=== block 1 ===
==> config.mk <==
export PLATFORM = sky130hd
export DESIGN_NAME = traffic_phase_scheduler
export DESIGN_NICKNAME = d
export VERILOG_FILES = /design/src/rtl/traffic_phase_scheduler.sv
export SDC_FILE = /design/constraint.sdc
export NUM_CORES = 1
export LEC_CHECK = 0
export CAP_MARGIN = 20
export CORE_ASPECT_RATIO = 1.4
export CORE_UTILIZATION = 40
export DETAILED_ROUTE_END_ITERATION = 12
export PLACE_DENSITY = 0.72
export SYNTH_ARGS = -nofsm -noshare
export SYNTH_HDL_FRONTEND = slang
export SYNTH_SLANG_ARGS = --single-unit
==> constraint.sdc <==
create_clock -name clk -period 4.5 [get_ports clk]
set_input_delay 0.9 -clock clk [delete_from_list [all_inputs] [get_ports clk]]
set_output_delay 0.9 -clock clk [all_outputs]
set_load 0.02 [all_outputs]
==> src/rtl/traffic_phase_scheduler.sv <==
// Demand-actuated phase scheduler for a four-approach intersection with ped crossing.
// Main road rests green; latched requests are served once per round in the order MT, S, PED.
module traffic_phase_scheduler #(
  parameter int CW       = 8,
  parameter int T_MIN_MG = 7,
  parameter int T_Y      = 2,
  parameter int T_AR     = 1,
  parameter int T_TG     = 5,
  parameter int T_MIN_SG = 3,
  parameter int T_MAX_SG = 8,
  parameter int T_PED    = 6
) (
  input  logic       clk,
  input  logic       rst,
  input  logic       req_mt,
  input  logic       req_s,
  input  logic       req_ped,
  input  logic       emg,
  output logic [2:0] light_M1,
  output logic [2:0] light_M2,
  output logic [2:0] light_MT,
  output logic [2:0] light_S,
  output logic       walk,
  output logic [2:0] grant,
  output logic [2:0] phase
);

  typedef enum logic [2:0] {
    MG  = 3'd0,
    MY  = 3'd1,
    AR  = 3'd2,
    TG  = 3'd3,
    TY  = 3'd4,
    SG  = 3'd5,
    SY  = 3'd6,
    PED = 3'd7
  } state_t;

  typedef enum logic [1:0] {
    LS_NONE = 2'd0,
    LS_MT   = 2'd1,
    LS_S    = 2'd2,
    LS_PED  = 2'd3
  } last_t;

  localparam logic [2:0] LG = 3'b001;
  localparam logic [2:0] LY = 3'b010;
  localparam logic [2:0] LR = 3'b100;

  // Exit thresholds: a phase held N cycles leaves on the edge where timer == N-1.
  localparam logic [CW-1:0] MG_END     = CW'(T_MIN_MG - 1);
  localparam logic [CW-1:0] Y_END      = CW'(T_Y - 1);
  localparam logic [CW-1:0] AR_END     = CW'(T_AR - 1);
  localparam logic [CW-1:0] TG_END     = CW'(T_TG - 1);
  localparam logic [CW-1:0] SG_MIN_END = CW'(T_MIN_SG - 1);
  localparam logic [CW-1:0] SG_MAX_END = CW'(T_MAX_SG - 1);
  localparam logic [CW-1:0] PED_END    = CW'(T_PED - 1);

  state_t        state;
  state_t        nxt;
  last_t         last;
  logic [CW-1:0] timer;
  logic [2:0]    pend;
  logic [2:0]    grant_nxt;
  logic [2:0]    req_vec;

  // Next service after all-red: first pending requester strictly after the last one served.
  function automatic state_t ar_target(input logic [2:0] p, input last_t ls);
    if (p[0] && (ls == LS_NONE)) return TG;
    if (p[1] && ((ls == LS_NONE) || (ls == LS_MT))) return SG;
    if (p[2] && (ls != LS_PED)) return PED;
    return MG;
  endfunction

  // Lamp image {M1, M2, MT, S, walk} shown while in a given state.
  function automatic logic [12:0] lamps(input state_t s);
    case (s)
      MG:      return {LG, LG, LR, LR, 1'b0};
      MY:      return {LY, LY, LR, LR, 1'b0};
      AR:      return {LR, LR, LR, LR, 1'b0};
      TG:      return {LG, LR, LG, LR, 1'b0};
      TY:      return {LY, LR, LY, LR, 1'b0};
      SG:      return {LR, LR, LR, LG, 1'b0};
      SY:      return {LR, LR, LR, LY, 1'b0};
      PED:     return {LR, LR, LR, LR, 1'b1};
      default: return {LR, LR, LR, LR, 1'b0};
    endcase
  endfunction

  assign req_vec = {req_ped, req_s, req_mt};

  always_comb begin
    nxt = state;
    case (state)
      MG:         if (!emg && (|pend) && (timer >= MG_END)) nxt = MY;
      MY, TY, SY: if (timer >= Y_END) nxt = AR;
      TG:         if (emg || (timer >= TG_END)) nxt = TY;
      SG:         if (emg || (timer >= SG_MAX_END) || ((timer >= SG_MIN_END) && !req_s)) nxt = SY;
      PED:        if (emg || (timer >= PED_END)) nxt = AR;
      AR:         if (timer >= AR_END) nxt = emg ? MG : ar_target(pend, last);
      default:    nxt = MG;
    endcase
    grant_nxt = {(nxt == PED) && (state != PED),
                 (nxt == SG)  && (state != SG),
                 (nxt == TG)  && (state != TG)};
  end

  always_ff @(posedge clk or negedge rst) begin
    if (!rst) begin
      state    <= MG;
      timer    <= '0;
      pend     <= '0;
      last     <= LS_NONE;
      light_M1 <= LG;
      light_M2 <= LG;
      light_MT <= LR;
      light_S  <= LR;
      walk     <= 1'b0;
      grant    <= '0;
      phase    <= 3'd0;
    end else begin
      state <= nxt;
      if (nxt != state) timer <= '0;
      else if (timer != '1) timer <= timer + CW'(1);
      // A request seen while its own grant pulse is out is absorbed by that service.
      pend <= (pend | (req_vec & ~grant)) & ~grant_nxt;
      if ((nxt == MG) && (state != MG)) last <= LS_NONE;
      else if (grant_nxt[0])            last <= LS_MT;
      else if (grant_nxt[1])            last <= LS_S;
      else if (grant_nxt[2])            last <= LS_PED;
      grant <= grant_nxt;
      phase <= nxt;
      {light_M1, light_M2, light_MT, light_S, walk} <= lamps(nxt);
    end
  end

endmodule

=== block 2 ===
[config.mk]
export PLATFORM = sky130hd
export DESIGN_NAME = idx_mask_decoder
export DESIGN_NICKNAME = d
export VERILOG_FILES = /design/src/rtl/idx_codec_pkg.sv /design/src/rtl/idx_onehot_dec.sv /design/src/rtl/idx_mask_decoder.sv
export SDC_FILE = /design/constraint.sdc
export NUM_CORES = 1
export LEC_CHECK = 0
export ABC_AREA = 1
export CAP_MARGIN = 20
export CORE_ASPECT_RATIO = 0.7
export CORE_MARGIN = 3
export CORE_UTILIZATION = 25
export DETAILED_ROUTE_END_ITERATION = 12
export PLACE_DENSITY = 0.55
export RECOVER_POWER = 100
export SKIP_CTS_REPAIR_TIMING = 1
export SLEW_MARGIN = 10
export SYNTH_ARGS = -nofsm -noshare
export SYNTH_HDL_FRONTEND = slang
export SYNTH_SLANG_ARGS = --single-unit
[constraint.sdc]
create_clock -name clk -period 3 [get_ports clk]
set_clock_uncertainty 0.15 [all_clocks]
set_input_delay 0.6 -clock clk [delete_from_list [all_inputs] [get_ports clk]]
set_output_delay 0.6 -clock clk [all_outputs]
set_load 0.01 [all_outputs]
[src/rtl/idx_codec_pkg.sv]
// Shared definitions for the index encoder/decoder pair: sizes, FSM state
// encoding and a saturating counter helper.
package idx_codec_pkg;

    localparam int WIDTH = 8;
    localparam int IDX_W = $clog2(WIDTH);
    localparam int CNT_W = IDX_W + 1;

    // ACCUM collects beats of a frame; HOLD presents the finished frame.
    typedef enum logic [0:0] {
        ACCUM = 1'b0,
        HOLD  = 1'b1
    } state_t;

    // Increment that sticks at all-ones instead of wrapping.
    function automatic logic [CNT_W-1:0] sat_inc(input logic [CNT_W-1:0] v);
        return (&v) ? v : v + CNT_W'(1);
    endfunction

endpackage

[src/rtl/idx_onehot_dec.sv]
// Combinational index-to-one-hot decoder. Null beats and indices outside
// the mask width decode to all-zero so they cannot set any mask bit.
module idx_onehot_dec
    import idx_codec_pkg::*;
(
    input  logic [IDX_W-1:0] idx,
    input  logic             is_null,
    output logic [WIDTH-1:0] onehot
);

    // Decode with null/range gating.
    always_comb begin
        onehot = '0;
        if (!is_null && (32'(idx) < 32'(WIDTH))) begin
            onehot[idx] = 1'b1;
        end
    end

endmodule

[src/rtl/idx_mask_decoder.sv]
// Rebuilds a request mask from a stream of encoded indices. Each accepted
// beat produces a registered one-hot pulse; a beat with in_last closes the
// frame and the accumulated mask, non-null beat count and duplicate flag
// are offered on a valid/ready output.
//
// Handshakes: a beat transfers on a rising edge where in_valid && in_ready;
// a frame result transfers on a rising edge where out_valid && out_ready.
// out_valid stays high and the result stays stable until it transfers.
module idx_mask_decoder
    import idx_codec_pkg::*;
(
    input  logic             clk,
    input  logic             rst_n,
    input  logic             in_valid,
    output logic             in_ready,
    input  logic [IDX_W-1:0] in_idx,
    input  logic             in_null,
    input  logic             in_last,
    output logic             dec_valid,
    output logic [WIDTH-1:0] dec_onehot,
    output logic             out_valid,
    input  logic             out_ready,
    output logic [WIDTH-1:0] out_mask,
    output logic [CNT_W-1:0] out_count,
    output logic             out_dup
);

    state_t           state;
    logic [WIDTH-1:0] mask_q;
    logic [CNT_W-1:0] count_q;
    logic             dup_q;

    logic [WIDTH-1:0] dec_line;
    logic             accept;
    logic             frame_done;
    logic             result_taken;
    logic [WIDTH-1:0] mask_nxt;
    logic [CNT_W-1:0] count_nxt;
    logic             dup_nxt;

    idx_onehot_dec u_dec (
        .idx     (in_idx),
        .is_null (in_null),
        .onehot  (dec_line)
    );

    assign in_ready     = (state == ACCUM);
    assign accept       = in_valid && in_ready;
    assign frame_done   = accept && in_last;
    assign result_taken = (state == HOLD) && out_valid && out_ready;

    // Running totals including the beat currently presented. A duplicate is
    // a decoded bit that was already set before this beat.
    always_comb begin
        mask_nxt  = mask_q | dec_line;
        count_nxt = (|dec_line) ? sat_inc(count_q) : count_q;
        dup_nxt   = dup_q | (|(dec_line & mask_q));
    end

    // Frame state: ACCUM until the last beat, HOLD until the result transfers.
    always_ff @(posedge clk or negedge rst_n) begin
        if (!rst_n) begin
            state <= ACCUM;
        end else begin
            case (state)
                ACCUM:   if (frame_done)   state <= HOLD;
                HOLD:    if (result_taken) state <= ACCUM;
                default: state <= ACCUM;
            endcase
        end
    end

    // Accumulators: update on every accepted beat, cleared once the
    // finished frame has been handed off.
    always_ff @(posedge clk or negedge rst_n) begin
        if (!rst_n) begin
            mask_q  <= '0;
            count_q <= '0;
            dup_q   <= 1'b0;
        end else if (result_taken) begin
            mask_q  <= '0;
            count_q <= '0;
            dup_q   <= 1'b0;
        end else if (accept) begin
            mask_q  <= mask_nxt;
            count_q <= count_nxt;
            dup_q   <= dup_nxt;
        end
    end

    // Per-beat pulse: one cycle after each accept; the one-hot value holds
    // between pulses.
    always_ff @(posedge clk or negedge rst_n) begin
        if (!rst_n) begin
            dec_valid  <= 1'b0;
            dec_onehot <= '0;
        end else begin
            dec_valid <= accept;
            if (accept) begin
                dec_onehot <= dec_line;
            end
        end
    end

    // Frame result: captured with the last beat folded in; the data fields
    // persist after the handoff until the next frame completes.
    always_ff @(posedge clk or negedge rst_n) begin
        if (!rst_n) begin
            out_valid <= 1'b0;
            out_mask  <= '0;
            out_count <= '0;
            out_dup   <= 1'b0;
        end else if (frame_done) begin
            out_valid <= 1'b1;
            out_mask  <= mask_nxt;
            out_count <= count_nxt;
            out_dup   <= dup_nxt;
        end else if (result_taken) begin
            out_valid <= 1'b0;
        end
    end

endmodule

=== block 3 ===
--- config.mk ---
export PLATFORM = sky130hd
export DESIGN_NAME = ram_arbiter_flat
export DESIGN_NICKNAME = d
export VERILOG_FILES = /design/src/rtl/ram_arbiter_if.sv /design/src/rtl/ram_arbiter.sv /design/src/flat_wrapper.sv
export SDC_FILE = /design/constraint.sdc
export NUM_CORES = 1
export LEC_CHECK = 0
export ABC_AREA = 0
export CORE_MARGIN = 1.5
export CORE_UTILIZATION = 45
export CTS_BUF_LIST = sky130_fd_sc_hd__clkbuf_16
export DETAILED_ROUTE_END_ITERATION = 16
export PLACE_DENSITY = 0.85
export SYNTH_ARGS = -nofsm -noshare
export SYNTH_HDL_FRONTEND = slang
export SYNTH_SLANG_ARGS = --single-unit
--- constraint.sdc ---
create_clock -name clk -period 4.5 [get_ports clk]
set_clock_uncertainty 0.05 [all_clocks]
set_input_delay 0.9 -clock clk [delete_from_list [all_inputs] [get_ports clk]]
set_output_delay 0.9 -clock clk [all_outputs]
set_load 0.05 [all_outputs]
--- src/rtl/ram_arbiter_if.sv ---
// Requester-side bus of ram_arbiter: two req/gnt ports with their read-return paths.
interface ram_arbiter_if #(
  parameter int ADDR_W = 8,
  parameter int DATA_W = 16
);
  logic              req0;
  logic              req1;
  logic              we0;
  logic              we1;
  logic [ADDR_W-1:0] addr0;
  logic [ADDR_W-1:0] addr1;
  logic [DATA_W-1:0] wdata0;
  logic [DATA_W-1:0] wdata1;
  logic              gnt0;
  logic              gnt1;
  logic [DATA_W-1:0] rdata0;
  logic [DATA_W-1:0] rdata1;
  logic              rvalid0;
  logic              rvalid1;

  modport master (
    output req0, req1, we0, we1, addr0, addr1, wdata0, wdata1,
    input  gnt0, gnt1, rdata0, rdata1, rvalid0, rvalid1
  );

  modport slave (
    input  req0, req1, we0, we1, addr0, addr1, wdata0, wdata1,
    output gnt0, gnt1, rdata0, rdata1, rvalid0, rvalid1
  );
endinterface

--- src/rtl/ram_arbiter.sv ---
// Two-requester arbiter in front of a single-port RAM; one access per two cycles.
// Define ARB_FIXED_PRIO_EN for fixed priority to requester 0 (default: round-robin).
module ram_arbiter #(
  parameter int ADDR_W = 8,
  parameter int DATA_W = 16
) (
  input  logic              clk,
  input  logic              rst,
  ram_arbiter_if.slave      bus,
  output logic              ram_cs,
  output logic              ram_re,
  output logic              ram_we,
  output logic [ADDR_W-1:0] ram_addr,
  output logic [DATA_W-1:0] ram_wdata,
  input  logic [DATA_W-1:0] ram_rdata,
  output logic              busy,
  output logic [15:0]       conflict_cnt
);

  typedef enum logic {
    ST_IDLE   = 1'b0,
    ST_ACCESS = 1'b1
  } state_t;

  state_t            r_state;
  state_t            w_state_nxt;
  logic              w_start;
  logic              w_contend;
  logic              w_win1;
  logic              r_win;
  logic              r_gnt0;
  logic              r_gnt1;
  logic              r_rvalid0;
  logic              r_rvalid1;
  logic [DATA_W-1:0] r_rdata0;
  logic [DATA_W-1:0] r_rdata1;
  logic              r_cs;
  logic              r_re;
  logic              r_we;
  logic [ADDR_W-1:0] r_addr;
  logic [DATA_W-1:0] r_wdata;
  logic              r_busy;
  logic [15:0]       r_conflict_cnt;
`ifndef ARB_FIXED_PRIO_EN
  logic              r_last;
`endif

  // Winner select: w_win1 is meaningful only when a request is present.
  always_comb begin
    w_contend = bus.req0 & bus.req1;
`ifdef ARB_FIXED_PRIO_EN
    w_win1 = bus.req1 & ~bus.req0;
`else
    w_win1 = bus.req1 & (~bus.req0 | ~r_last);
`endif
  end

  // Next-state logic
  always_comb begin
    w_state_nxt = r_state;
    w_start     = 1'b0;
    case (r_state)
      ST_IDLE: begin
        if (bus.req0 | bus.req1) begin
          w_start     = 1'b1;
          w_state_nxt = ST_ACCESS;
        end else begin
          w_state_nxt = ST_IDLE;
        end
      end
      ST_ACCESS: w_state_nxt = ST_IDLE;
      default:   w_state_nxt = ST_IDLE;
    endcase
  end

  // State register
  always_ff @(posedge clk) begin
    if (rst) begin
      r_state <= ST_IDLE;
    end else begin
      r_state <= w_state_nxt;
    end
  end

  // Grant, RAM strobes and read return; strobes default low so every pulse lasts one cycle
  always_ff @(posedge clk) begin
    if (rst) begin
      r_win     <= 1'b0;
      r_gnt0    <= 1'b0;
      r_gnt1    <= 1'b0;
      r_rvalid0 <= 1'b0;
      r_rvalid1 <= 1'b0;
      r_rdata0  <= {DATA_W{1'b0}};
      r_rdata1  <= {DATA_W{1'b0}};
      r_cs      <= 1'b0;
      r_re      <= 1'b0;
      r_we      <= 1'b0;
      r_addr    <= {ADDR_W{1'b0}};
      r_wdata   <= {DATA_W{1'b0}};
      r_busy    <= 1'b0;
    end else begin
      r_gnt0    <= 1'b0;
      r_gnt1    <= 1'b0;
      r_rvalid0 <= 1'b0;
      r_rvalid1 <= 1'b0;
      r_cs      <= 1'b0;
      r_re      <= 1'b0;
      r_we      <= 1'b0;
      r_busy    <= 1'b0;
      if (w_start) begin
        r_win  <= w_win1;
        r_gnt0 <= ~w_win1;
        r_gnt1 <= w_win1;
        r_cs   <= 1'b1;
        r_busy <= 1'b1;
        if (w_win1) begin
          r_we    <= bus.we1;
          r_re    <= ~bus.we1;
          r_addr  <= bus.addr1;
          r_wdata <= bus.wdata1;
        end else begin
          r_we    <= bus.we0;
          r_re    <= ~bus.we0;
          r_addr  <= bus.addr0;
          r_wdata <= bus.wdata0;
        end
      end else if ((r_state == ST_ACCESS) && r_re) begin
        if (r_win) begin
          r_rdata1  <= ram_rdata;
          r_rvalid1 <= 1'b1;
        end else begin
          r_rdata0  <= ram_rdata;
          r_rvalid0 <= 1'b1;
        end
      end else begin
        r_win <= r_win;
      end
    end
  end

  // Contention counter, saturating at all-ones
  always_ff @(posedge clk) begin
    if (rst) begin
      r_conflict_cnt <= 16'h0000;
    end else if (w_start && w_contend && (r_conflict_cnt != 16'hFFFF)) begin
      r_conflict_cnt <= r_conflict_cnt + 16'h0001;
    end else begin
      r_conflict_cnt <= r_conflict_cnt;
    end
  end

`ifndef ARB_FIXED_PRIO_EN
  // Round-robin history: records the winner of the latest contention only
  always_ff @(posedge clk) begin
    if (rst) begin
      r_last <= 1'b1;
    end else if (w_start && w_contend) begin
      r_last <= w_win1;
    end else begin
      r_last <= r_last;
    end
  end
`endif

  assign bus.gnt0     = r_gnt0;
  assign bus.gnt1     = r_gnt1;
  assign bus.rvalid0  = r_rvalid0;
  assign bus.rvalid1  = r_rvalid1;
  assign bus.rdata0   = r_rdata0;
  assign bus.rdata1   = r_rdata1;
  assign ram_cs       = r_cs;
  assign ram_re       = r_re;
  assign ram_we       = r_we;
  assign ram_addr     = r_addr;
  assign ram_wdata    = r_wdata;
  assign busy         = r_busy;
  assign conflict_cnt = r_conflict_cnt;

endmodule

--- src/flat_wrapper.sv ---
// flat-port wrapper written by rule: the top's interface ports become plain ports
module ram_arbiter_flat 
#(
  parameter int ADDR_W = 8,
  parameter int DATA_W = 16
)
  (clk, rst, ram_cs, ram_re, ram_we, ram_addr, ram_wdata, ram_rdata, busy, conflict_cnt, bus_req0, bus_req1, bus_we0, bus_we1, bus_addr0, bus_addr1, bus_wdata0, bus_wdata1, bus_gnt0, bus_gnt1, bus_rdata0, bus_rdata1, bus_rvalid0, bus_rvalid1);
  ram_arbiter_if #(.ADDR_W(ADDR_W), .DATA_W(DATA_W)) bus_i ();
  input  logic clk;
  input  logic rst;
  output logic ram_cs;
  output logic ram_re;
  output logic ram_we;
  output logic [ADDR_W-1:0] ram_addr;
  output logic [DATA_W-1:0] ram_wdata;
  input  logic [DATA_W-1:0] ram_rdata;
  output logic busy;
  output logic [15:0] conflict_cnt;
  input wire logic [$bits(bus_i.req0)-1:0] bus_req0;
  input wire logic [$bits(bus_i.req1)-1:0] bus_req1;
  input wire logic [$bits(bus_i.we0)-1:0] bus_we0;
  input wire logic [$bits(bus_i.we1)-1:0] bus_we1;
  input wire logic [$bits(bus_i.addr0)-1:0] bus_addr0;
  input wire logic [$bits(bus_i.addr1)-1:0] bus_addr1;
  input wire logic [$bits(bus_i.wdata0)-1:0] bus_wdata0;
  input wire logic [$bits(bus_i.wdata1)-1:0] bus_wdata1;
  output wire logic [$bits(bus_i.gnt0)-1:0] bus_gnt0;
  output wire logic [$bits(bus_i.gnt1)-1:0] bus_gnt1;
  output wire logic [$bits(bus_i.rdata0)-1:0] bus_rdata0;
  output wire logic [$bits(bus_i.rdata1)-1:0] bus_rdata1;
  output wire logic [$bits(bus_i.rvalid0)-1:0] bus_rvalid0;
  output wire logic [$bits(bus_i.rvalid1)-1:0] bus_rvalid1;
  assign bus_i.req0 = bus_req0;
  assign bus_i.req1 = bus_req1;
  assign bus_i.we0 = bus_we0;
  assign bus_i.we1 = bus_we1;
  assign bus_i.addr0 = bus_addr0;
  assign bus_i.addr1 = bus_addr1;
  assign bus_i.wdata0 = bus_wdata0;
  assign bus_i.wdata1 = bus_wdata1;
  assign bus_gnt0 = bus_i.gnt0;
  assign bus_gnt1 = bus_i.gnt1;
  assign bus_rdata0 = bus_i.rdata0;
  assign bus_rdata1 = bus_i.rdata1;
  assign bus_rvalid0 = bus_i.rvalid0;
  assign bus_rvalid1 = bus_i.rvalid1;
  ram_arbiter #(.ADDR_W(ADDR_W), .DATA_W(DATA_W)) u_core (.clk(clk), .rst(rst), .bus(bus_i), .ram_cs(ram_cs), .ram_re(ram_re), .ram_we(ram_we), .ram_addr(ram_addr), .ram_wdata(ram_wdata), .ram_rdata(ram_rdata), .busy(busy), .conflict_cnt(conflict_cnt));
endmodule
=== block 4 ===
--- src/rtl/uart_tx_frame.sv ---
// UART frame transmitter: start bit, LSB-first data, optional parity, stop bit.
// One bit per clock; the clock is the baud clock.
module uart_tx_frame #(
    parameter int width = 8
) (
    input  logic             clk,
    input  logic             rst,
    input  logic             Data_valid,
    input  logic [width-1:0] P_data,
    input  logic             Par_type,
    input  logic             Par_en,
    output logic             Busy,
    output logic             TX_out
);

    localparam int CNT_W = (width > 1) ? $clog2(width) : 1;
    localparam logic [CNT_W-1:0] LAST_BIT = CNT_W'(width - 1);

    typedef enum logic [3:0] {
        IDLE   = 4'd0,
        START  = 4'd1,
        DATA   = 4'd2,
        PARITY = 4'd3,
        STOP   = 4'd4
    } state_t;

    state_t             state_r;
    logic [width-1:0]   data_r;
    logic               par_en_r;
    logic               par_type_r;
    logic [CNT_W-1:0]   bit_cnt_r;
    logic               parity_s;

    // Even parity is the XOR of the data; odd parity is its complement.
    function automatic logic parity_calc(input logic [width-1:0] data, input logic odd);
        return (^data) ^ odd;
    endfunction

    // Controller: frame sequencing and latching of the word and its parity config.
    always_ff @(posedge clk or negedge rst) begin
        if (!rst) begin
            state_r    <= IDLE;
            data_r     <= {width{1'b0}};
            par_en_r   <= 1'b0;
            par_type_r <= 1'b0;
        end else begin
            case (state_r)
                IDLE: begin
                    if (Data_valid) begin
                        state_r    <= START;
                        data_r     <= P_data;
                        par_en_r   <= Par_en;
                        par_type_r <= Par_type;
                    end else begin
                        state_r <= IDLE;
                    end
                end
                START:  state_r <= DATA;
                DATA: begin
                    if (bit_cnt_r == LAST_BIT) begin
                        state_r <= par_en_r ? PARITY : STOP;
                    end else begin
                        state_r <= DATA;
                    end
                end
                PARITY: state_r <= STOP;
                STOP:   state_r <= IDLE;
                default: state_r <= IDLE;
            endcase
        end
    end

    // Serializer: selects the data bit on the line; held at zero outside DATA.
    always_ff @(posedge clk or negedge rst) begin
        if (!rst) begin
            bit_cnt_r <= {CNT_W{1'b0}};
        end else if (state_r == DATA) begin
            bit_cnt_r <= bit_cnt_r + CNT_W'(1);
        end else begin
            bit_cnt_r <= {CNT_W{1'b0}};
        end
    end

    assign parity_s = parity_calc(data_r, par_type_r);

    // Output mux: line level and busy flag decoded from the current state.
    always_comb begin
        TX_out = 1'b1;
        Busy   = 1'b0;
        case (state_r)
            IDLE: begin
                TX_out = 1'b1;
                Busy   = 1'b0;
            end
            START: begin
                TX_out = 1'b0;
                Busy   = 1'b1;
            end
            DATA: begin
                TX_out = data_r[bit_cnt_r];
                Busy   = 1'b1;
            end
            PARITY: begin
                TX_out = parity_s;
                Busy   = 1'b1;
            end
            STOP: begin
                TX_out = 1'b1;
                Busy   = 1'b1;
            end
            default: begin
                TX_out = 1'b1;
                Busy   = 1'b0;
            end
        endcase
    end

endmodule

--- config.mk ---
export PLATFORM = sky130hd
export DESIGN_NAME = uart_tx_frame
export DESIGN_NICKNAME = d
export VERILOG_FILES = /design/src/rtl/uart_tx_frame.sv
export SDC_FILE = /design/constraint.sdc
export NUM_CORES = 1
export LEC_CHECK = 0
export CORE_MARGIN = 5
export CORE_UTILIZATION = 52
export CTS_BUF_LIST = sky130_fd_sc_hd__clkbuf_4 sky130_fd_sc_hd__clkbuf_8
export DETAILED_ROUTE_END_ITERATION = 12
export GPL_TIMING_DRIVEN = 0
export PLACE_DENSITY = 0.86
export SLEW_MARGIN = 0
export SYNTH_ARGS = -nofsm -noshare
export SYNTH_HDL_FRONTEND = slang
export SYNTH_SLANG_ARGS = --single-unit
--- constraint.sdc ---
create_clock -name clk -period 2.1 [get_ports clk]
set_clock_uncertainty 0.1 [all_clocks]
set_input_delay 0.21 -clock clk [delete_from_list [all_inputs] [get_ports clk]]
set_output_delay 0.21 -clock clk [all_outputs]
set_load 0.005 [all_outputs]
=== block 5 ===
## config.mk

```make
export PLATFORM = sky130hd
export DESIGN_NAME = reg_dump
export DESIGN_NICKNAME = d
export VERILOG_FILES = /design/src/rtl/reg_dump.sv
export SDC_FILE = /design/constraint.sdc
export NUM_CORES = 1
export LEC_CHECK = 0
export CAP_MARGIN = 20
export CORE_UTILIZATION = 51
export DETAILED_ROUTE_END_ITERATION = 6
export PLACE_DENSITY_LB_ADDON = 0.15
export SLEW_MARGIN = 5
export SYNTH_ARGS = -nofsm -noshare
export SYNTH_HDL_FRONTEND = slang
export SYNTH_SLANG_ARGS = --single-unit
```

## constraint.sdc

```tcl
create_clock -name clk -period 3.5 [get_ports clk]
set_input_delay 0.7 -clock clk [delete_from_list [all_inputs] [get_ports clk]]
set_output_delay 0.7 -clock clk [all_outputs]
set_load 0.05 [all_outputs]
```

## src/rtl/reg_dump.sv

```systemverilog
// Purpose : streams a window of the register file (FIRST_REG..LAST_REG) out as a valid/ready word stream with a running checksum, freezing the CPU meanwhile.
// Latency : one READ cycle then one SEND cycle per word; first out_valid one edge after start is taken, full 32-register dump completes in 64 edges.
// Backpr. : out_ready low holds SEND with out_data/out_index/out_last frozen; no word is dropped or repeated; abort cancels at any point.

module reg_dump #(
   parameter int unsigned FIRST_REG = 0,
   parameter int unsigned LAST_REG  = 31
) (
   input  logic        clk,
   input  logic        reset_n,
   input  logic        start,
   input  logic        abort,
   output logic [4:0]  rf_addr,
   input  logic [31:0] rf_data,
   output logic        hold_cpu,
   output logic        out_valid,
   input  logic        out_ready,
   output logic [31:0] out_data,
   output logic [4:0]  out_index,
   output logic        out_last,
   output logic        done,
   output logic [31:0] checksum
);

   // Register window bounds narrowed to the address width; callers keep
   // FIRST_REG <= LAST_REG <= 31.
   localparam logic [4:0] FIRST_IDX = 5'(FIRST_REG);
   localparam logic [4:0] LAST_IDX  = 5'(LAST_REG);

   typedef enum logic [1:0] {
      IDLE = 2'd0,
      READ = 2'd1,
      SEND = 2'd2,
      DONE = 2'd3
   } state_t;

   state_t     state;
   logic [4:0] index;

   // The read address is always the current index; it parks on FIRST_REG
   // while idle so the first read of a new dump needs no extra setup.
   assign rf_addr = index;

   // Dump sequencer: all outputs are registered and move together with the
   // state, so out_valid/hold_cpu/done never glitch.
   always_ff @(posedge clk or negedge reset_n) begin
      if (!reset_n) begin
         state     <= IDLE;
         index     <= FIRST_IDX;
         hold_cpu  <= 1'b0;
         out_valid <= 1'b0;
         out_data  <= 32'd0;
         out_index <= 5'd0;
         out_last  <= 1'b0;
         done      <= 1'b0;
         checksum  <= 32'd0;
      end else begin
         done <= 1'b0;
         case (state)
            IDLE: begin
               // abort outranks a simultaneous start
               if (start && !abort) begin
                  state    <= READ;
                  index    <= FIRST_IDX;
                  checksum <= 32'd0;
                  hold_cpu <= 1'b1;
               end
            end

            READ: begin
               if (abort) begin
                  state     <= IDLE;
                  index     <= FIRST_IDX;
                  hold_cpu  <= 1'b0;
                  out_valid <= 1'b0;
                  out_last  <= 1'b0;
               end else begin
                  // capture the word; the register file is frozen, so the
                  // holding register can present it for as long as needed
                  out_data  <= rf_data;
                  out_index <= index;
                  out_last  <= (index == LAST_IDX);
                  out_valid <= 1'b1;
                  state     <= SEND;
               end
            end

            SEND: begin
               if (abort) begin
                  // a handshake in the same cycle is discarded with the dump
                  state     <= IDLE;
                  index     <= FIRST_IDX;
                  hold_cpu  <= 1'b0;
                  out_valid <= 1'b0;
                  out_last  <= 1'b0;
               end else if (out_ready) begin
                  checksum  <= checksum + out_data;
                  out_valid <= 1'b0;
                  out_last  <= 1'b0;
                  if (index == LAST_IDX) begin
                     state <= DONE;
                     done  <= 1'b1;
                  end else begin
                     index <= index + 5'd1;
                     state <= READ;
                  end
               end
            end

            DONE: begin
               // single-cycle completion; checksum is left for the reader
               state    <= IDLE;
               index    <= FIRST_IDX;
               hold_cpu <= 1'b0;
            end

            default: begin
               state     <= IDLE;
               index     <= FIRST_IDX;
               hold_cpu  <= 1'b0;
               out_valid <= 1'b0;
               out_last  <= 1'b0;
            end
         endcase
      end
   end

   // A stalled word must stay exactly as presented until it is taken.
   a_stall_stable : assert property (@(posedge clk) disable iff (!reset_n)
      (out_valid && !out_ready && !abort) |=>
         (out_valid && $stable(out_data) && $stable(out_index) && $stable(out_last)));

   // The CPU is frozen whenever a word is on offer.
   a_valid_holds_cpu : assert property (@(posedge clk) disable iff (!reset_n)
      out_valid |-> hold_cpu);

endmodule

```

**Block 5: track usage over the die**

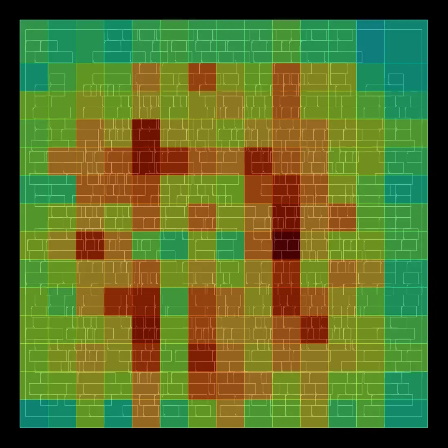
Layout Utilization: 0.6930
met1 Usage GRT: 0.3176

==> flow_metrics.env, block 5 <==
# yosys + openroad results
export IMPL_hold_buffers=0
export IMPL_avgRoutedWirePerCell_microns=16.01
export IMPL_p_leak_uw=0.002837
export IMPL_die_x_microns=100.3
export IMPL_worst_pin_slew_ps=846.7
export IMPL_outcome="completed"
export IMPL_grt_usage=0.2467
export IMPL_clkTransAtPathRegs_ps=90
export IMPL_grt_first_pass_wirelength_microns=20080
export IMPL_max_freq_mhz=333.6
export IMPL_via_per_inst=5.678
export IMPL_seqPwrFrac=0.241
export IMPL_drtAntennaViolNets=0
export IMPL_avgSynthCellArea_sq_um=9.738
export IMPL_synth_stat_cells=506
export IMPL_dr_wl_met2_microns=5982
export IMPL_postSynthCellCount=506
export IMPL_dieArea_sq_mm=0.01006
export IMPL_tool_warnings=28
export IMPL_wl_met3_microns=534
export IMPL_clk_share=0.03131
export IMPL_n_all_buffers=120
export IMPL_hold_ws_ps=278.2
export IMPL_hold_viol_final=0
export IMPL_powerClk_uw=714
export IMPL_first_iter_violations=126
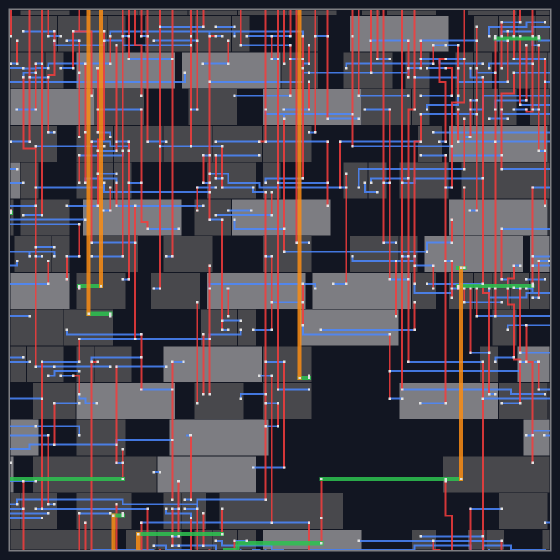
**Above:** block 3 (layout detail).
Region (25, 42) to (65, 82) microns. Cells in grey, sequential cells in the stronger grey; small squares are vias.
[orange] M4
[green] M3
[red] M2
[blue] M1
cells with their middle in the window: 110
sequential cells in the window: 20
netlist names of flops here include: `u_core.bus.rdata1` (6), `u_core.ram_wdata` (5), `u_core.ram_addr` (4)
most frequent: clkdlybuf4s50_1 (23), dfxtp_1 (20), nand2_1 (17)

==> flow_metrics.env, block 3 <==
# yosys + openroad results
export IMPL_highest_layer="met4"
export IMPL_cts_tree="yes"
export IMPL_dp_cells=605
export IMPL_postSynthCellCount=380
export IMPL_seqPwrFrac=0.426
export IMPL_avgRoutedWirePerCell_microns=14.41
export IMPL_p_comb_frac=0.178
export IMPL_grt_use_met1=0.2665
export IMPL_hpwl_microns=6545
export IMPL_postCtsSetupBuffers=0
export IMPL_reg2regPathDepth=4
export IMPL_synthDominantCellAreaShare=0.4859
export IMPL_grt_busiest_layer="met2"
export IMPL_cp_slowest_cell="clkdlybuf4s50_1"
export IMPL_seq_area_frac=0.3140
export IMPL_outcome="completed"
export IMPL_cts_buffers=9
export IMPL_flops=81
export IMPL_powerClk_uw=712
export IMPL_tool_warnings=26
export IMPL_dr_wl_met2_microns=4310
export IMPL_drive_gt1_frac=0.05364
export IMPL_fin_setup_tns_ps=0
export IMPL_grt_setup_unrepaired="false"
export IMPL_clkTransAtPathRegs_ps=60
export IMPL_vdd_drop_max_mv=0.2208
export IMPL_aoi_share=0.1537
export IMPL_final_area_sq_mm=0.005165
export IMPL_cts_resized=0
export IMPL_comb_cells=271
export IMPL_ys_top_cells_by_area="dfxtp_1 (49%), nand2_1 (8.3%), mux2i_1 (7.5%), a21oi_1 (6.6%), a211oi_1 (5.6%)"
export IMPL_ys_seq_share=0.4859
export IMPL_non_clock_buffer_area_share=0.2892
export IMPL_yosys_area_share_simple=0.2332
export IMPL_nFillCells=566
export IMPL_portBuffers=149
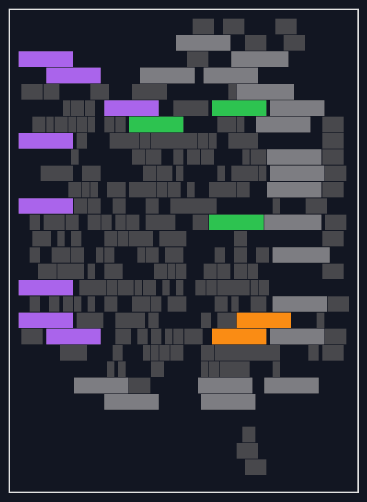
**Above:** block 1 (register map, names as in the netlist).
(6 px per micron)
[green] `state` | flops: 3
[orange] `last` | flops: 2
[purple] `timer` | flops: 8
not coloured: 19

==> flow_metrics.env, block 1 <==
# yosys + openroad results
export IMPL_synth_xor_area_share=0.03860
export IMPL_setup_slack_ps=840.4
export IMPL_p_sw_frac=0.4222
export IMPL_fp_nets=191
export IMPL_cts_buffers=5
export IMPL_grt_pass1_vias=1307
export IMPL_ys_top_cells_by_area="dfrtp_1 (40%), dfstp_2 (6.0%), ha_1 (4.3%), nor2_1 (3.9%), a21oi_1 (3.7%)"
export IMPL_cts_root_buf="clkbuf_8"
export IMPL_drc=5
export IMPL_grt_use_met1=0.1957
export IMPL_logic_area_sq_um=850.8
export IMPL_non_clock_buffer_area_share=0.1169
export IMPL_grt_overflow=0
export IMPL_worst_path_largest_cell_delay_ps=530
export IMPL_dp_cells=241
export IMPL_layout_top_cell="dfrtp_1"
export IMPL_hold_path_end="pend[2]$_DFF_PN0_"
export IMPL_synthDominantCellAreaShare=0.4003
export IMPL_via_per_inst=5.594
export IMPL_gp_congestion=0.8771
export IMPL_powerClk_uw=270
export IMPL_yosysChipArea_sq_mm=0.001750
export IMPL_die_x_microns=57.91
export IMPL_antenna_found_initial=0
export IMPL_cts_buffer_depth=2
export IMPL_cts_tree="yes"
export IMPL_drive_gt1_frac=0.1275
export IMPL_hp_class="flip-flop to flip-flop"
export IMPL_yosys_most_used_dff="dfrtp_1"
export IMPL_cts_resized=0
export IMPL_vdd_drop_max_mv=0.3115
export IMPL_finClkSkew_ps=6.535
export IMPL_finalWirelength_microns=3364
export IMPL_comb_share=0.4014
export IMPL_final_area_sq_mm=0.002120
export IMPL_outcome="complete, but fails checks"
export IMPL_fp_util=0.4164
export IMPL_async_reset_ff_frac=1.000
export IMPL_worstPathBufferInverterCount=2
export IMPL_first_pass_iters=8
export IMPL_violations="design-rule violations"
export IMPL_pg_seq_uw=476
export IMPL_ioPinCount=25
export IMPL_nClkBuffers=5
export IMPL_most_common_cell="dfrtp_1"
export IMPL_arrival_ps=3830
export IMPL_htreeDepth=2
export IMPL_n_antenna_cell=0
export IMPL_yosysTopAreaCell="dfrtp_1"
export IMPL_crit_family="simple AND/OR/NAND/NOR gates"
export IMPL_r2r_end="last[1]$_DFFE_PN0P_"
export IMPL_cts_sinks=32
export IMPL_postCtsSetupBuffers=0
export IMPL_portBuffers=24
export IMPL_worst_pin_slew_ps=609.1
export IMPL_crit_end="last[1]$_DFFE_PN0P_"
export IMPL_setup_viol=0
export IMPL_comb_cells=128
export IMPL_avgSynthCellArea_sq_um=9.779
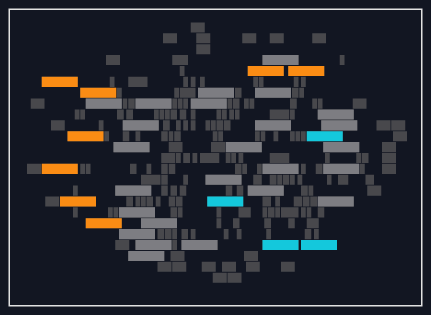
**Above:** block 2 (register map, names as in the netlist).
(4 px per micron)
[cyan] `out_count` | flops: 4
[orange] `dec_onehot` | flops: 8

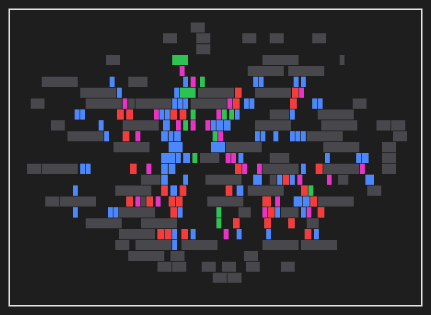
**Above:** block 2 (gate families picked out).
(4 px per micron)
[magenta] inv cells | cells: 26 | where: centre
[blue] nand cells | cells: 73
[green] nor cells | cells: 12
[red] aoi and oai cells | cells: 33

==> flow_metrics.env, block 2 <==
# yosys + openroad results
export IMPL_dpl_cell_area_sq_mm=0.002036
export IMPL_p_switching_uw=199.4
export IMPL_final_min_clock_period_ps=2242
export IMPL_pwr_share_clk=0.380
export IMPL_drive_gt1_frac=0.08000
export IMPL_common_cells="nand2_1 (54), dfrtp_1 (37), inv_1 (21)"
export IMPL_drv_cap=1
export IMPL_timing_rr_start="state$_DFF_PN0_"
export IMPL_p_int_uw=673.5
export IMPL_portBuffers=32
export IMPL_power_density_mw_per_mm2=416.0
export IMPL_yosys_area_share_simple=0.2391
export IMPL_holdPathStages=2
export IMPL_tool_warnings=26
export IMPL_synth_stat_cells=188
export IMPL_die_x_microns=102.7
export IMPL_grt_usage=0.1103
export IMPL_hold_viol_final=0
export IMPL_dp_slack_ps=710.7
export IMPL_r2r_end="out_mask[7]$_DFFE_PN0P_"
export IMPL_row_count=24
export IMPL_max_freq_mhz=446.0
export IMPL_dieArea_sq_mm=0.007574
export IMPL_async_reset_ff_frac=1.000
export IMPL_logic_family="simple AND/OR/NAND/NOR gates"
export IMPL_worstPathRequired_ps=3050
export IMPL_final_area_sq_mm=0.002098
export IMPL_yosysTopAreaCell="dfrtp_1"
export IMPL_hp_class="flip-flop to flip-flop"
export IMPL_wl_met1_microns=1892
export IMPL_worstPathBufferInverterCount=2
export IMPL_gp_congestion=0.8370
export IMPL_cp_common_cell="nor2_1"
export IMPL_cts_tree="yes"
export IMPL_nClkBuffers=6
export IMPL_syn_area_sq_mm=0.001638
export IMPL_n_antenna_cell=0
export IMPL_logic_area_sq_um=573.1
export IMPL_critPathKind="input pin to flip-flop"
export IMPL_seq_area_frac=0.4413
export IMPL_worst_pin_slew_ps=1978
export IMPL_num_vias=1316
export IMPL_drv_slew=38
export IMPL_use_met2=0.1660
export IMPL_reg2regPathDepth=7
export IMPL_outcome="complete, but fails checks"
export IMPL_grt_use_met1=0.1525
export IMPL_synthDominantCellAreaShare=0.5653
export IMPL_antenna_found_initial=0
export IMPL_mux_share=0
export IMPL_clk_latency_ps=280
export IMPL_violations="max-capacitance violations, max-slew violations"
export IMPL_fin_util=0.3343
export IMPL_avgSynthCellArea_sq_um=8.712
export IMPL_yosys_warnings=0
export IMPL_cts_root_buf="clkbuf_8"
export IMPL_via_per_inst=4.343
export IMPL_ioPinCount=33
export IMPL_hold_ws_ps=328.8
export IMPL_pg_seq_uw=499
export IMPL_ys_seq_share=0.5653
export IMPL_htreeDepth=2
export IMPL_seq_area_sq_um=925.9
export IMPL_drc=0
export IMPL_cp_depth=6
export IMPL_end_kind="flip-flop"
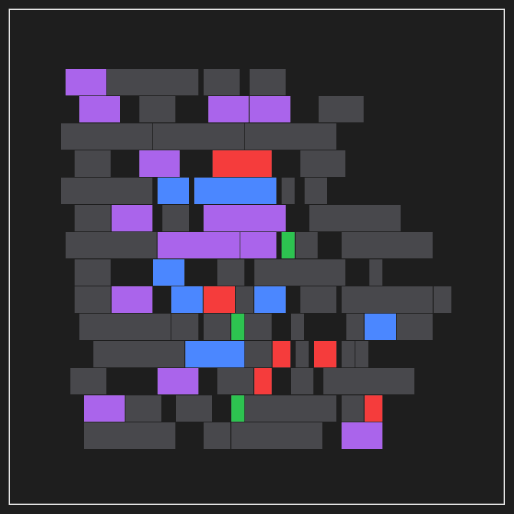
**Above:** block 4 (gate families picked out).
(10 px per micron)
[red] aoi and oai cells | cells: 6
[blue] xor and xnor cells | cells: 7 | where: centre
[green] nand cells | cells: 3
[purple] mux cells | cells: 13

==> flow_metrics.env, block 4 <==
# yosys + openroad results
export IMPL_outcome="completed"
export IMPL_wl_met1_microns=588
export IMPL_cp_depth=6
export IMPL_n_all_inverters=2
export IMPL_yosys_area_share_simple=0.07919
export IMPL_biggestRegsByFlops="data_r: 8 flops, bit_cnt_r: 3 flops, state_r: 3 flops"
export IMPL_p_sw_frac=0.3500
export IMPL_reg2regPathDepth=5
export IMPL_grt_usage=0.1428
export IMPL_postCtsSetupBuffers=1
export IMPL_ys_ff=16
export IMPL_pg_seq_uw=604
export IMPL_htreeDepth=1
export IMPL_top_power_group="combinational logic"
export IMPL_dp_slack_ps=-37.98
export IMPL_drive_gt1_frac=0.2625
export IMPL_synthDominantCellAreaShare=0.4969
export IMPL_drv_slew=0
export IMPL_wl_met3_microns=65
export IMPL_worstPathRequired_ps=1790
export IMPL_clk_share=0.02256
export IMPL_synth_stat_cells=63
export IMPL_cts_tree="yes"
export IMPL_grtUsageMet3=0.01835
export IMPL_seq_area_frac=0.4010
export IMPL_ff2ff_setup_slack_ps=400
export IMPL_n_all_buffers=17
export IMPL_yosysChipArea_sq_um=805.8
export IMPL_seq_area_sq_um=400.4
export IMPL_area_growth_syn_to_layout_pct=23.91
export IMPL_dieArea_sq_mm=0.002437
export IMPL_layout_nets=97
export IMPL_fin_setup_tns_ps=0
export IMPL_maxSlewHeadroom=0.5323
export IMPL_synth_xor_area_share=0.09317
export IMPL_grt_pass1_vias=598
export IMPL_largestClassByArea="registers"
export IMPL_comb_cell_power_uw=760
export IMPL_critPathKind="flip-flop to primary output"
export IMPL_comb_share=0.3935
export IMPL_pwr_share_clk=0.102
export IMPL_crit_end="TX_out"
export IMPL_first_pass_iters=5
export IMPL_antenna_found_initial=0
export IMPL_grt_max_degree=17
export IMPL_flops=16
export IMPL_syn_area_sq_um=805.8
export IMPL_fp_nets=78
export IMPL_dp_cells=93
export IMPL_edf_count=0
export IMPL_logic_area_sq_um=392.9
export IMPL_cts_buffers=3
export IMPL_fp_util=0.5412
export IMPL_powerClk_uw=156
export IMPL_layout_top_cells="dfrtp_1 (16), clkdlybuf4s50_1 (13), mux2_2 (10)"
export IMPL_fin_crit_sh=0.9866
export IMPL_highest_layer="met4"
export IMPL_non_clock_buffer_area_share=0.1554
export IMPL_yosys_most_used_dff="dfrtp_1"
export IMPL_num_vias=548
export IMPL_portBuffers=14

=== block 6 ===
**Block 6: layout detail**

Region (58, 89) to (98, 129) microns. Cells in grey, sequential cells in the stronger grey; small squares are vias.
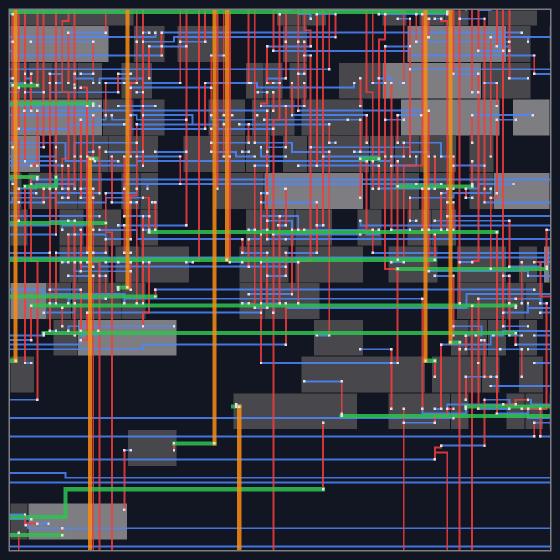

### config.mk
export PLATFORM = sky130hd
export DESIGN_NAME = ray_sweep_cell
export DESIGN_NICKNAME = d
export VERILOG_FILES = /design/src/rtl/ray_sweep_cell.sv
export SDC_FILE = /design/constraint.sdc
export NUM_CORES = 1
export LEC_CHECK = 0
export ABC_AREA = 1
export CORE_UTILIZATION = 41
export CTS_CLUSTER_DIAMETER = 100
export DETAILED_ROUTE_END_ITERATION = 10
export GPL_TIMING_DRIVEN = 0
export PLACE_DENSITY = 0.84
export SLEW_MARGIN = 40
export SYNTH_ARGS = -nofsm -noshare
export SYNTH_HDL_FRONTEND = slang
export SYNTH_SLANG_ARGS = --single-unit
### constraint.sdc
create_clock -name clk -period 4.29 [get_ports clk]
set_clock_uncertainty 0.2 [all_clocks]
set_input_delay 0.6435 -clock clk [delete_from_list [all_inputs] [get_ports clk]]
set_output_delay 0.6435 -clock clk [all_outputs]
set_load 0.01 [all_outputs]
### src/rtl/ray_sweep_cell.sv
// Per-square ray cell: launches range-limited sliding rays for the resident piece and
// records, filters and forwards rays arriving from neighbouring squares during a sweep.
module ray_sweep_cell #(
  parameter int unsigned NUM_DIR      = 8,
  parameter int unsigned POS_W        = 6,
  parameter int unsigned RANGE_W      = 3,
  parameter int unsigned SWEEP_CYCLES = 7,
  localparam int unsigned MSG_W       = 4 + RANGE_W + POS_W,
  localparam int unsigned CNT_W       = $clog2(NUM_DIR + 1)
) (
  input  logic                       clk,
  input  logic                       reset,
  input  logic                       start,
  input  logic                       ack,
  input  logic [POS_W-1:0]           pos,
  input  logic                       piece_vld,
  input  logic                       piece_color,
  input  logic [1:0]                 piece_slide,
  input  logic [RANGE_W-1:0]         piece_range,
  input  logic [NUM_DIR*MSG_W-1:0]   ray_in,
  output logic [NUM_DIR*MSG_W-1:0]   ray_out,
  output logic [NUM_DIR*MSG_W-1:0]   move_q,
  output logic [NUM_DIR-1:0]         move_vld,
  output logic [NUM_DIR-1:0]         capture,
  output logic [CNT_W-1:0]           move_count,
  output logic                       busy,
  output logic                       done
);

  localparam int unsigned SC_W = $clog2(SWEEP_CYCLES + 1);
  localparam int unsigned RHI  = POS_W + RANGE_W - 1;

  localparam logic [1:0] S_IDLE   = 2'd0;
  localparam logic [1:0] S_LAUNCH = 2'd1;
  localparam logic [1:0] S_SWEEP  = 2'd2;
  localparam logic [1:0] S_DONE   = 2'd3;

  logic [1:0]               state_q, state_d;
  logic [SC_W-1:0]          cnt_q, cnt_d;
  logic [NUM_DIR*MSG_W-1:0] ray_out_q, ray_out_d;
  logic [NUM_DIR*MSG_W-1:0] move_msg_q, move_msg_d;
  logic [NUM_DIR-1:0]       move_vld_q, move_vld_d;
  logic [NUM_DIR-1:0]       capture_q, capture_d;
  logic [CNT_W-1:0]         move_count_q, move_count_d;

  always_comb begin
    logic [MSG_W-1:0]   m;
    logic [1:0]         cls;
    logic [RANGE_W-1:0] rng;
    logic               cls_ok;
    logic               slide_ok;
    logic               accept;
    logic               rec;
    logic               cap;
    int unsigned        o;

    state_d    = state_q;
    cnt_d      = cnt_q;
    ray_out_d  = '0;
    move_msg_d = move_msg_q;
    move_vld_d = move_vld_q;
    capture_d  = capture_q;
    m          = '0;
    cls        = '0;
    rng        = '0;
    cls_ok     = 1'b0;
    slide_ok   = 1'b0;
    accept     = 1'b0;
    rec        = 1'b0;
    cap        = 1'b0;
    o          = 0;

    case (state_q)
      S_IDLE: begin
        if (start) state_d = S_LAUNCH;
      end
      S_LAUNCH: begin
        move_msg_d = '0;
        move_vld_d = '0;
        capture_d  = '0;
        for (int unsigned d = 0; d < NUM_DIR; d++) begin
          slide_ok = (d % 2 == 0) ? piece_slide[0] : piece_slide[1];
          if (piece_vld && slide_ok && (piece_range != '0))
            ray_out_d[d*MSG_W +: MSG_W] = {1'b1, piece_color, piece_slide, piece_range, pos};
        end
        cnt_d   = SC_W'(1);
        state_d = S_SWEEP;
      end
      S_SWEEP: begin
        // Forward target o is fed only by its opposite d, so slots never collide.
        for (int unsigned d = 0; d < NUM_DIR; d++) begin
          m      = ray_in[d*MSG_W +: MSG_W];
          cls    = m[MSG_W-3 -: 2];
          rng    = m[RHI -: RANGE_W];
          cls_ok = (d % 2 == 0) ? cls[0] : cls[1];
          accept = m[MSG_W-1] && (rng != '0) && cls_ok;
          o      = (d + NUM_DIR / 2) % NUM_DIR;
          rec    = 1'b0;
          cap    = 1'b0;
          if (accept) begin
            if (piece_vld) begin
              if (m[MSG_W-2] != piece_color) begin
                rec = 1'b1;
                cap = 1'b1;
              end
            end else begin
              rec = 1'b1;
              if (rng > RANGE_W'(1))
                ray_out_d[o*MSG_W +: MSG_W] = {m[MSG_W-1:RHI+1], rng - RANGE_W'(1), m[POS_W-1:0]};
            end
          end
          if (rec && !move_vld_q[d]) begin
            move_msg_d[d*MSG_W +: MSG_W] = m;
            move_vld_d[d]                = 1'b1;
            capture_d[d]                 = cap;
          end
        end
        if (cnt_q == SC_W'(SWEEP_CYCLES)) begin
          ray_out_d = '0;
          cnt_d     = '0;
          state_d   = S_DONE;
        end else begin
          cnt_d = cnt_q + SC_W'(1);
        end
      end
      default: begin
        if (ack) state_d = S_IDLE;
      end
    endcase

    move_count_d = '0;
    for (int unsigned d = 0; d < NUM_DIR; d++)
      move_count_d = move_count_d + CNT_W'(move_vld_d[d]);
  end

  always_ff @(posedge clk) begin
    if (reset) begin
      state_q      <= S_IDLE;
      cnt_q        <= '0;
      ray_out_q    <= '0;
      move_msg_q   <= '0;
      move_vld_q   <= '0;
      capture_q    <= '0;
      move_count_q <= '0;
    end else begin
      state_q      <= state_d;
      cnt_q        <= cnt_d;
      ray_out_q    <= ray_out_d;
      move_msg_q   <= move_msg_d;
      move_vld_q   <= move_vld_d;
      capture_q    <= capture_d;
      move_count_q <= move_count_d;
    end
  end

  assign ray_out    = ray_out_q;
  assign move_q     = move_msg_q;
  assign move_vld   = move_vld_q;
  assign capture    = capture_q;
  assign move_count = move_count_q;
  assign busy       = (state_q != S_IDLE);
  assign done       = (state_q == S_DONE);

endmodule

=== block 7 ===
===== src/rtl/lsu_memory.sv =====
// lsu_memory: byte-addressed 32-bit data memory with RISC-V load/store sizing and a fixed response latency
module lsu_memory #(
  parameter int WORDS = 64,
  parameter int LATENCY = 1
) (
  input  logic        clk,
  input  logic        rst_n,
  input  logic        req_valid,
  output logic        req_ready,
  input  logic        req_we,
  input  logic [2:0]  req_funct3,
  input  logic [31:0] req_addr,
  input  logic [31:0] req_wdata,
  output logic        rsp_valid,
  output logic [31:0] rsp_rdata,
  output logic        rsp_err
);
  localparam int AW = WORDS > 1 ? $clog2(WORDS) : 1;
  localparam int CW = $clog2(LATENCY + 1);
  typedef enum logic [1:0] {IDLE, BUSY, RESP} state_t;
  state_t state, state_n;
  logic [CW-1:0] cnt;
  logic [31:0] mem [WORDS];
  logic [31:0] word, ld_data, wr_data, res_rdata, pend_rdata;
  logic [15:0] ld_h;
  logic [7:0] ld_b;
  logic [3:0] be;
  logic [AW-1:0] idx;
  logic acc, in_range, code_ok, aligned, legal, res_err, pend_err;
  assign req_ready = rst_n && state == IDLE;
  assign rsp_valid = state == RESP;
  assign acc = req_valid && req_ready;
  assign idx = req_addr[AW+1:2];
  assign in_range = req_addr[31:2] < 30'(WORDS);
  assign code_ok = (req_funct3 inside {3'b000, 3'b001, 3'b010, 3'b100, 3'b101}) && !(req_we && req_funct3[2]);
  assign aligned = req_funct3[1:0] == 2'b10 ? req_addr[1:0] == 2'b00 : req_funct3[0] ? !req_addr[0] : 1'b1;
  assign legal = in_range && code_ok && aligned;
  assign word = mem[idx];
  assign ld_b = 8'(word >> {req_addr[1:0], 3'b000});
  assign ld_h = 16'(word >> {req_addr[1], 4'b0000});
  assign ld_data = req_funct3 == 3'b000 ? {{24{ld_b[7]}}, ld_b} :
                   req_funct3 == 3'b100 ? {24'b0, ld_b} :
                   req_funct3 == 3'b001 ? {{16{ld_h[15]}}, ld_h} :
                   req_funct3 == 3'b101 ? {16'b0, ld_h} : word;
  assign res_rdata = legal && !req_we ? ld_data : 32'b0;
  assign res_err = !legal;
  assign be = req_funct3[1:0] == 2'b00 ? 4'b0001 << req_addr[1:0] :
              req_funct3[1:0] == 2'b01 ? (req_addr[1] ? 4'b1100 : 4'b0011) : 4'b1111;
  assign wr_data = req_funct3[1:0] == 2'b00 ? {4{req_wdata[7:0]}} :
                   req_funct3[1:0] == 2'b01 ? {2{req_wdata[15:0]}} : req_wdata;
  always_comb begin
    state_n = state == IDLE ? (acc ? (LATENCY == 1 ? RESP : BUSY) : IDLE) :
              state == BUSY ? (cnt == '0 ? RESP : BUSY) : IDLE;
  end
  // The result is computed at accept; it reaches the response registers on entry to RESP.
  always_ff @(posedge clk) begin
    if (!rst_n) begin
      state <= IDLE;
      cnt <= '0;
      pend_rdata <= '0;
      pend_err <= 1'b0;
      rsp_rdata <= '0;
      rsp_err <= 1'b0;
      for (int i = 0; i < WORDS; i++) mem[i] <= '0;
    end else begin
      state <= state_n;
      if (acc) begin
        cnt <= CW'(LATENCY > 1 ? LATENCY - 2 : 0);
        pend_rdata <= res_rdata;
        pend_err <= res_err;
      end else if (state == BUSY && cnt != '0) cnt <= cnt - 1'b1;
      if (acc && legal && req_we)
        for (int i = 0; i < 4; i++) if (be[i]) mem[idx][8*i +: 8] <= wr_data[8*i +: 8];
      if (state_n == RESP && state != RESP) begin
        rsp_rdata <= acc ? res_rdata : pend_rdata;
        rsp_err <= acc ? res_err : pend_err;
      end
    end
  end
endmodule


===== config.mk =====
export PLATFORM = sky130hd
export DESIGN_NAME = lsu_memory
export DESIGN_NICKNAME = d
export VERILOG_FILES = /design/src/rtl/lsu_memory.sv
export SDC_FILE = /design/constraint.sdc
export NUM_CORES = 2
export LEC_CHECK = 0
export ABC_CLOCK_PERIOD_IN_PS = 7900
export CORE_MARGIN = 2
export CORE_UTILIZATION = 45
export CTS_BUF_LIST = sky130_fd_sc_hd__clkbuf_8
export CTS_CLUSTER_DIAMETER = 100
export CTS_CLUSTER_SIZE = 12
export DETAILED_ROUTE_END_ITERATION = 16
export SLEW_MARGIN = 10
export SYNTH_ARGS = -nofsm -noshare
export SYNTH_HDL_FRONTEND = slang
export SYNTH_SLANG_ARGS = --single-unit

===== constraint.sdc =====
create_clock -name clk -period 7.9 [get_ports clk]
set_input_delay 1.58 -clock clk [delete_from_list [all_inputs] [get_ports clk]]
set_output_delay 1.58 -clock clk [all_outputs]
set_load 0.1 [all_outputs]

=== block 8 ===
**config.mk**
```make
export PLATFORM = sky130hd
export DESIGN_NAME = leds_axis_arb_flat
export DESIGN_NICKNAME = d
export VERILOG_FILES = /design/src/rtl/leds_axis_arb_pkg.sv /design/src/rtl/leds_axis_arb_if.sv /design/src/rtl/leds_axis_arb_rr_picker.sv /design/src/rtl/leds_axis_arb.sv /design/src/flat_wrapper.sv
export SDC_FILE = /design/constraint.sdc
export NUM_CORES = 1
export LEC_CHECK = 0
export CORE_MARGIN = 8
export CORE_UTILIZATION = 33
export CTS_BUF_LIST = sky130_fd_sc_hd__clkbuf_8
export DETAILED_ROUTE_END_ITERATION = 10
export PLACE_DENSITY_LB_ADDON = 0.2
export SLEW_MARGIN = 40
export SYNTH_ARGS = -nofsm -noshare
export SYNTH_HDL_FRONTEND = slang
export SYNTH_HIERARCHICAL = 1
export SYNTH_SLANG_ARGS = --single-unit
```
**constraint.sdc**
```tcl
create_clock -name axis_aclk_i -period 1.8 [get_ports axis_aclk_i]
set_input_delay 0.18 -clock axis_aclk_i [delete_from_list [all_inputs] [get_ports axis_aclk_i]]
set_output_delay 0.18 -clock axis_aclk_i [all_outputs]
set_load 0.05 [all_outputs]
```
**src/rtl/leds_axis_arb_pkg.sv**
```systemverilog
// Shared types and default sizing for the LED stream arbiter.
package leds_axis_arb_pkg;

  localparam int unsigned DEF_DATA_WIDTH = 8;
  localparam int unsigned DEF_NUM_REQ    = 4;

  typedef enum logic {
    ST_ARB  = 1'b0,
    ST_SEND = 1'b1
  } state_t;

endpackage

```
**src/rtl/leds_axis_arb_if.sv**
```systemverilog
// Requester/sink bundle of the LED stream arbiter; slave is the arbiter's view.
interface leds_axis_arb_if
  import leds_axis_arb_pkg::*;
#(
  parameter int unsigned DATA_WIDTH = DEF_DATA_WIDTH,
  parameter int unsigned NUM_REQ    = DEF_NUM_REQ,
  parameter int unsigned ID_WIDTH   = $clog2(NUM_REQ)
) ();

  logic [NUM_REQ-1:0]            s_axis_tvalid_i;
  logic [NUM_REQ*DATA_WIDTH-1:0] s_axis_tdata_i;
  logic [NUM_REQ-1:0]            s_axis_tready_o;
  logic [NUM_REQ-1:0]            req_mask_i;
  logic                          m_axis_tvalid_o;
  logic [DATA_WIDTH-1:0]         m_axis_tdata_o;
  logic                          m_axis_tready_i;
  logic [ID_WIDTH-1:0]           grant_id_o;

  modport slave (
    input  s_axis_tvalid_i, s_axis_tdata_i, req_mask_i, m_axis_tready_i,
    output s_axis_tready_o, m_axis_tvalid_o, m_axis_tdata_o, grant_id_o
  );

  modport master (
    output s_axis_tvalid_i, s_axis_tdata_i, req_mask_i, m_axis_tready_i,
    input  s_axis_tready_o, m_axis_tvalid_o, m_axis_tdata_o, grant_id_o
  );

endinterface

```
**src/rtl/leds_axis_arb_rr_picker.sv**
```systemverilog
// Combinational round-robin picker: first eligible index above last_grant, wrapping.
module rr_picker #(
  parameter int unsigned NUM_REQ  = 4,
  parameter int unsigned ID_WIDTH = 2
) (
  input  logic [NUM_REQ-1:0]  eligible,
  input  logic [ID_WIDTH-1:0] last_grant,
  output logic [ID_WIDTH-1:0] winner,
  output logic                any
);

  logic [ID_WIDTH-1:0] idx;

  always_comb begin
    winner = '0;
    any    = 1'b0;
    idx    = '0;
    for (int unsigned k = 1; k <= NUM_REQ; k++) begin
      idx = ID_WIDTH'((32'(last_grant) + k) % NUM_REQ);
      if (!any && eligible[idx]) begin
        any    = 1'b1;
        winner = idx;
      end
    end
  end

endmodule

```
**src/rtl/leds_axis_arb.sv**
```systemverilog
// Round-robin arbiter merging NUM_REQ AXI-Stream requesters onto one LED sink.
module leds_axis_arb
  import leds_axis_arb_pkg::*;
#(
  parameter int unsigned DATA_WIDTH = DEF_DATA_WIDTH,
  parameter int unsigned NUM_REQ    = DEF_NUM_REQ,
  parameter int unsigned ID_WIDTH   = $clog2(NUM_REQ)
) (
  input logic            axis_aclk_i,
  input logic            axis_areset_i,
  leds_axis_arb_if.slave bus
);

  state_t                state, state_next;
  logic [ID_WIDTH-1:0]   last_grant, last_grant_next;
  logic [ID_WIDTH-1:0]   held_id, held_id_next;
  logic [ID_WIDTH-1:0]   grant_id, grant_id_next;
  logic [ID_WIDTH-1:0]   winner;
  logic                  any_eligible;
  logic [DATA_WIDTH-1:0] data_q, data_next, winner_data;
  logic                  valid_q, valid_next;
  logic [NUM_REQ-1:0]    eligible, ready;

  assign eligible = bus.s_axis_tvalid_i & bus.req_mask_i;

  rr_picker #(
    .NUM_REQ  (NUM_REQ),
    .ID_WIDTH (ID_WIDTH)
  ) u_picker (
    .eligible   (eligible),
    .last_grant (last_grant),
    .winner     (winner),
    .any        (any_eligible)
  );

  // Data mux for the current winner.
  always_comb begin
    winner_data = '0;
    for (int i = 0; i < int'(NUM_REQ); i++) begin
      if (winner == ID_WIDTH'(i)) winner_data = bus.s_axis_tdata_i[i*DATA_WIDTH +: DATA_WIDTH];
    end
  end

  // Next state; ready is only offered in ST_ARB and never while in reset.
  always_comb begin
    state_next      = state;
    valid_next      = valid_q;
    data_next       = data_q;
    held_id_next    = held_id;
    last_grant_next = last_grant;
    grant_id_next   = grant_id;
    ready           = '0;
    unique case (state)
      ST_ARB: begin
        if (any_eligible && !axis_areset_i) begin
          ready[winner] = 1'b1;
          data_next     = winner_data;
          valid_next    = 1'b1;
          held_id_next  = winner;
          state_next    = ST_SEND;
        end
      end
      ST_SEND: begin
        if (bus.m_axis_tready_i) begin
          valid_next      = 1'b0;
          last_grant_next = held_id;
          grant_id_next   = held_id;
          state_next      = ST_ARB;
        end
      end
    endcase
  end

  // Reset seeds last_grant so requester 0 wins first.
  always_ff @(posedge axis_aclk_i) begin
    if (axis_areset_i) begin
      state      <= ST_ARB;
      valid_q    <= 1'b0;
      data_q     <= '0;
      held_id    <= '0;
      last_grant <= ID_WIDTH'(NUM_REQ - 1);
      grant_id   <= '0;
    end else begin
      state      <= state_next;
      valid_q    <= valid_next;
      data_q     <= data_next;
      held_id    <= held_id_next;
      last_grant <= last_grant_next;
      grant_id   <= grant_id_next;
    end
  end

  assign bus.s_axis_tready_o = ready;
  assign bus.m_axis_tvalid_o = valid_q;
  assign bus.m_axis_tdata_o  = data_q;
  assign bus.grant_id_o      = grant_id;

endmodule

```
**src/flat_wrapper.sv**
```systemverilog
// flat-port wrapper written by rule: the top's interface ports become plain ports
module leds_axis_arb_flat import leds_axis_arb_pkg::*;
#(
  parameter int unsigned DATA_WIDTH = DEF_DATA_WIDTH,
  parameter int unsigned NUM_REQ    = DEF_NUM_REQ,
  parameter int unsigned ID_WIDTH   = $clog2(NUM_REQ)
)
  (axis_aclk_i, axis_areset_i, bus_s_axis_tvalid_i, bus_s_axis_tdata_i, bus_req_mask_i, bus_m_axis_tready_i, bus_s_axis_tready_o, bus_m_axis_tvalid_o, bus_m_axis_tdata_o, bus_grant_id_o);
  leds_axis_arb_if #(.DATA_WIDTH(DATA_WIDTH), .NUM_REQ(NUM_REQ), .ID_WIDTH(ID_WIDTH)) bus_i ();
  input logic axis_aclk_i;
  input logic axis_areset_i;
  input wire logic [$bits(bus_i.s_axis_tvalid_i)-1:0] bus_s_axis_tvalid_i;
  input wire logic [$bits(bus_i.s_axis_tdata_i)-1:0] bus_s_axis_tdata_i;
  input wire logic [$bits(bus_i.req_mask_i)-1:0] bus_req_mask_i;
  input wire logic [$bits(bus_i.m_axis_tready_i)-1:0] bus_m_axis_tready_i;
  output wire logic [$bits(bus_i.s_axis_tready_o)-1:0] bus_s_axis_tready_o;
  output wire logic [$bits(bus_i.m_axis_tvalid_o)-1:0] bus_m_axis_tvalid_o;
  output wire logic [$bits(bus_i.m_axis_tdata_o)-1:0] bus_m_axis_tdata_o;
  output wire logic [$bits(bus_i.grant_id_o)-1:0] bus_grant_id_o;
  assign bus_i.s_axis_tvalid_i = bus_s_axis_tvalid_i;
  assign bus_i.s_axis_tdata_i = bus_s_axis_tdata_i;
  assign bus_i.req_mask_i = bus_req_mask_i;
  assign bus_i.m_axis_tready_i = bus_m_axis_tready_i;
  assign bus_s_axis_tready_o = bus_i.s_axis_tready_o;
  assign bus_m_axis_tvalid_o = bus_i.m_axis_tvalid_o;
  assign bus_m_axis_tdata_o = bus_i.m_axis_tdata_o;
  assign bus_grant_id_o = bus_i.grant_id_o;
  leds_axis_arb #(.DATA_WIDTH(DATA_WIDTH), .NUM_REQ(NUM_REQ), .ID_WIDTH(ID_WIDTH)) u_core (.axis_aclk_i(axis_aclk_i), .axis_areset_i(axis_areset_i), .bus(bus_i));
endmodule
```
=== block 9 ===
File: config.mk
export PLATFORM = sky130hd
export DESIGN_NAME = writeback_issue_unit_flat
export DESIGN_NICKNAME = d
export VERILOG_FILES = /design/src/rtl/writeback_issue_unit_if.sv /design/src/rtl/writeback_issue_unit.sv /design/src/flat_wrapper.sv
export SDC_FILE = /design/constraint.sdc
export NUM_CORES = 1
export LEC_CHECK = 0
export ABC_AREA = 1
export CAP_MARGIN = 20
export CORE_MARGIN = 4
export CORE_UTILIZATION = 36
export DETAILED_ROUTE_END_ITERATION = 8
export SETUP_SLACK_MARGIN = 0.3
export SYNTH_ARGS = -nofsm -noshare
export SYNTH_HDL_FRONTEND = slang
export SYNTH_SLANG_ARGS = --single-unit
File: constraint.sdc
create_clock -name clk -period 7 [get_ports clk]
set_clock_uncertainty 0.2 [all_clocks]
set_input_delay 1.05 -clock clk [delete_from_list [all_inputs] [get_ports clk]]
set_output_delay 1.05 -clock clk [all_outputs]
set_load 0.05 [all_outputs]
File: src/rtl/writeback_issue_unit_if.sv
// Result-packet handshake into the write-back issue stage.
// Master offers packets, slave accepts them with in_ready.
interface writeback_issue_unit_if;
    logic        in_valid;
    logic        in_ready;
    logic [3:0]  in_dest;
    logic [31:0] in_data;
    logic        in_flag_we;
    logic [31:0] in_flag_data;

    modport master (
        output in_valid, in_dest, in_data, in_flag_we, in_flag_data,
        input  in_ready
    );

    modport slave (
        input  in_valid, in_dest, in_data, in_flag_we, in_flag_data,
        output in_ready
    );
endinterface

File: src/rtl/writeback_issue_unit.sv
// In-order result FIFO driving register write-back strobes.
// Head commits when not blocked by an interrupt entry or a flush.
module writeback_issue_unit #(
    parameter int DEPTH = 4
) (
    input  logic                      clk,
    input  logic                      all_rst_n,
    writeback_issue_unit_if.slave     pkt,
    input  logic                      interrupt_ask,
    input  logic                      pipe_flush,
    output logic [12:0]               back_ask,
    output logic [31:0]               back_value,
    output logic [31:0]               back_flag,
    output logic [12:0]               busy_mask,
    output logic [$clog2(DEPTH):0]    fifo_count,
    output logic                      err_bad_dest
);

    localparam int AW = $clog2(DEPTH);
    localparam int CW = AW + 1;

    logic [3:0]    dest_q  [DEPTH];
    logic [31:0]   data_q  [DEPTH];
    logic          fwe_q   [DEPTH];
    logic [31:0]   fdata_q [DEPTH];

    logic [AW-1:0] head;
    logic [AW-1:0] tail;
    logic [CW-1:0] count;
    logic [AW-1:0] idx;

    logic head_valid;
    logic present;
    logic push;

    // Strobe bits for one entry: its register (1..13) plus flag when flag_we.
    function automatic logic [12:0] dest_bits(input logic [3:0] d, input logic f);
        logic [12:0] m;
        m = '0;
        if (d >= 4'd1 && d <= 4'd13) m = 13'd1 << (d - 4'd1);
        if (f) m[8] = 1'b1;
        return m;
    endfunction

    assign head_valid   = (count != '0);
    assign present      = head_valid & ~interrupt_ask & ~pipe_flush;
    assign pkt.in_ready = (count != CW'(DEPTH));
    assign push         = pkt.in_valid & pkt.in_ready;
    assign fifo_count   = count;

    // Head entry drives the write-back port; strobes only when committing.
    always_comb begin
        back_ask   = '0;
        back_value = '0;
        back_flag  = '0;
        if (head_valid) begin
            back_value = data_q[head];
            back_flag  = (dest_q[head] == 4'd9) ? data_q[head] : fdata_q[head];
        end
        if (present) back_ask = dest_bits(dest_q[head], fwe_q[head]);
    end

    // Pending destinations of every buffered entry, for decode stalls.
    always_comb begin
        busy_mask = '0;
        idx       = '0;
        for (int k = 0; k < DEPTH; k++) begin
            idx = head + AW'(k);
            if (CW'(k) < count) busy_mask = busy_mask | dest_bits(dest_q[idx], fwe_q[idx]);
        end
    end

    // Payload storage; needs no reset since validity lives in count.
    always_ff @(posedge clk) begin
        if (push) begin
            dest_q[tail]  <= pkt.in_dest;
            data_q[tail]  <= pkt.in_data;
            fwe_q[tail]   <= pkt.in_flag_we;
            fdata_q[tail] <= pkt.in_flag_data;
        end
    end

    // Pointer, occupancy and sticky error bookkeeping.
    always_ff @(posedge clk or negedge all_rst_n) begin
        if (!all_rst_n) begin
            head         <= '0;
            tail         <= '0;
            count        <= '0;
            err_bad_dest <= 1'b0;
        end else if (pipe_flush) begin
            head  <= '0;
            tail  <= '0;
            count <= '0;
        end else begin
            if (push) tail <= tail + 1'b1;
            if (present) begin
                head <= head + 1'b1;
                if (dest_q[head] >= 4'd14) err_bad_dest <= 1'b1;
            end
            if (push && !present)      count <= count + 1'b1;
            else if (!push && present) count <= count - 1'b1;
        end
    end

endmodule

File: src/flat_wrapper.sv
// flat-port wrapper written by rule: the top's interface ports become plain ports
module writeback_issue_unit_flat 
#(
    parameter int DEPTH = 4
)
  (clk, all_rst_n, interrupt_ask, pipe_flush, back_ask, back_value, back_flag, busy_mask, fifo_count, err_bad_dest, pkt_in_valid, pkt_in_dest, pkt_in_data, pkt_in_flag_we, pkt_in_flag_data, pkt_in_ready);
  writeback_issue_unit_if pkt_i ();
  input  logic clk;
  input  logic all_rst_n;
  input  logic interrupt_ask;
  input  logic pipe_flush;
  output logic [12:0] back_ask;
  output logic [31:0] back_value;
  output logic [31:0] back_flag;
  output logic [12:0] busy_mask;
  output logic [$clog2(DEPTH):0] fifo_count;
  output logic err_bad_dest;
  input wire logic [$bits(pkt_i.in_valid)-1:0] pkt_in_valid;
  input wire logic [$bits(pkt_i.in_dest)-1:0] pkt_in_dest;
  input wire logic [$bits(pkt_i.in_data)-1:0] pkt_in_data;
  input wire logic [$bits(pkt_i.in_flag_we)-1:0] pkt_in_flag_we;
  input wire logic [$bits(pkt_i.in_flag_data)-1:0] pkt_in_flag_data;
  output wire logic [$bits(pkt_i.in_ready)-1:0] pkt_in_ready;
  assign pkt_i.in_valid = pkt_in_valid;
  assign pkt_i.in_dest = pkt_in_dest;
  assign pkt_i.in_data = pkt_in_data;
  assign pkt_i.in_flag_we = pkt_in_flag_we;
  assign pkt_i.in_flag_data = pkt_in_flag_data;
  assign pkt_in_ready = pkt_i.in_ready;
  writeback_issue_unit #(.DEPTH(DEPTH)) u_core (.clk(clk), .all_rst_n(all_rst_n), .pkt(pkt_i), .interrupt_ask(interrupt_ask), .pipe_flush(pipe_flush), .back_ask(back_ask), .back_value(back_value), .back_flag(back_flag), .busy_mask(busy_mask), .fifo_count(fifo_count), .err_bad_dest(err_bad_dest));
endmodule
**Block 8: track usage over the die**

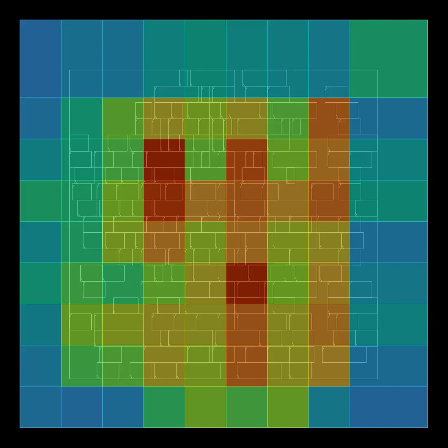
met1 Usage GRT: 0.1619
M3 GR Usage: 0.02946
Layout Utilization: 0.6894

==> flow_metrics.env, block 8 <==
# yosys + openroad results
export IMPL_maxSlewHeadroom=0.6552
export IMPL_r2r_end="u_core/bus.m_axis_tdata_o[0]$_SDFFE_PP0P_"
export IMPL_outcome="complete, but fails checks"
export IMPL_p_leak_uw=0.0007674
export IMPL_seq_area_frac=0.1772
export IMPL_wl_met1_microns=1290
export IMPL_setup_slack_ps=-159.8
export IMPL_final_min_clock_period_ps=1960
export IMPL_worst_path_largest_cell_delay_ps=230
export IMPL_p_sw_frac=0.3152
export IMPL_pwr_share_clk=0.251
export IMPL_holdPathStages=2
export IMPL_synth_xor_area_share=0
export IMPL_area_growth_syn_to_layout_pct=104.0
export IMPL_wl_met3_microns=247
export IMPL_fp_util=0.3379
export IMPL_gp_congestion=0.7609
export IMPL_dp_slack_ps=-464.1
export IMPL_non_clock_buffer_area_share=0.4444
export IMPL_yosys_area_share_simple=0.1919
export IMPL_vdd_drop_max_mv=0.4485
export IMPL_violations="negative setup slack"
export IMPL_comb_share=0.3231
export IMPL_postSynthCellCount=90
export IMPL_die_x_microns=68.21
export IMPL_taps=31
export IMPL_layout_top_cell="clkdlybuf4s50_1"
export IMPL_cts_tree="yes"
export IMPL_cts_buffer_depth=2
export IMPL_setup_viol=8
export IMPL_p_switching_uw=409.3
export IMPL_cp_common_cell="buf_4"
export IMPL_ys_seq_share=0.3561
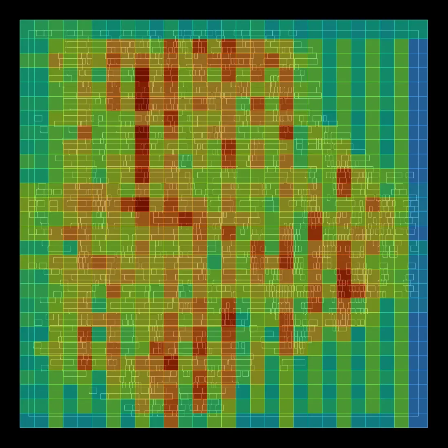
**Above:** block 9 (track usage over the die).
met1 Usage GRT: 0.2299
Total GRT Usage: 0.1690
most used routing layer: met2
Layout Utilization: 0.4514
M3 GR Usage: 0.03847

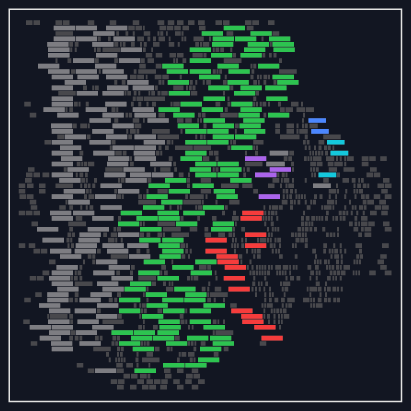
**Above:** block 9 (register map, names as in the netlist).
(2 px per micron)
[purple] `u_core.fwe_q` | flops: 4
[cyan] `u_core.fifo_count` | flops: 3
[green] `u_core.data_q` | flops: 128
[red] `u_core.dest_q` | flops: 16
[blue] `u_core.tail` | flops: 2
not coloured: 131

==> flow_metrics.env, block 9 <==
# yosys + openroad results
export IMPL_outcome="completed"
export IMPL_aoi_share=0.1056
export IMPL_avgRoutedWirePerCell_microns=19.49
export IMPL_seq_area_frac=0.5446
export IMPL_common_cells="edfxtp_1 (276), nand2_1 (185), nor2_1 (97)"
export IMPL_die_y_microns=195.3
export IMPL_taps=455
export IMPL_hold_path_end="u_core.err_bad_dest$_DFFE_PN0P_"
export IMPL_r2r_end="u_core.fifo_count[2]$_DFFE_PN0P_"
export IMPL_p_sw_frac=0.4487
export IMPL_dp_slack_ps=1857
export IMPL_dr_wl_met2_microns=15710
export IMPL_finalWirelength_microns=33450
export IMPL_grt_max_degree=70
export IMPL_first_pass_iters=5
export IMPL_power_density_mw_per_mm2=454.4
export IMPL_fin_setup_tns_ps=0
export IMPL_drc=0
export IMPL_n_all_inverters=83
export IMPL_cts_sinks=284
export IMPL_ff2ff_setup_slack_ps=3780
export IMPL_antenna_found_initial=3
export IMPL_via_per_inst=5.147
export IMPL_comb_share=0.2255
export IMPL_postSynthCellCount=1083
export IMPL_async_reset_ff_frac=0.02817
export IMPL_hp_class="flip-flop to flip-flop"
export IMPL_tool_warnings=32
export IMPL_logic_family="simple AND/OR/NAND/NOR gates"
export IMPL_p_comb_frac=0.489
export IMPL_dieArea_sq_mm=0.03815
export IMPL_core_area_sq_mm=0.03454
export IMPL_synthDistinctLibCells=44
export IMPL_layout_top_cell="edfxtp_1"
export IMPL_pg_seq_uw=2150
export IMPL_n_all_buffers=180
export IMPL_grt_overflow=0
export IMPL_ys_sh_adder=0.007923
export IMPL_non_clock_buffer_area_share=0.1154
export IMPL_hold_buffers=0
export IMPL_nFillCells=3206
export IMPL_clkTransAtPathRegs_ps=60
export IMPL_end_kind="primary output"
export IMPL_area_growth_syn_to_layout_pct=23.41
export IMPL_top_power_group="combinational logic"
export IMPL_synthDominantCellAreaShare=0.6560
export IMPL_reg2regPathDepth=8
export IMPL_comb_cell_power_uw=3460
export IMPL_yosys_area_share_simple=0.1610
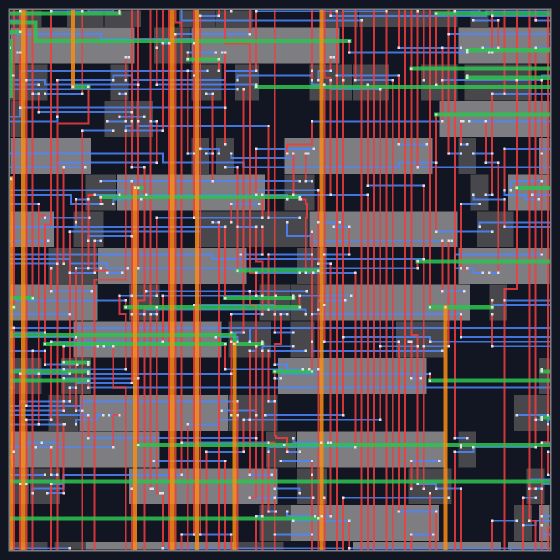
**Above:** block 7 (layout detail).
Region (212, 304) to (252, 344) microns. Cells in grey, sequential cells in the stronger grey; small squares are vias.
[orange] M4
[blue] M1
[green] M3
[red] M2
netlist names of flops here include: `mem` (19)
sequential cells in the window: 19
cells with their middle in the window: 61
most frequent: edfxtp_1 (19), and3_1 (14)

==> flow_metrics.env, block 7 <==
# yosys + openroad results
export IMPL_hold_buffers=0
export IMPL_powerClk_uw=6010
export IMPL_drive_gt1_frac=0.1217
export IMPL_pg_seq_uw=12700
export IMPL_n_all_inverters=15
export IMPL_dpl_cell_area_sq_mm=0.09934
export IMPL_end_kind="flip-flop"
export IMPL_yosys_area_share_simple=0.1370
export IMPL_hp_class="flip-flop to flip-flop"
export IMPL_portBuffers=105
export IMPL_cts_resized=0
export IMPL_ys_sh_adder=0
export IMPL_cp_startpoint="req_addr[1]"
export IMPL_pwr_share_clk=0.290
export IMPL_cts_buffers=194
export IMPL_hold_ws_ps=467.4
export IMPL_cts_sinks=2117
export IMPL_comb_share=0.2845
export IMPL_outcome="completed"
export IMPL_final_min_clock_period_ps=5606
export IMPL_worstPathBufferInverterCount=2
export IMPL_layout_top_cell="edfxtp_1"
export IMPL_drtAntennaViolNets=0
export IMPL_dp_slack_ps=1424
export IMPL_clkTransAtPathRegs_ps=90
export IMPL_arrival_ps=6170
export IMPL_taps=2805
export IMPL_flops=2117
export IMPL_fin_crit_sh=0.7096
export IMPL_common_cells="edfxtp_1 (2,048), nor2_1 (1,707), and3_1 (528)"
export IMPL_comb_cell_power_uw=2030
export IMPL_aoi_share=0.09217
export IMPL_critPathLaunchType="input pin"
export IMPL_syn_area_sq_mm=0.09499
export IMPL_cp_slowest_cell="o21ai_0"
export IMPL_grt_use_met1=0.4184
export IMPL_yosys_warnings=0
export IMPL_logic_area_sq_mm=0.02909
export IMPL_r2r_end="mem[58][27]$_SDFFCE_PN0P_"
export IMPL_cts_tree="yes"
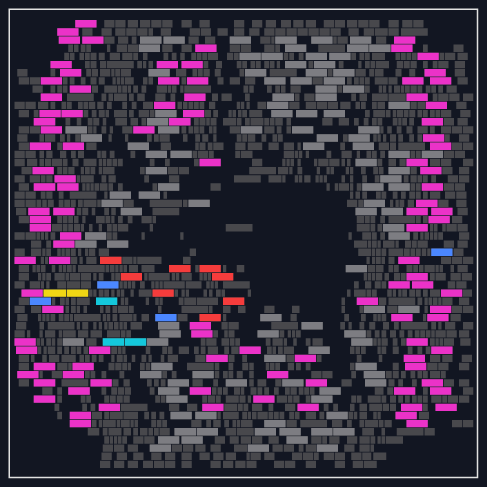
**Above:** block 6 (register map, names as in the netlist).
(3 px per micron)
[cyan] `cnt_q` | flops: 3
[red] `move_vld` | flops: 8 | where: centre
[magenta] `move_q` | flops: 104 | where: widely spread
[yellow] `state_q` | flops: 2
[blue] `move_count` | flops: 4
not coloured: 112

## Picture notes: 'layout detail' of block 6
[red] M2
[green] M3
[blue] M1
[orange] M4
most frequent: nand2_1 (14), a21oi_1 (14), clkdlybuf4s50_1 (13)
netlist names of flops here include: `ray_out` (6), `move_q` (3)
sequential cells in the window: 9
cells with their middle in the window: 95

==> flow_metrics.env, block 6 <==
# yosys + openroad results
export IMPL_worst_path_largest_cell_delay_ps=570
export IMPL_core_area_sq_mm=0.02292
export IMPL_max_freq_mhz=245.1
export IMPL_first_iter_violations=770
export IMPL_nClkBuffers=38
export IMPL_dr_wl_met2_microns=18580
export IMPL_taps=313
export IMPL_grt_max_degree=13
export IMPL_grt_overflow=0
export IMPL_fin_crit_sh=0.9512
export IMPL_hp_class="flip-flop to flip-flop"
export IMPL_end_kind="flip-flop"
export IMPL_synthDistinctLibCells=25
export IMPL_ys_ff=233
export IMPL_pg_seq_uw=2330
export IMPL_clk_latency_ps=510
export IMPL_power_density_mw_per_mm2=422.9
export IMPL_fin_util=0.6305
export IMPL_pwr_share_clk=0.336
export IMPL_p_switching_uw=2094
export IMPL_finalWirelength_microns=39190
export IMPL_outcome="completed"
export IMPL_grtUsageMet3=0.05444
export IMPL_postCtsSetupBuffers=7
export IMPL_setup_slack_ps=209.2
export IMPL_logic_family="simple AND/OR/NAND/NOR gates"
export IMPL_common_cells="dfxtp_1 (233), a21oi_1 (213), nand3_1 (203)"
export IMPL_ff2ff_setup_slack_ps=210
export IMPL_hold_path_end="move_q[16]$_SDFFE_PP0P_"
export IMPL_hold_ws_ps=278.0
export IMPL_largestClassByArea="registers"
export IMPL_maxSlewHeadroom=0.4275
export IMPL_grt_setup_unrepaired="false"
export IMPL_drive_gt1_frac=0.08444
export IMPL_antenna_found_initial=0
export IMPL_ioPinCount=351
export IMPL_critPathKind="flip-flop to flip-flop"
export IMPL_cts_root_buf="clkbuf_16"
export IMPL_vdd_drop_max_mv=0.2955
export IMPL_first_pass_iters=6
export IMPL_yosys_warnings=0
export IMPL_powerClk_uw=2050
export IMPL_timing_rr_start="state_q[1]$_SDFFE_PP0P_"
export IMPL_clk_share=0.05248
export IMPL_ys_top_cells_by_area="dfxtp_1 (48%), a21oi_1 (11%), nand3_1 (11%), nand4_1 (6.2%), nand2_1 (4.3%)"
export IMPL_fp_nets=1336
export IMPL_synth_stat_cells=1178
export IMPL_area_growth_syn_to_layout_pct=49.45
export IMPL_cts_resized=16
export IMPL_cts_buffer_depth=3
export IMPL_syn_area_sq_mm=0.009668
export IMPL_n_antenna_cell=0
export IMPL_holdPathStages=2
export IMPL_ys_sh_adder=0.05099
export IMPL_wl_met3_microns=3590

==> layout pictures side by side <==
Met2 routing.
panel A
(1 px per micron)
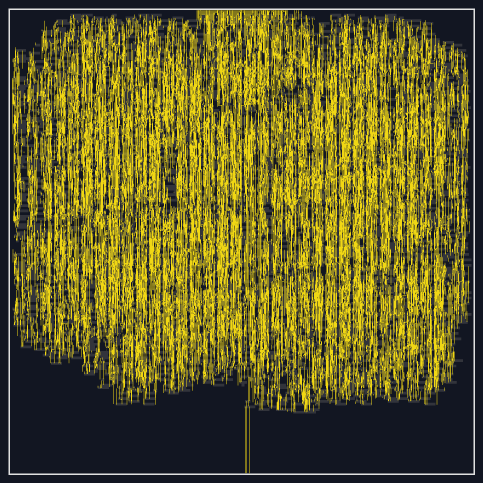
panel B
(1.5 px per micron)
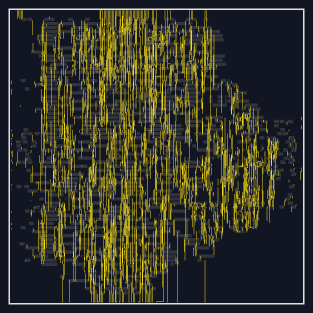
panel C
(2 px per micron)
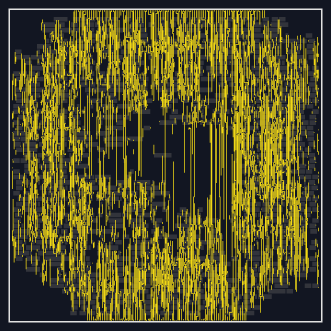
panel D
(4 px per micron)
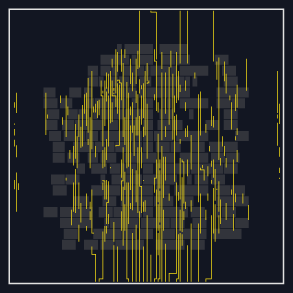
| picture | from |
|---|---|
| panel C | block 6 |
| panel D | block 8 |
| panel B | block 9 |
| panel A | block 7 |

Key to panel C:
nets with wire on the layer: 1,479
share of all routed wire: 47%
main direction: vertical
longest straight run: 72.4 microns


=== block 10 ===
**Block 10: gate families picked out**

(6 px per micron)
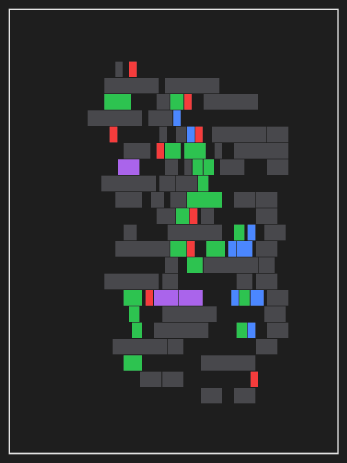

<file path="src/rtl/hockey_auto_player.sv">
// ============================================================================
// Module   : hockey_auto_player
// Purpose  : Autonomous player B for DigiHockey; serves/hits via BTNB, YB, DIRB.
// Options  : define MISS_INJECT_EN for LFSR-driven deliberate misses.
// Revision : 1.0 - initial release
// ============================================================================
`default_nettype none

module hockey_auto_player #(
  parameter int X_HIT        = 4,
  parameter int REACT_CYCLES = 3,
  parameter int PRESS_CYCLES = 4,
  parameter int SERVE_Y      = 2
) (
  input  logic       clk,
  input  logic       rst,
  input  logic       en,
  input  logic       LEDB,
  input  logic       serve,
  input  logic [2:0] X,
  input  logic [2:0] Y,
  output logic       BTNB,
  output logic [2:0] YB,
  output logic [1:0] DIRB
);

  typedef enum logic [2:0] {
    S_IDLE    = 3'd0,
    S_DECIDE  = 3'd1,
    S_REACT   = 3'd2,
    S_PRESS   = 3'd3,
    S_RELEASE = 3'd4
  } state_t;

  localparam int CNT_MAX = (REACT_CYCLES > PRESS_CYCLES) ? REACT_CYCLES : PRESS_CYCLES;
  localparam int CW      = $clog2(CNT_MAX + 1) + 1;

  state_t          r_state;
  logic [CW-1:0]   r_cnt;
  logic [1:0]      r_dir_ptr;
  logic [3:0]      r_hit_cnt;

  logic [2:0]      w_y_clamp;
  logic [2:0]      w_hit_y;
  logic            w_x_match;
  logic            w_react_done;
  logic            w_press_done;

  assign w_y_clamp    = (Y > 3'd4) ? 3'd4 : Y;
  assign w_x_match    = (X == 3'(X_HIT)) && (X <= 3'd4);
  // A zero react delay still spends one REACT cycle, same as a delay of one.
  assign w_react_done = (REACT_CYCLES <= 1) || (r_cnt >= CW'(REACT_CYCLES - 1));
  assign w_press_done = (r_cnt >= CW'(PRESS_CYCLES - 1));

`ifdef MISS_INJECT_EN
  logic [4:0] r_lfsr;

  always_comb begin
    w_hit_y = w_y_clamp;
    if (r_lfsr[1:0] == 2'b00)
      w_hit_y = (w_y_clamp == 3'd4) ? 3'd0 : w_y_clamp + 3'd1;
  end

  // x^5 + x^3 + 1, stepped once per decision (serves included)
  always_ff @(posedge clk or posedge rst) begin
    if (rst)
      r_lfsr <= 5'b00001;
    else if (r_state == S_DECIDE)
      r_lfsr <= {r_lfsr[3:0], r_lfsr[4] ^ r_lfsr[2]};
  end
`else
  assign w_hit_y = w_y_clamp;
`endif

  always_ff @(posedge clk or posedge rst) begin
    if (rst) begin
      r_state   <= S_IDLE;
      r_cnt     <= '0;
      r_dir_ptr <= 2'd0;
      r_hit_cnt <= 4'd0;
      BTNB      <= 1'b0;
      YB        <= 3'd0;
      DIRB      <= 2'b00;
    end else if (!en) begin
      r_state <= S_IDLE;
      r_cnt   <= '0;
      BTNB    <= 1'b0;
    end else begin
      case (r_state)
        S_IDLE: begin
          BTNB <= 1'b0;
          if (LEDB && serve) begin
            YB      <= 3'(SERVE_Y);
            r_state <= S_DECIDE;
          end else if (LEDB && w_x_match) begin
            YB      <= w_hit_y;
            r_state <= S_DECIDE;
          end
        end
        S_DECIDE: begin
          DIRB    <= r_dir_ptr;
          r_cnt   <= '0;
          r_state <= S_REACT;
        end
        S_REACT: begin
          if (!LEDB) begin
            r_state <= S_IDLE;
          end else if (w_react_done) begin
            r_cnt   <= '0;
            BTNB    <= 1'b1;
            r_state <= S_PRESS;
          end else begin
            r_cnt <= r_cnt + 1'b1;
          end
        end
        S_PRESS: begin
          if (w_press_done) begin
            r_cnt <= '0;
            BTNB  <= 1'b0;
            if (LEDB) begin
              r_state <= S_RELEASE;
            end else begin
              // Window already closed: the press counts as a completed shot.
              r_state   <= S_IDLE;
              r_dir_ptr <= (r_dir_ptr == 2'd2) ? 2'd0 : r_dir_ptr + 2'd1;
              r_hit_cnt <= r_hit_cnt + 4'd1;
            end
          end else begin
            r_cnt <= r_cnt + 1'b1;
          end
        end
        S_RELEASE: begin
          if (!LEDB) begin
            r_state   <= S_IDLE;
            r_dir_ptr <= (r_dir_ptr == 2'd2) ? 2'd0 : r_dir_ptr + 2'd1;
            r_hit_cnt <= r_hit_cnt + 4'd1;
          end
        end
        default: r_state <= S_IDLE;
      endcase
    end
  end

endmodule

`default_nettype wire

</file>
<file path="config.mk">
export PLATFORM = sky130hd
export DESIGN_NAME = hockey_auto_player
export DESIGN_NICKNAME = d
export VERILOG_FILES = /design/src/rtl/hockey_auto_player.sv
export SDC_FILE = /design/constraint.sdc
export NUM_CORES = 1
export LEC_CHECK = 0
export ABC_CLOCK_PERIOD_IN_PS = 2500
export CAP_MARGIN = 20
export CORE_ASPECT_RATIO = 1.5
export CORE_MARGIN = 8
export CORE_UTILIZATION = 35
export CTS_CLUSTER_DIAMETER = 100
export CTS_CLUSTER_SIZE = 28
export DETAILED_ROUTE_END_ITERATION = 6
export PLACE_DENSITY = 0.65
export SLEW_MARGIN = 30
export SYNTH_ARGS = -nofsm -noshare
export SYNTH_HDL_FRONTEND = slang
export SYNTH_SLANG_ARGS = --single-unit
</file>
<file path="constraint.sdc">
create_clock -name clk -period 2.5 [get_ports clk]
set_input_delay 0.5 -clock clk [delete_from_list [all_inputs] [get_ports clk]]
set_output_delay 0.5 -clock clk [all_outputs]
set_load 0.005 [all_outputs]
</file>
=== block 11 ===
<file path="src/rtl/reset_seq_pkg.sv">
// Shared definitions for the reset sequencer: state encoding, counter width
// and the state-to-reset-output decode.
package reset_seq_pkg;

  localparam int CNT_W = 20;

  typedef enum logic [1:0] {
    S_ASSERT = 2'd0,
    S_PERIPH = 2'd1,
    S_CORE   = 2'd2,
    S_RUN    = 2'd3
  } state_t;

  typedef struct packed {
    logic periph_n;
    logic core_n;
    logic app_n;
    logic ready;
  } rst_out_t;

  // Release set only grows from S_ASSERT to S_RUN, so ordering holds by construction.
  function automatic rst_out_t decode_outputs(state_t s);
    rst_out_t o;
    o.periph_n = (s != S_ASSERT);
    o.core_n   = (s == S_CORE) || (s == S_RUN);
    o.app_n    = (s == S_RUN);
    o.ready    = (s == S_RUN);
    return o;
  endfunction

  function automatic logic [CNT_W-1:0] sat_inc(logic [CNT_W-1:0] c,
                                               logic [CNT_W-1:0] last);
    return (c < last) ? c + CNT_W'(1) : c;
  endfunction

endpackage

</file>
<file path="src/rtl/debounce.sv">
// Two-flop synchronizer followed by a level debouncer: the output follows the
// synchronized input only after DEBOUNCE_CYCLES consecutive differing samples.
module debounce
  import reset_seq_pkg::*;
#(
  parameter int unsigned DEBOUNCE_CYCLES = 1_000_000
) (
  input  logic clock,
  input  logic reset_n,
  input  logic btn_raw,
  output logic btn_db
);

  localparam logic [CNT_W-1:0] DB_LAST = CNT_W'(DEBOUNCE_CYCLES - 1);

  logic             sync1;
  logic             sync2;
  logic [CNT_W-1:0] db_cnt;

  always_ff @(posedge clock or negedge reset_n) begin
    if (!reset_n) begin
      sync1  <= 1'b0;
      sync2  <= 1'b0;
      btn_db <= 1'b0;
      db_cnt <= '0;
    end else begin
      sync1 <= btn_raw;
      sync2 <= sync1;
      // A sample matching the current level restarts the stability count.
      if (sync2 == btn_db) begin
        db_cnt <= '0;
      end else if (db_cnt >= DB_LAST) begin
        btn_db <= sync2;
        db_cnt <= '0;
      end else begin
        db_cnt <= sat_inc(db_cnt, DB_LAST);
      end
    end
  end

endmodule

</file>
<file path="src/rtl/reset_sequencer.sv">
// Staged reset release: periph, then core, then app, restarted by power-on
// reset or a debounced pushbutton press. All outputs are registered.
module reset_sequencer
  import reset_seq_pkg::*;
#(
  parameter int unsigned HOLD_CYCLES     = 16,
  parameter int unsigned STAGE_CYCLES    = 100,
  parameter int unsigned DEBOUNCE_CYCLES = 1_000_000
) (
  input  logic       clock,
  input  logic       reset_n,
  input  logic       btn_reset,
  output logic       rst_periph_n,
  output logic       rst_core_n,
  output logic       rst_app_n,
  output logic       sys_ready,
  output logic [1:0] state_dbg
);

  // The output register adds one cycle, so each state is left one count
  // early to keep output edges at HOLD, HOLD+STAGE, HOLD+2*STAGE.
  localparam logic [CNT_W-1:0] HOLD_LAST  = CNT_W'(HOLD_CYCLES - 1);
  localparam logic [CNT_W-1:0] STAGE_LAST = CNT_W'(STAGE_CYCLES - 1);

  logic             btn_db;
  state_t           state;
  state_t           state_n;
  logic [CNT_W-1:0] cnt;
  logic [CNT_W-1:0] cnt_n;
  rst_out_t         out_q;

  debounce #(
    .DEBOUNCE_CYCLES(DEBOUNCE_CYCLES)
  ) u_debounce (
    .clock  (clock),
    .reset_n(reset_n),
    .btn_raw(btn_reset),
    .btn_db (btn_db)
  );

  always_ff @(posedge clock or negedge reset_n) begin
    if (!reset_n) begin
      state <= S_ASSERT;
      cnt   <= '0;
    end else begin
      state <= state_n;
      cnt   <= cnt_n;
    end
  end

  always_comb begin
    state_n = state;
    cnt_n   = cnt;
    // A held button wins over any counter expiry in the same cycle.
    if (btn_db) begin
      state_n = S_ASSERT;
      cnt_n   = '0;
    end else begin
      case (state)
        S_ASSERT: begin
          if (cnt >= HOLD_LAST) begin
            state_n = S_PERIPH;
            cnt_n   = '0;
          end else begin
            cnt_n = sat_inc(cnt, HOLD_LAST);
          end
        end
        S_PERIPH: begin
          if (cnt >= STAGE_LAST) begin
            state_n = S_CORE;
            cnt_n   = '0;
          end else begin
            cnt_n = sat_inc(cnt, STAGE_LAST);
          end
        end
        S_CORE: begin
          if (cnt >= STAGE_LAST) begin
            state_n = S_RUN;
            cnt_n   = '0;
          end else begin
            cnt_n = sat_inc(cnt, STAGE_LAST);
          end
        end
        S_RUN: begin
          cnt_n = '0;
        end
        default: begin
          state_n = S_ASSERT;
          cnt_n   = '0;
        end
      endcase
    end
  end

  always_ff @(posedge clock or negedge reset_n) begin
    if (!reset_n) begin
      out_q <= '0;
    end else begin
      out_q <= decode_outputs(state);
    end
  end

  assign rst_periph_n = out_q.periph_n;
  assign rst_core_n   = out_q.core_n;
  assign rst_app_n    = out_q.app_n;
  assign sys_ready    = out_q.ready;
  assign state_dbg    = state;

endmodule

</file>
<file path="config.mk">
export PLATFORM = sky130hd
export DESIGN_NAME = reset_sequencer
export DESIGN_NICKNAME = d
export VERILOG_FILES = /design/src/rtl/reset_seq_pkg.sv /design/src/rtl/debounce.sv /design/src/rtl/reset_sequencer.sv
export SDC_FILE = /design/constraint.sdc
export NUM_CORES = 1
export LEC_CHECK = 0
export ABC_AREA = 1
export CORE_UTILIZATION = 55
export DETAILED_ROUTE_END_ITERATION = 10
export PLACE_DENSITY = 0.73
export RECOVER_POWER = 100
export SYNTH_ARGS = -nofsm -noshare
export SYNTH_HDL_FRONTEND = slang
export SYNTH_HIERARCHICAL = 1
export SYNTH_SLANG_ARGS = --single-unit
</file>
<file path="constraint.sdc">
create_clock -name clock -period 1.8 [get_ports clock]
set_clock_uncertainty 0.05 [all_clocks]
set_input_delay 0.54 -clock clock [delete_from_list [all_inputs] [get_ports clock]]
set_output_delay 0.54 -clock clock [all_outputs]
set_load 0.01 [all_outputs]
</file>
=== block 12 ===
### src/rtl/exec_sequencer_if.sv
// Handshake/status bundle between the phase sequencer and the datapath.
// The datapath side drives go, decode flags and mem_ack.
interface exec_sequencer_if #(
  parameter int CW = 16
);
  logic          go;
  logic          dec_rf_write;
  logic          dec_mem_read;
  logic          dec_mem_write;
  logic          dec_halt;
  logic          mem_ack;
  logic          ir_load;
  logic          pc_en;
  logic          carry_en;
  logic          rf_we;
  logic          mem_req;
  logic          mem_we;
  logic          busy;
  logic          done;
  logic          err;
  logic [CW-1:0] cycle_ct;
  logic [CW-1:0] instr_ct;

  modport master (
    output go, dec_rf_write, dec_mem_read,
    output dec_mem_write, dec_halt, mem_ack,
    input  ir_load, pc_en, carry_en, rf_we,
    input  mem_req, mem_we, busy, done, err,
    input  cycle_ct, instr_ct
  );

  modport slave (
    input  go, dec_rf_write, dec_mem_read,
    input  dec_mem_write, dec_halt, mem_ack,
    output ir_load, pc_en, carry_en, rf_we,
    output mem_req, mem_we, busy, done, err,
    output cycle_ct, instr_ct
  );
endinterface

### src/rtl/exec_sequencer.sv
// Multi-cycle fetch/decode/exec/mem/writeback phase sequencer
// with variable-latency data-memory handshake and timeout.
module exec_sequencer #(
  parameter int CW          = 16,
  parameter int MEM_TIMEOUT = 8
) (
  input logic               clk,
  input logic               reset_n,
  exec_sequencer_if.slave   bus
);

  typedef enum logic [2:0] {
    S_IDLE,
    S_FETCH,
    S_DECODE,
    S_EXEC,
    S_MEM,
    S_WB,
    S_DONE,
    S_ERR
  } state_e;

  localparam int WW = 16;
  localparam logic [WW-1:0] WLAST =
    (MEM_TIMEOUT == 0) ? '0 : WW'(MEM_TIMEOUT - 1);
  localparam logic [CW-1:0] CMAX = '1;

  state_e        state_q, state_d;
  logic [WW-1:0] wait_q, wait_d;
  logic [CW-1:0] cycle_q, cycle_d;
  logic [CW-1:0] instr_q, instr_d;

  logic ir_load_c, pc_en_c, carry_en_c, rf_we_c;
  logic mem_req_c, mem_we_c, busy_c, done_c, err_c;

  always_ff @(posedge clk) begin
    if (!reset_n) begin
      state_q <= S_IDLE;
      wait_q  <= '0;
      cycle_q <= '0;
      instr_q <= '0;
    end else begin
      state_q <= state_d;
      wait_q  <= wait_d;
      cycle_q <= cycle_d;
      instr_q <= instr_d;
    end
  end

  always_comb begin
    state_d    = state_q;
    wait_d     = wait_q;
    cycle_d    = cycle_q;
    instr_d    = instr_q;
    ir_load_c  = 1'b0;
    pc_en_c    = 1'b0;
    carry_en_c = 1'b0;
    rf_we_c    = 1'b0;
    mem_req_c  = 1'b0;
    mem_we_c   = 1'b0;
    busy_c     = 1'b0;
    done_c     = 1'b0;
    err_c      = 1'b0;

    unique case (state_q)
      S_IDLE: begin
        if (bus.go) begin
          state_d = S_FETCH;
          cycle_d = '0;
          instr_d = '0;
        end
      end
      S_FETCH: begin
        ir_load_c = 1'b1;
        busy_c    = 1'b1;
        state_d   = S_DECODE;
      end
      S_DECODE: begin
        busy_c  = 1'b1;
        state_d = bus.dec_halt ? S_DONE : S_EXEC;
      end
      S_EXEC: begin
        carry_en_c = 1'b1;
        busy_c     = 1'b1;
        state_d    = (bus.dec_mem_read | bus.dec_mem_write)
                   ? S_MEM : S_WB;
      end
      S_MEM: begin
        mem_req_c = 1'b1;
        mem_we_c  = bus.dec_mem_write;
        busy_c    = 1'b1;
        if (bus.mem_ack) begin
          state_d = S_WB;
          wait_d  = '0;
        end else if (MEM_TIMEOUT != 0 && wait_q == WLAST) begin
          state_d = S_ERR;
          wait_d  = '0;
        end else begin
          wait_d = wait_q + 1'b1;
        end
      end
      S_WB: begin
        pc_en_c = 1'b1;
        rf_we_c = bus.dec_rf_write & ~bus.dec_mem_write;
        busy_c  = 1'b1;
        state_d = S_FETCH;
        if (instr_q != CMAX) instr_d = instr_q + 1'b1;
      end
      S_DONE: begin
        done_c = 1'b1;
        if (bus.go) begin
          state_d = S_FETCH;
          cycle_d = '0;
          instr_d = '0;
        end
      end
      S_ERR: begin
        err_c = 1'b1;
      end
      default: state_d = S_IDLE;
    endcase

    // restart clears only happen in non-busy states, so no overlap
    if (busy_c && cycle_q != CMAX) cycle_d = cycle_q + 1'b1;
  end

  assign bus.ir_load  = ir_load_c;
  assign bus.pc_en    = pc_en_c;
  assign bus.carry_en = carry_en_c;
  assign bus.rf_we    = rf_we_c;
  assign bus.mem_req  = mem_req_c;
  assign bus.mem_we   = mem_we_c;
  assign bus.busy     = busy_c;
  assign bus.done     = done_c;
  assign bus.err      = err_c;
  assign bus.cycle_ct = cycle_q;
  assign bus.instr_ct = instr_q;

endmodule

### src/flat_wrapper.sv
// flat-port wrapper written by rule: the top's interface ports become plain ports
module exec_sequencer_flat 
#(
  parameter int CW          = 16,
  parameter int MEM_TIMEOUT = 8
)
  (clk, reset_n, bus_go, bus_dec_rf_write, bus_dec_mem_read, bus_dec_mem_write, bus_dec_halt, bus_mem_ack, bus_ir_load, bus_pc_en, bus_carry_en, bus_rf_we, bus_mem_req, bus_mem_we, bus_busy, bus_done, bus_err, bus_cycle_ct, bus_instr_ct);
  exec_sequencer_if #(.CW(CW)) bus_i ();
  input logic clk;
  input logic reset_n;
  input wire logic [$bits(bus_i.go)-1:0] bus_go;
  input wire logic [$bits(bus_i.dec_rf_write)-1:0] bus_dec_rf_write;
  input wire logic [$bits(bus_i.dec_mem_read)-1:0] bus_dec_mem_read;
  input wire logic [$bits(bus_i.dec_mem_write)-1:0] bus_dec_mem_write;
  input wire logic [$bits(bus_i.dec_halt)-1:0] bus_dec_halt;
  input wire logic [$bits(bus_i.mem_ack)-1:0] bus_mem_ack;
  output wire logic [$bits(bus_i.ir_load)-1:0] bus_ir_load;
  output wire logic [$bits(bus_i.pc_en)-1:0] bus_pc_en;
  output wire logic [$bits(bus_i.carry_en)-1:0] bus_carry_en;
  output wire logic [$bits(bus_i.rf_we)-1:0] bus_rf_we;
  output wire logic [$bits(bus_i.mem_req)-1:0] bus_mem_req;
  output wire logic [$bits(bus_i.mem_we)-1:0] bus_mem_we;
  output wire logic [$bits(bus_i.busy)-1:0] bus_busy;
  output wire logic [$bits(bus_i.done)-1:0] bus_done;
  output wire logic [$bits(bus_i.err)-1:0] bus_err;
  output wire logic [$bits(bus_i.cycle_ct)-1:0] bus_cycle_ct;
  output wire logic [$bits(bus_i.instr_ct)-1:0] bus_instr_ct;
  assign bus_i.go = bus_go;
  assign bus_i.dec_rf_write = bus_dec_rf_write;
  assign bus_i.dec_mem_read = bus_dec_mem_read;
  assign bus_i.dec_mem_write = bus_dec_mem_write;
  assign bus_i.dec_halt = bus_dec_halt;
  assign bus_i.mem_ack = bus_mem_ack;
  assign bus_ir_load = bus_i.ir_load;
  assign bus_pc_en = bus_i.pc_en;
  assign bus_carry_en = bus_i.carry_en;
  assign bus_rf_we = bus_i.rf_we;
  assign bus_mem_req = bus_i.mem_req;
  assign bus_mem_we = bus_i.mem_we;
  assign bus_busy = bus_i.busy;
  assign bus_done = bus_i.done;
  assign bus_err = bus_i.err;
  assign bus_cycle_ct = bus_i.cycle_ct;
  assign bus_instr_ct = bus_i.instr_ct;
  exec_sequencer #(.CW(CW), .MEM_TIMEOUT(MEM_TIMEOUT)) u_core (.clk(clk), .reset_n(reset_n), .bus(bus_i));
endmodule
### config.mk
export PLATFORM = sky130hd
export DESIGN_NAME = exec_sequencer_flat
export DESIGN_NICKNAME = d
export VERILOG_FILES = /design/src/rtl/exec_sequencer_if.sv /design/src/rtl/exec_sequencer.sv /design/src/flat_wrapper.sv
export SDC_FILE = /design/constraint.sdc
export NUM_CORES = 1
export LEC_CHECK = 0
export ABC_CLOCK_PERIOD_IN_PS = 4800
export CORE_MARGIN = 2
export CORE_UTILIZATION = 25
export DETAILED_ROUTE_END_ITERATION = 16
export GPL_TIMING_DRIVEN = 0
export MAX_ROUTING_LAYER = met4
export PLACE_DENSITY = 0.45
export SLEW_MARGIN = 20
export SYNTH_ARGS = -nofsm -noshare
export SYNTH_HDL_FRONTEND = slang
export SYNTH_SLANG_ARGS = --single-unit
### constraint.sdc
create_clock -name clk -period 4.8 [get_ports clk]
set_input_delay 0.72 -clock clk [delete_from_list [all_inputs] [get_ports clk]]
set_output_delay 0.72 -clock clk [all_outputs]
set_load 0.01 [all_outputs]

==> layout pictures side by side <==
Register map, names as in the netlist.
image #1
(8 px per micron)
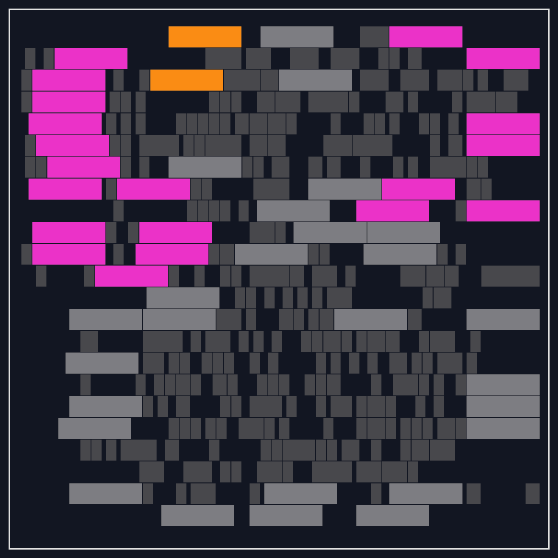
image #2
(6 px per micron)
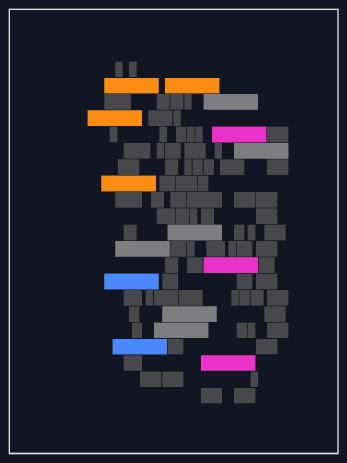
image #3
(4 px per micron)
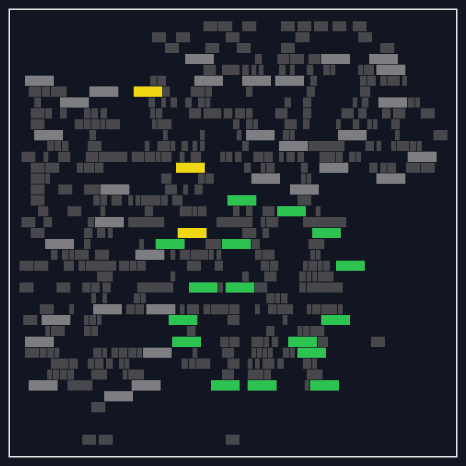
- block 11 = image #1
- block 12 = image #3
- block 10 = image #2
- most cells: image #3

**Block 11: layout detail**

Region (14, 27) to (54, 67) microns. Cells in grey, sequential cells in the stronger grey; small squares are vias.
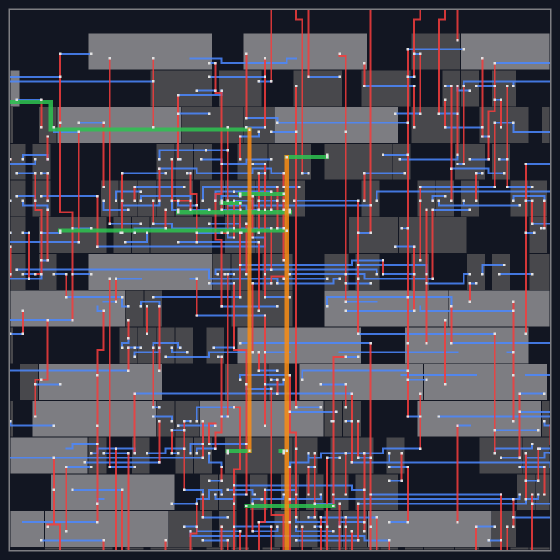
[red] M2
[green] M3
[orange] M4
[blue] M1
sequential cells in the window: 21
netlist names of flops here include: `cnt` (7), `u_debounce/db_cnt` (6), `state_dbg` (2)
most frequent: nor2_1 (25), nand2_1 (23), dfrtp_1 (21)
cells with their middle in the window: 122

==> flow_metrics.env, block 11 <==
# yosys + openroad results
export IMPL_outcome="completed"
export IMPL_die_y_microns=67.26
export IMPL_largestClassByArea="registers"
export IMPL_drv_cap=0
export IMPL_end_kind="primary output"
export IMPL_p_int_uw=1665
export IMPL_top_power_group="registers"
export IMPL_ys_sh_adder=0.03205
export IMPL_timing_rr_start="cnt[0]$_DFFE_PN0P_"
export IMPL_worstPathRequired_ps=1210
export IMPL_dp_cells=346
export IMPL_first_pass_iters=4
export IMPL_portBuffers=8
export IMPL_final_min_clock_period_ps=1749
export IMPL_grt_overflow=0
export IMPL_setup_viol=0
export IMPL_fin_util=0.6414
export IMPL_r2r_end="cnt[2]$_DFFE_PN0P_"
export IMPL_fin_crit_sh=0.9716
export IMPL_aoi_share=0.008013
export IMPL_syn_area_sq_mm=0.002342
export IMPL_ff2ff_setup_slack_ps=150
export IMPL_postCtsSetupBuffers=0
export IMPL_antenna_found_initial=0
export IMPL_cp_startpoint="rst_core_n$_DFF_PN0_"
export IMPL_seq_area_sq_mm=0.001201
export IMPL_grt_busiest_layer="met2"
export IMPL_tool_warnings=29
export IMPL_avgRoutedWirePerCell_microns=10.80
export IMPL_postSynthCellCount=277
export IMPL_hold_buffers=0
export IMPL_use_met2=0.2925
export IMPL_dr_wl_met2_microns=1709
export IMPL_wl_met1_microns=1928
export IMPL_hold_viol_final=0
export IMPL_clk_share=0.03750
export IMPL_total_power_uw=2306
export IMPL_ys_top_cells_by_area="dfrtp_1 (51%), nor2_1 (11%), nand2_1 (9.9%), xor2_1 (4.9%), inv_1 (4.2%)"
export IMPL_hold_ws_ps=307.3
export IMPL_htreeDepth=2
export IMPL_first_iter_violations=67
export IMPL_dp_slack_ps=177.9
export IMPL_path_max_fanout=1
export IMPL_seqPwrFrac=0.525
export IMPL_cp_slowest_cell="clkdlybuf4s50_1"
export IMPL_gp_congestion=0.8518
export IMPL_path_cells="clkdlybuf4s50_1"
export IMPL_logic_area_sq_mm=0.001046
export IMPL_logic_family="simple AND/OR/NAND/NOR gates"
export IMPL_row_count=23
export IMPL_grt_max_degree=49
export IMPL_layout_nets=312
export IMPL_synth_stat_cells=277
export IMPL_stdcell_count=354
export IMPL_edf_count=0
export IMPL_drc=0
export IMPL_common_cells="nor2_1 (69), nand2_1 (62), dfrtp_1 (48)"
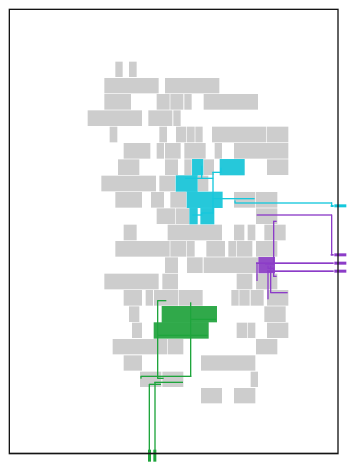
**Above:** block 10 (port wiring).
(6 px per micron)
[cyan] `en` | direction: input | edge: right | end cells: 6 | buffers: 1 | wire: 43.3 microns
[green] `DIRB` | direction: output | edge: bottom | end cells: 2 | buffers: 2 | wire: 77.4 microns
[purple] `X` | direction: input | edge: right | end cells: 1 | buffers: 3 | wire: 69.5 microns

## Picture notes: 'gate families picked out' of block 10
[green] aoi and oai cells | cells: 19 | where: centre
[red] inv cells | cells: 9
[blue] nand cells | cells: 8
[purple] mux cells | cells: 3

==> flow_metrics.env, block 10 <==
# yosys + openroad results
export IMPL_holdPathStages=1
export IMPL_synthDistinctLibCells=35
export IMPL_postCtsSetupBuffers=0
export IMPL_highest_layer="met4"
export IMPL_most_common_cell="dfrtp_1"
export IMPL_cp_startpoint="en"
export IMPL_final_min_clock_period_ps=1691
export IMPL_ff2ff_setup_slack_ps=840
export IMPL_critPathKind="input pin to flip-flop"
export IMPL_synthDominantCellAreaShare=0.4815
export IMPL_yosysTopAreaCell="dfrtp_1"
export IMPL_ys_seq_share=0.4815
export IMPL_fin_setup_tns_ps=0
export IMPL_clk_share=0.02692
export IMPL_maxSlewHeadroom=0.6141
export IMPL_seqPwrFrac=0.551
export IMPL_crit_end="YB[1]$_DFFE_PP0P_"
export IMPL_largest_reg_flops=4
export IMPL_area_growth_syn_to_layout_pct=25.20
export IMPL_finClkSkew_ps=0.8071
export IMPL_ioPinCount=17
export IMPL_logic_family="AND-OR/OR-AND gates"
export IMPL_largestClassByArea="registers"
export IMPL_outcome="completed"
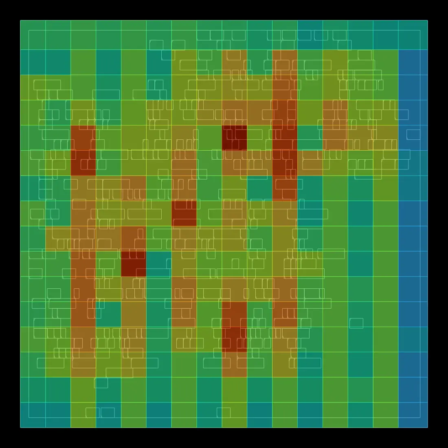
**Above:** block 12 (track usage over the die).
met1 Usage GRT: 0.1914
Layout Utilization: 0.3262
Total GRT Usage: 0.1449

==> flow_metrics.env, block 12 <==
# yosys + openroad results
export IMPL_mux_share=0.01385
export IMPL_via_per_inst=5.185
export IMPL_wl_met3_microns=312
export IMPL_outcome="completed"
export IMPL_htreeDepth=2
export IMPL_n_antenna_cell=0
export IMPL_dr_wl_met2_microns=4011
export IMPL_drive_gt1_frac=0.09420
export IMPL_grt_first_pass_wirelength_microns=14310
export IMPL_yosys_most_used_dff="dfxtp_1"
export IMPL_ys_seq_share=0.3532
export IMPL_ff2ff_setup_slack_ps=2490
export IMPL_fp_util=0.2542
export IMPL_worstPathBufferInverterCount=5
export IMPL_grt_pass1_vias=2729
export IMPL_first_pass_iters=4
export IMPL_final_area_sq_mm=0.003709
export IMPL_edf_count=0
export IMPL_top_power_group="registers"
export IMPL_yosysChipArea_sq_mm=0.002890
export IMPL_logic_area_sq_mm=0.001757
export IMPL_total_power_uw=1059

=== block 13 ===
**Block 13: layout detail**

Region (30, 21) to (70, 61) microns. Cells in grey, sequential cells in the stronger grey; small squares are vias.
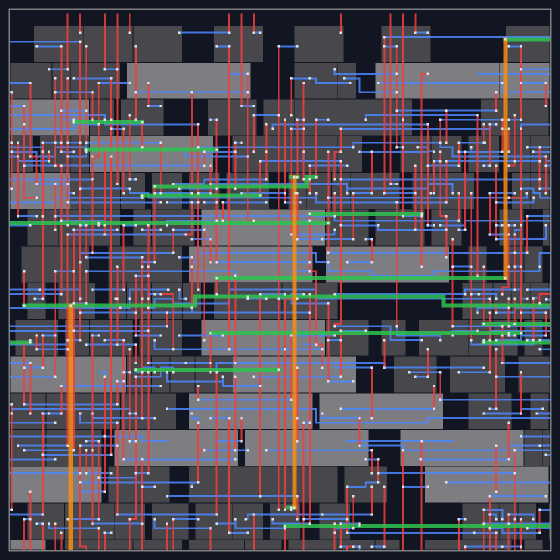
**Block 13: met2 routing**

(4 px per micron)
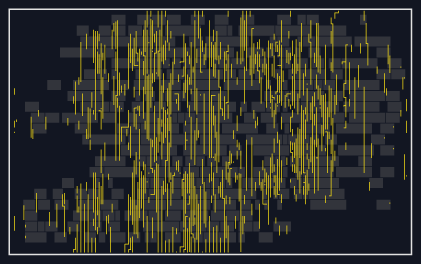
**Block 13: gate families picked out**

(6 px per micron)
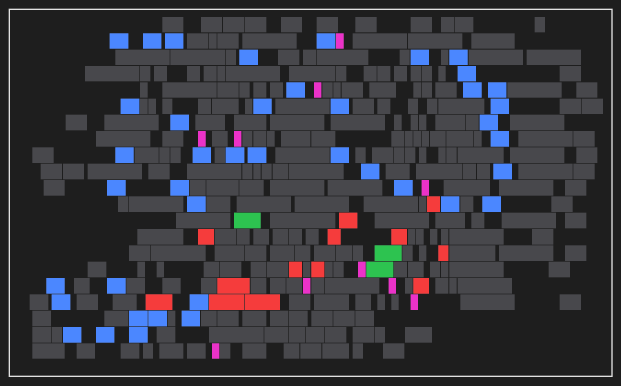
### src/rtl/hazard_stall_controller.sv
// ID-stage hazard and mul/div sequencing controller: stall/flush/bubble are combinational (zero latency),
// MD_Start/MD_IsDiv are registered one cycle after issue; load-use or HI/LO interlock holds PC and IF/ID.
module hazard_stall_controller #(
  parameter int MULT_LATENCY = 4,
  parameter int DIV_LATENCY  = 32
) (
  input  logic        Clk,
  input  logic        Reset,
  input  logic [31:0] ID_Instruction,
  input  logic        EX_MemRead,
  input  logic [4:0]  EX_RegisterRt,
  input  logic        ID_BranchTaken,
  output logic        PCWrite,
  output logic        IF_ID_Write,
  output logic        IF_ID_Flush,
  output logic        ID_EX_Bubble,
  output logic        MD_Start,
  output logic        MD_IsDiv,
  output logic        MD_Busy,
  output logic [31:0] StallCount
);

  typedef enum logic {RUN, MD_BUSY} state_t;

  localparam logic [5:0] MULT_CNT = 6'(MULT_LATENCY);
  localparam logic [5:0] DIV_CNT  = 6'(DIV_LATENCY);

  state_t      state, state_nxt;
  logic [5:0]  cnt, cnt_nxt;
  logic        rst_done;
  logic        md_start, md_isdiv;
  logic [31:0] stall_count;

  logic [5:0]  opcode, funct;
  logic [4:0]  rs, rt;
  logic        md_op, md_div, hilo_rd;
  logic        load_use, md_stall, stall, issue;
  logic        unused_instr_bits;

  assign opcode = ID_Instruction[31:26];
  assign rs     = ID_Instruction[25:21];
  assign rt     = ID_Instruction[20:16];
  assign funct  = ID_Instruction[5:0];
  assign unused_instr_bits = ^ID_Instruction[15:6];

  assign md_op   = (opcode == 6'b000000) && (funct[5:2] == 4'b0110);
  assign md_div  = md_op && funct[1];
  assign hilo_rd = (opcode == 6'b000000) &&
                   ((funct == 6'b010000) || (funct == 6'b010010));

  assign load_use = EX_MemRead && (EX_RegisterRt != 5'd0) &&
                    ((EX_RegisterRt == rs) || (EX_RegisterRt == rt));
  assign md_stall = MD_Busy && (md_op || hilo_rd);
  assign stall    = load_use || md_stall;

  // rst_done stays low until the first rising edge after Reset releases,
  // so the pipeline is held frozen for the whole reset window.
  assign issue = rst_done && (state == RUN) && md_op && !stall;

  assign MD_Busy    = (state == MD_BUSY);
  assign MD_Start   = md_start;
  assign MD_IsDiv   = md_isdiv;
  assign StallCount = stall_count;

  always_comb begin
    PCWrite      = 1'b0;
    IF_ID_Write  = 1'b0;
    IF_ID_Flush  = 1'b0;
    ID_EX_Bubble = 1'b1;
    if (rst_done && !stall) begin
      PCWrite      = 1'b1;
      IF_ID_Write  = 1'b1;
      IF_ID_Flush  = ID_BranchTaken;
      ID_EX_Bubble = 1'b0;
    end
  end

  always_comb begin
    state_nxt = state;
    cnt_nxt   = cnt;
    case (state)
      RUN: begin
        if (issue) begin
          state_nxt = MD_BUSY;
          cnt_nxt   = md_div ? DIV_CNT : MULT_CNT;
        end
      end
      MD_BUSY: begin
        // A waiting MD op is always stalled while busy, so it never issues here.
        if (cnt == 6'd1) begin
          state_nxt = RUN;
          cnt_nxt   = 6'd0;
        end else begin
          cnt_nxt = cnt - 6'd1;
        end
      end
      default: begin
        state_nxt = RUN;
        cnt_nxt   = 6'd0;
      end
    endcase
  end

  always_ff @(posedge Clk or negedge Reset) begin
    if (!Reset) begin
      state       <= RUN;
      cnt         <= 6'd0;
      rst_done    <= 1'b0;
      md_start    <= 1'b0;
      md_isdiv    <= 1'b0;
      stall_count <= 32'd0;
    end else begin
      state    <= state_nxt;
      cnt      <= cnt_nxt;
      rst_done <= 1'b1;
      md_start <= issue;
      md_isdiv <= issue && md_div;
      if (rst_done && stall && (stall_count != 32'hFFFF_FFFF))
        stall_count <= stall_count + 32'd1;
    end
  end

endmodule

### config.mk
export PLATFORM = sky130hd
export DESIGN_NAME = hazard_stall_controller
export DESIGN_NICKNAME = d
export VERILOG_FILES = /design/src/rtl/hazard_stall_controller.sv
export SDC_FILE = /design/constraint.sdc
export NUM_CORES = 1
export LEC_CHECK = 0
export CORE_ASPECT_RATIO = 0.6
export CORE_UTILIZATION = 40
export DETAILED_ROUTE_END_ITERATION = 8
export GPL_TIMING_DRIVEN = 0
export PLACE_DENSITY = 0.79
export SLEW_MARGIN = 20
export SYNTH_ARGS = -nofsm -noshare
export SYNTH_HDL_FRONTEND = slang
export SYNTH_SLANG_ARGS = --single-unit
### constraint.sdc
create_clock -name Clk -period 2.6 [get_ports Clk]
set_input_delay 0.78 -clock Clk [delete_from_list [all_inputs] [get_ports Clk]]
set_output_delay 0.78 -clock Clk [all_outputs]
set_load 0.01 [all_outputs]
==> flow_metrics.env <==
# yosys + openroad results
export IMPL_outcome="complete, but fails checks"
export IMPL_violations="design-rule violations, negative setup slack"
export IMPL_hold_buffers=0
export IMPL_p_sw_frac=0.2354
export IMPL_arrival_ps=2080
export IMPL_layout_nets=370
export IMPL_cts_resized=63
export IMPL_comb_share=0.3989
export IMPL_p_int_uw=1057
export IMPL_drc=2
export IMPL_setup_slack_ps=-255.3
export IMPL_first_iter_violations=120
export IMPL_cts_tree="yes"
export IMPL_hp_class="input pin to asynchronous set/reset pin"
export IMPL_r2r_end="StallCount[18]$_DFFE_PN0P_"
export IMPL_n_antenna_cell=0
export IMPL_cp_common_cell="o21ai_4"
export IMPL_grt_setup_unrepaired="true"
export IMPL_most_common_cell="dfrtp_1"
export IMPL_path_max_fanout=4
export IMPL_clk_latency_ps=300
export IMPL_setup_viol=6
export IMPL_n_all_inverters=10
export IMPL_gp_congestion=0.8249
export IMPL_drtAntennaViolNets=0
export IMPL_row_count=21
export IMPL_hold_viol_final=0
export IMPL_final_area_sq_mm=0.003520
export IMPL_yosysTopAreaCell="dfrtp_1"
export IMPL_cts_buffer_depth=2
export IMPL_total_power_uw=1383
export IMPL_fp_util=0.4155
export IMPL_ioPinCount=80
export IMPL_cp_depth=7
export IMPL_drive_gt1_frac=0.2232
export IMPL_postCtsSetupBuffers=6
export IMPL_comb_cells=177
export IMPL_ff2ff_setup_slack_ps=340
export IMPL_synth_stat_cells=238
export IMPL_use_met2=0.3063
export IMPL_grt_pass1_vias=1978
export IMPL_seq_area_frac=0.2986
export IMPL_cp_slowest_cell="or4_4"
export IMPL_logic_area_sq_mm=0.001404
export IMPL_tool_warnings=40
export IMPL_critPathLaunchType="input pin"
export IMPL_worstPathBufferInverterCount=2
## Picture notes: 'layout detail' of block 13
[red] M2
[green] M3
[blue] M1
[orange] M4
netlist names of flops here include: `StallCount` (14), `cnt` (2)
cells with their middle in the window: 121
most frequent: dfrtp_1 (17), clkdlybuf4s50_1 (14)
sequential cells in the window: 17

## Picture notes: 'met2 routing' of block 13
share of all routed wire: 46%
wire length on this layer: 2,830 microns

## Picture notes: 'gate families picked out' of block 13
[blue] xor and xnor cells | cells: 41 | where: widely spread
[magenta] inv cells | cells: 10
[red] aoi and oai cells | cells: 13
[green] fa/ha/maj cells | cells: 3



==> gallery <==
Track usage over the die.
shot_01.png
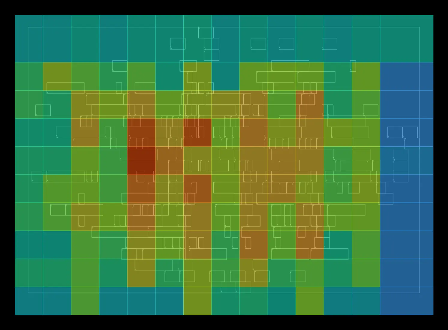
shot_02.png
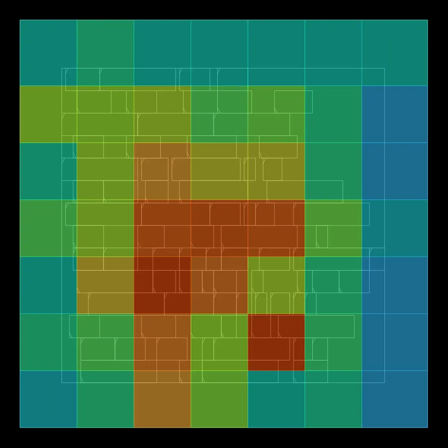
shot_03.png
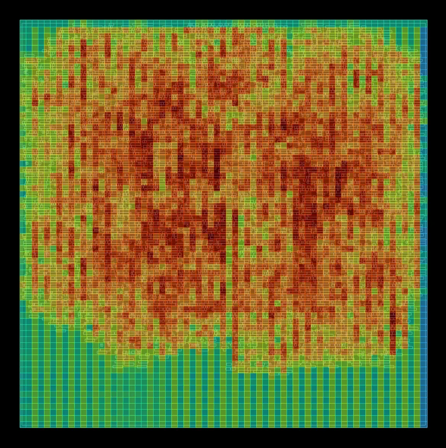
shot_04.png
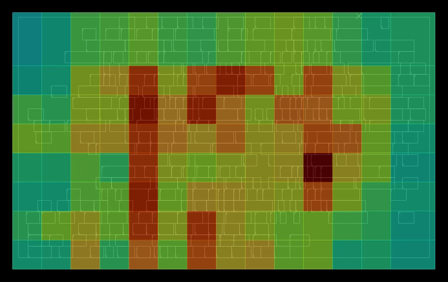
shot_05.png
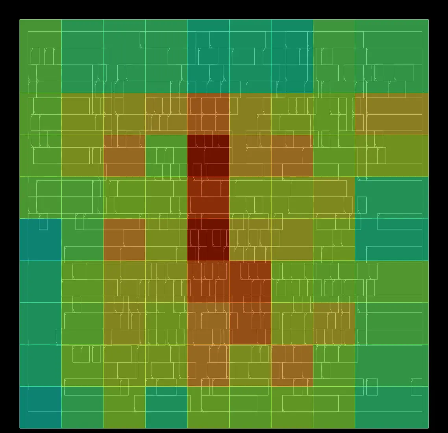
shot_06.png
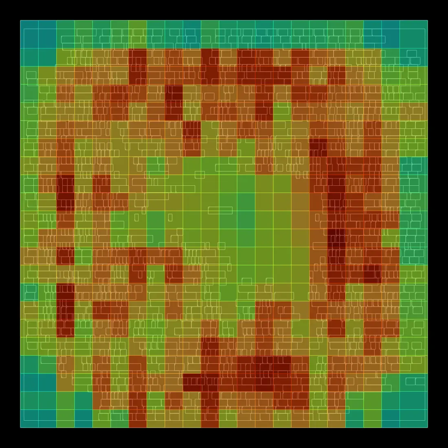
| from | picture |
|---|---|
| block 11 | shot_05.png |
| block 2 | shot_01.png |
| block 6 | shot_06.png |
| block 13 | shot_04.png |
| block 7 | shot_03.png |
| block 4 | shot_02.png |


## Gallery

Met2 routing.
(a)
(6 px per micron)
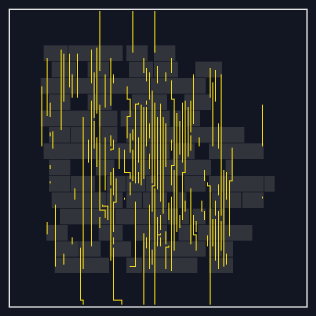
(b)
(3 px per micron)
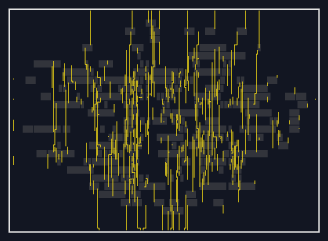
(c)
(3 px per micron)
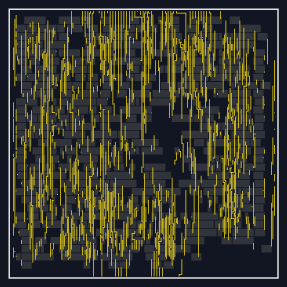
(d)
(3 px per micron)
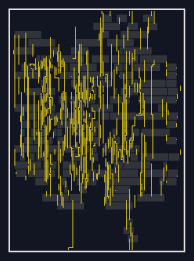
(e)
(3 px per micron)
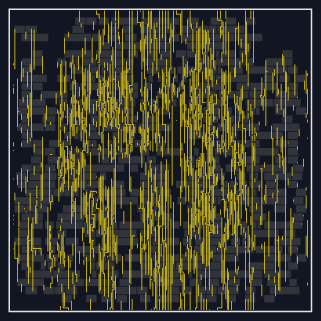
(f)
(4 px per micron)
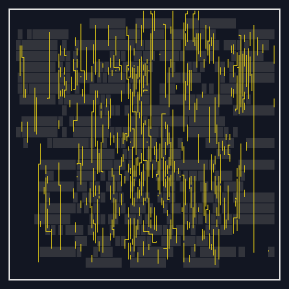
| from | picture |
|---|---|
| block 4 | (a) |
| block 1 | (d) |
| block 11 | (f) |
| block 2 | (b) |
| block 3 | (c) |
| block 5 | (e) |

Key to (a):
longest straight run: 25.2 microns
share of all routed wire: 56%
nets with wire on the layer: 88
main direction: vertical

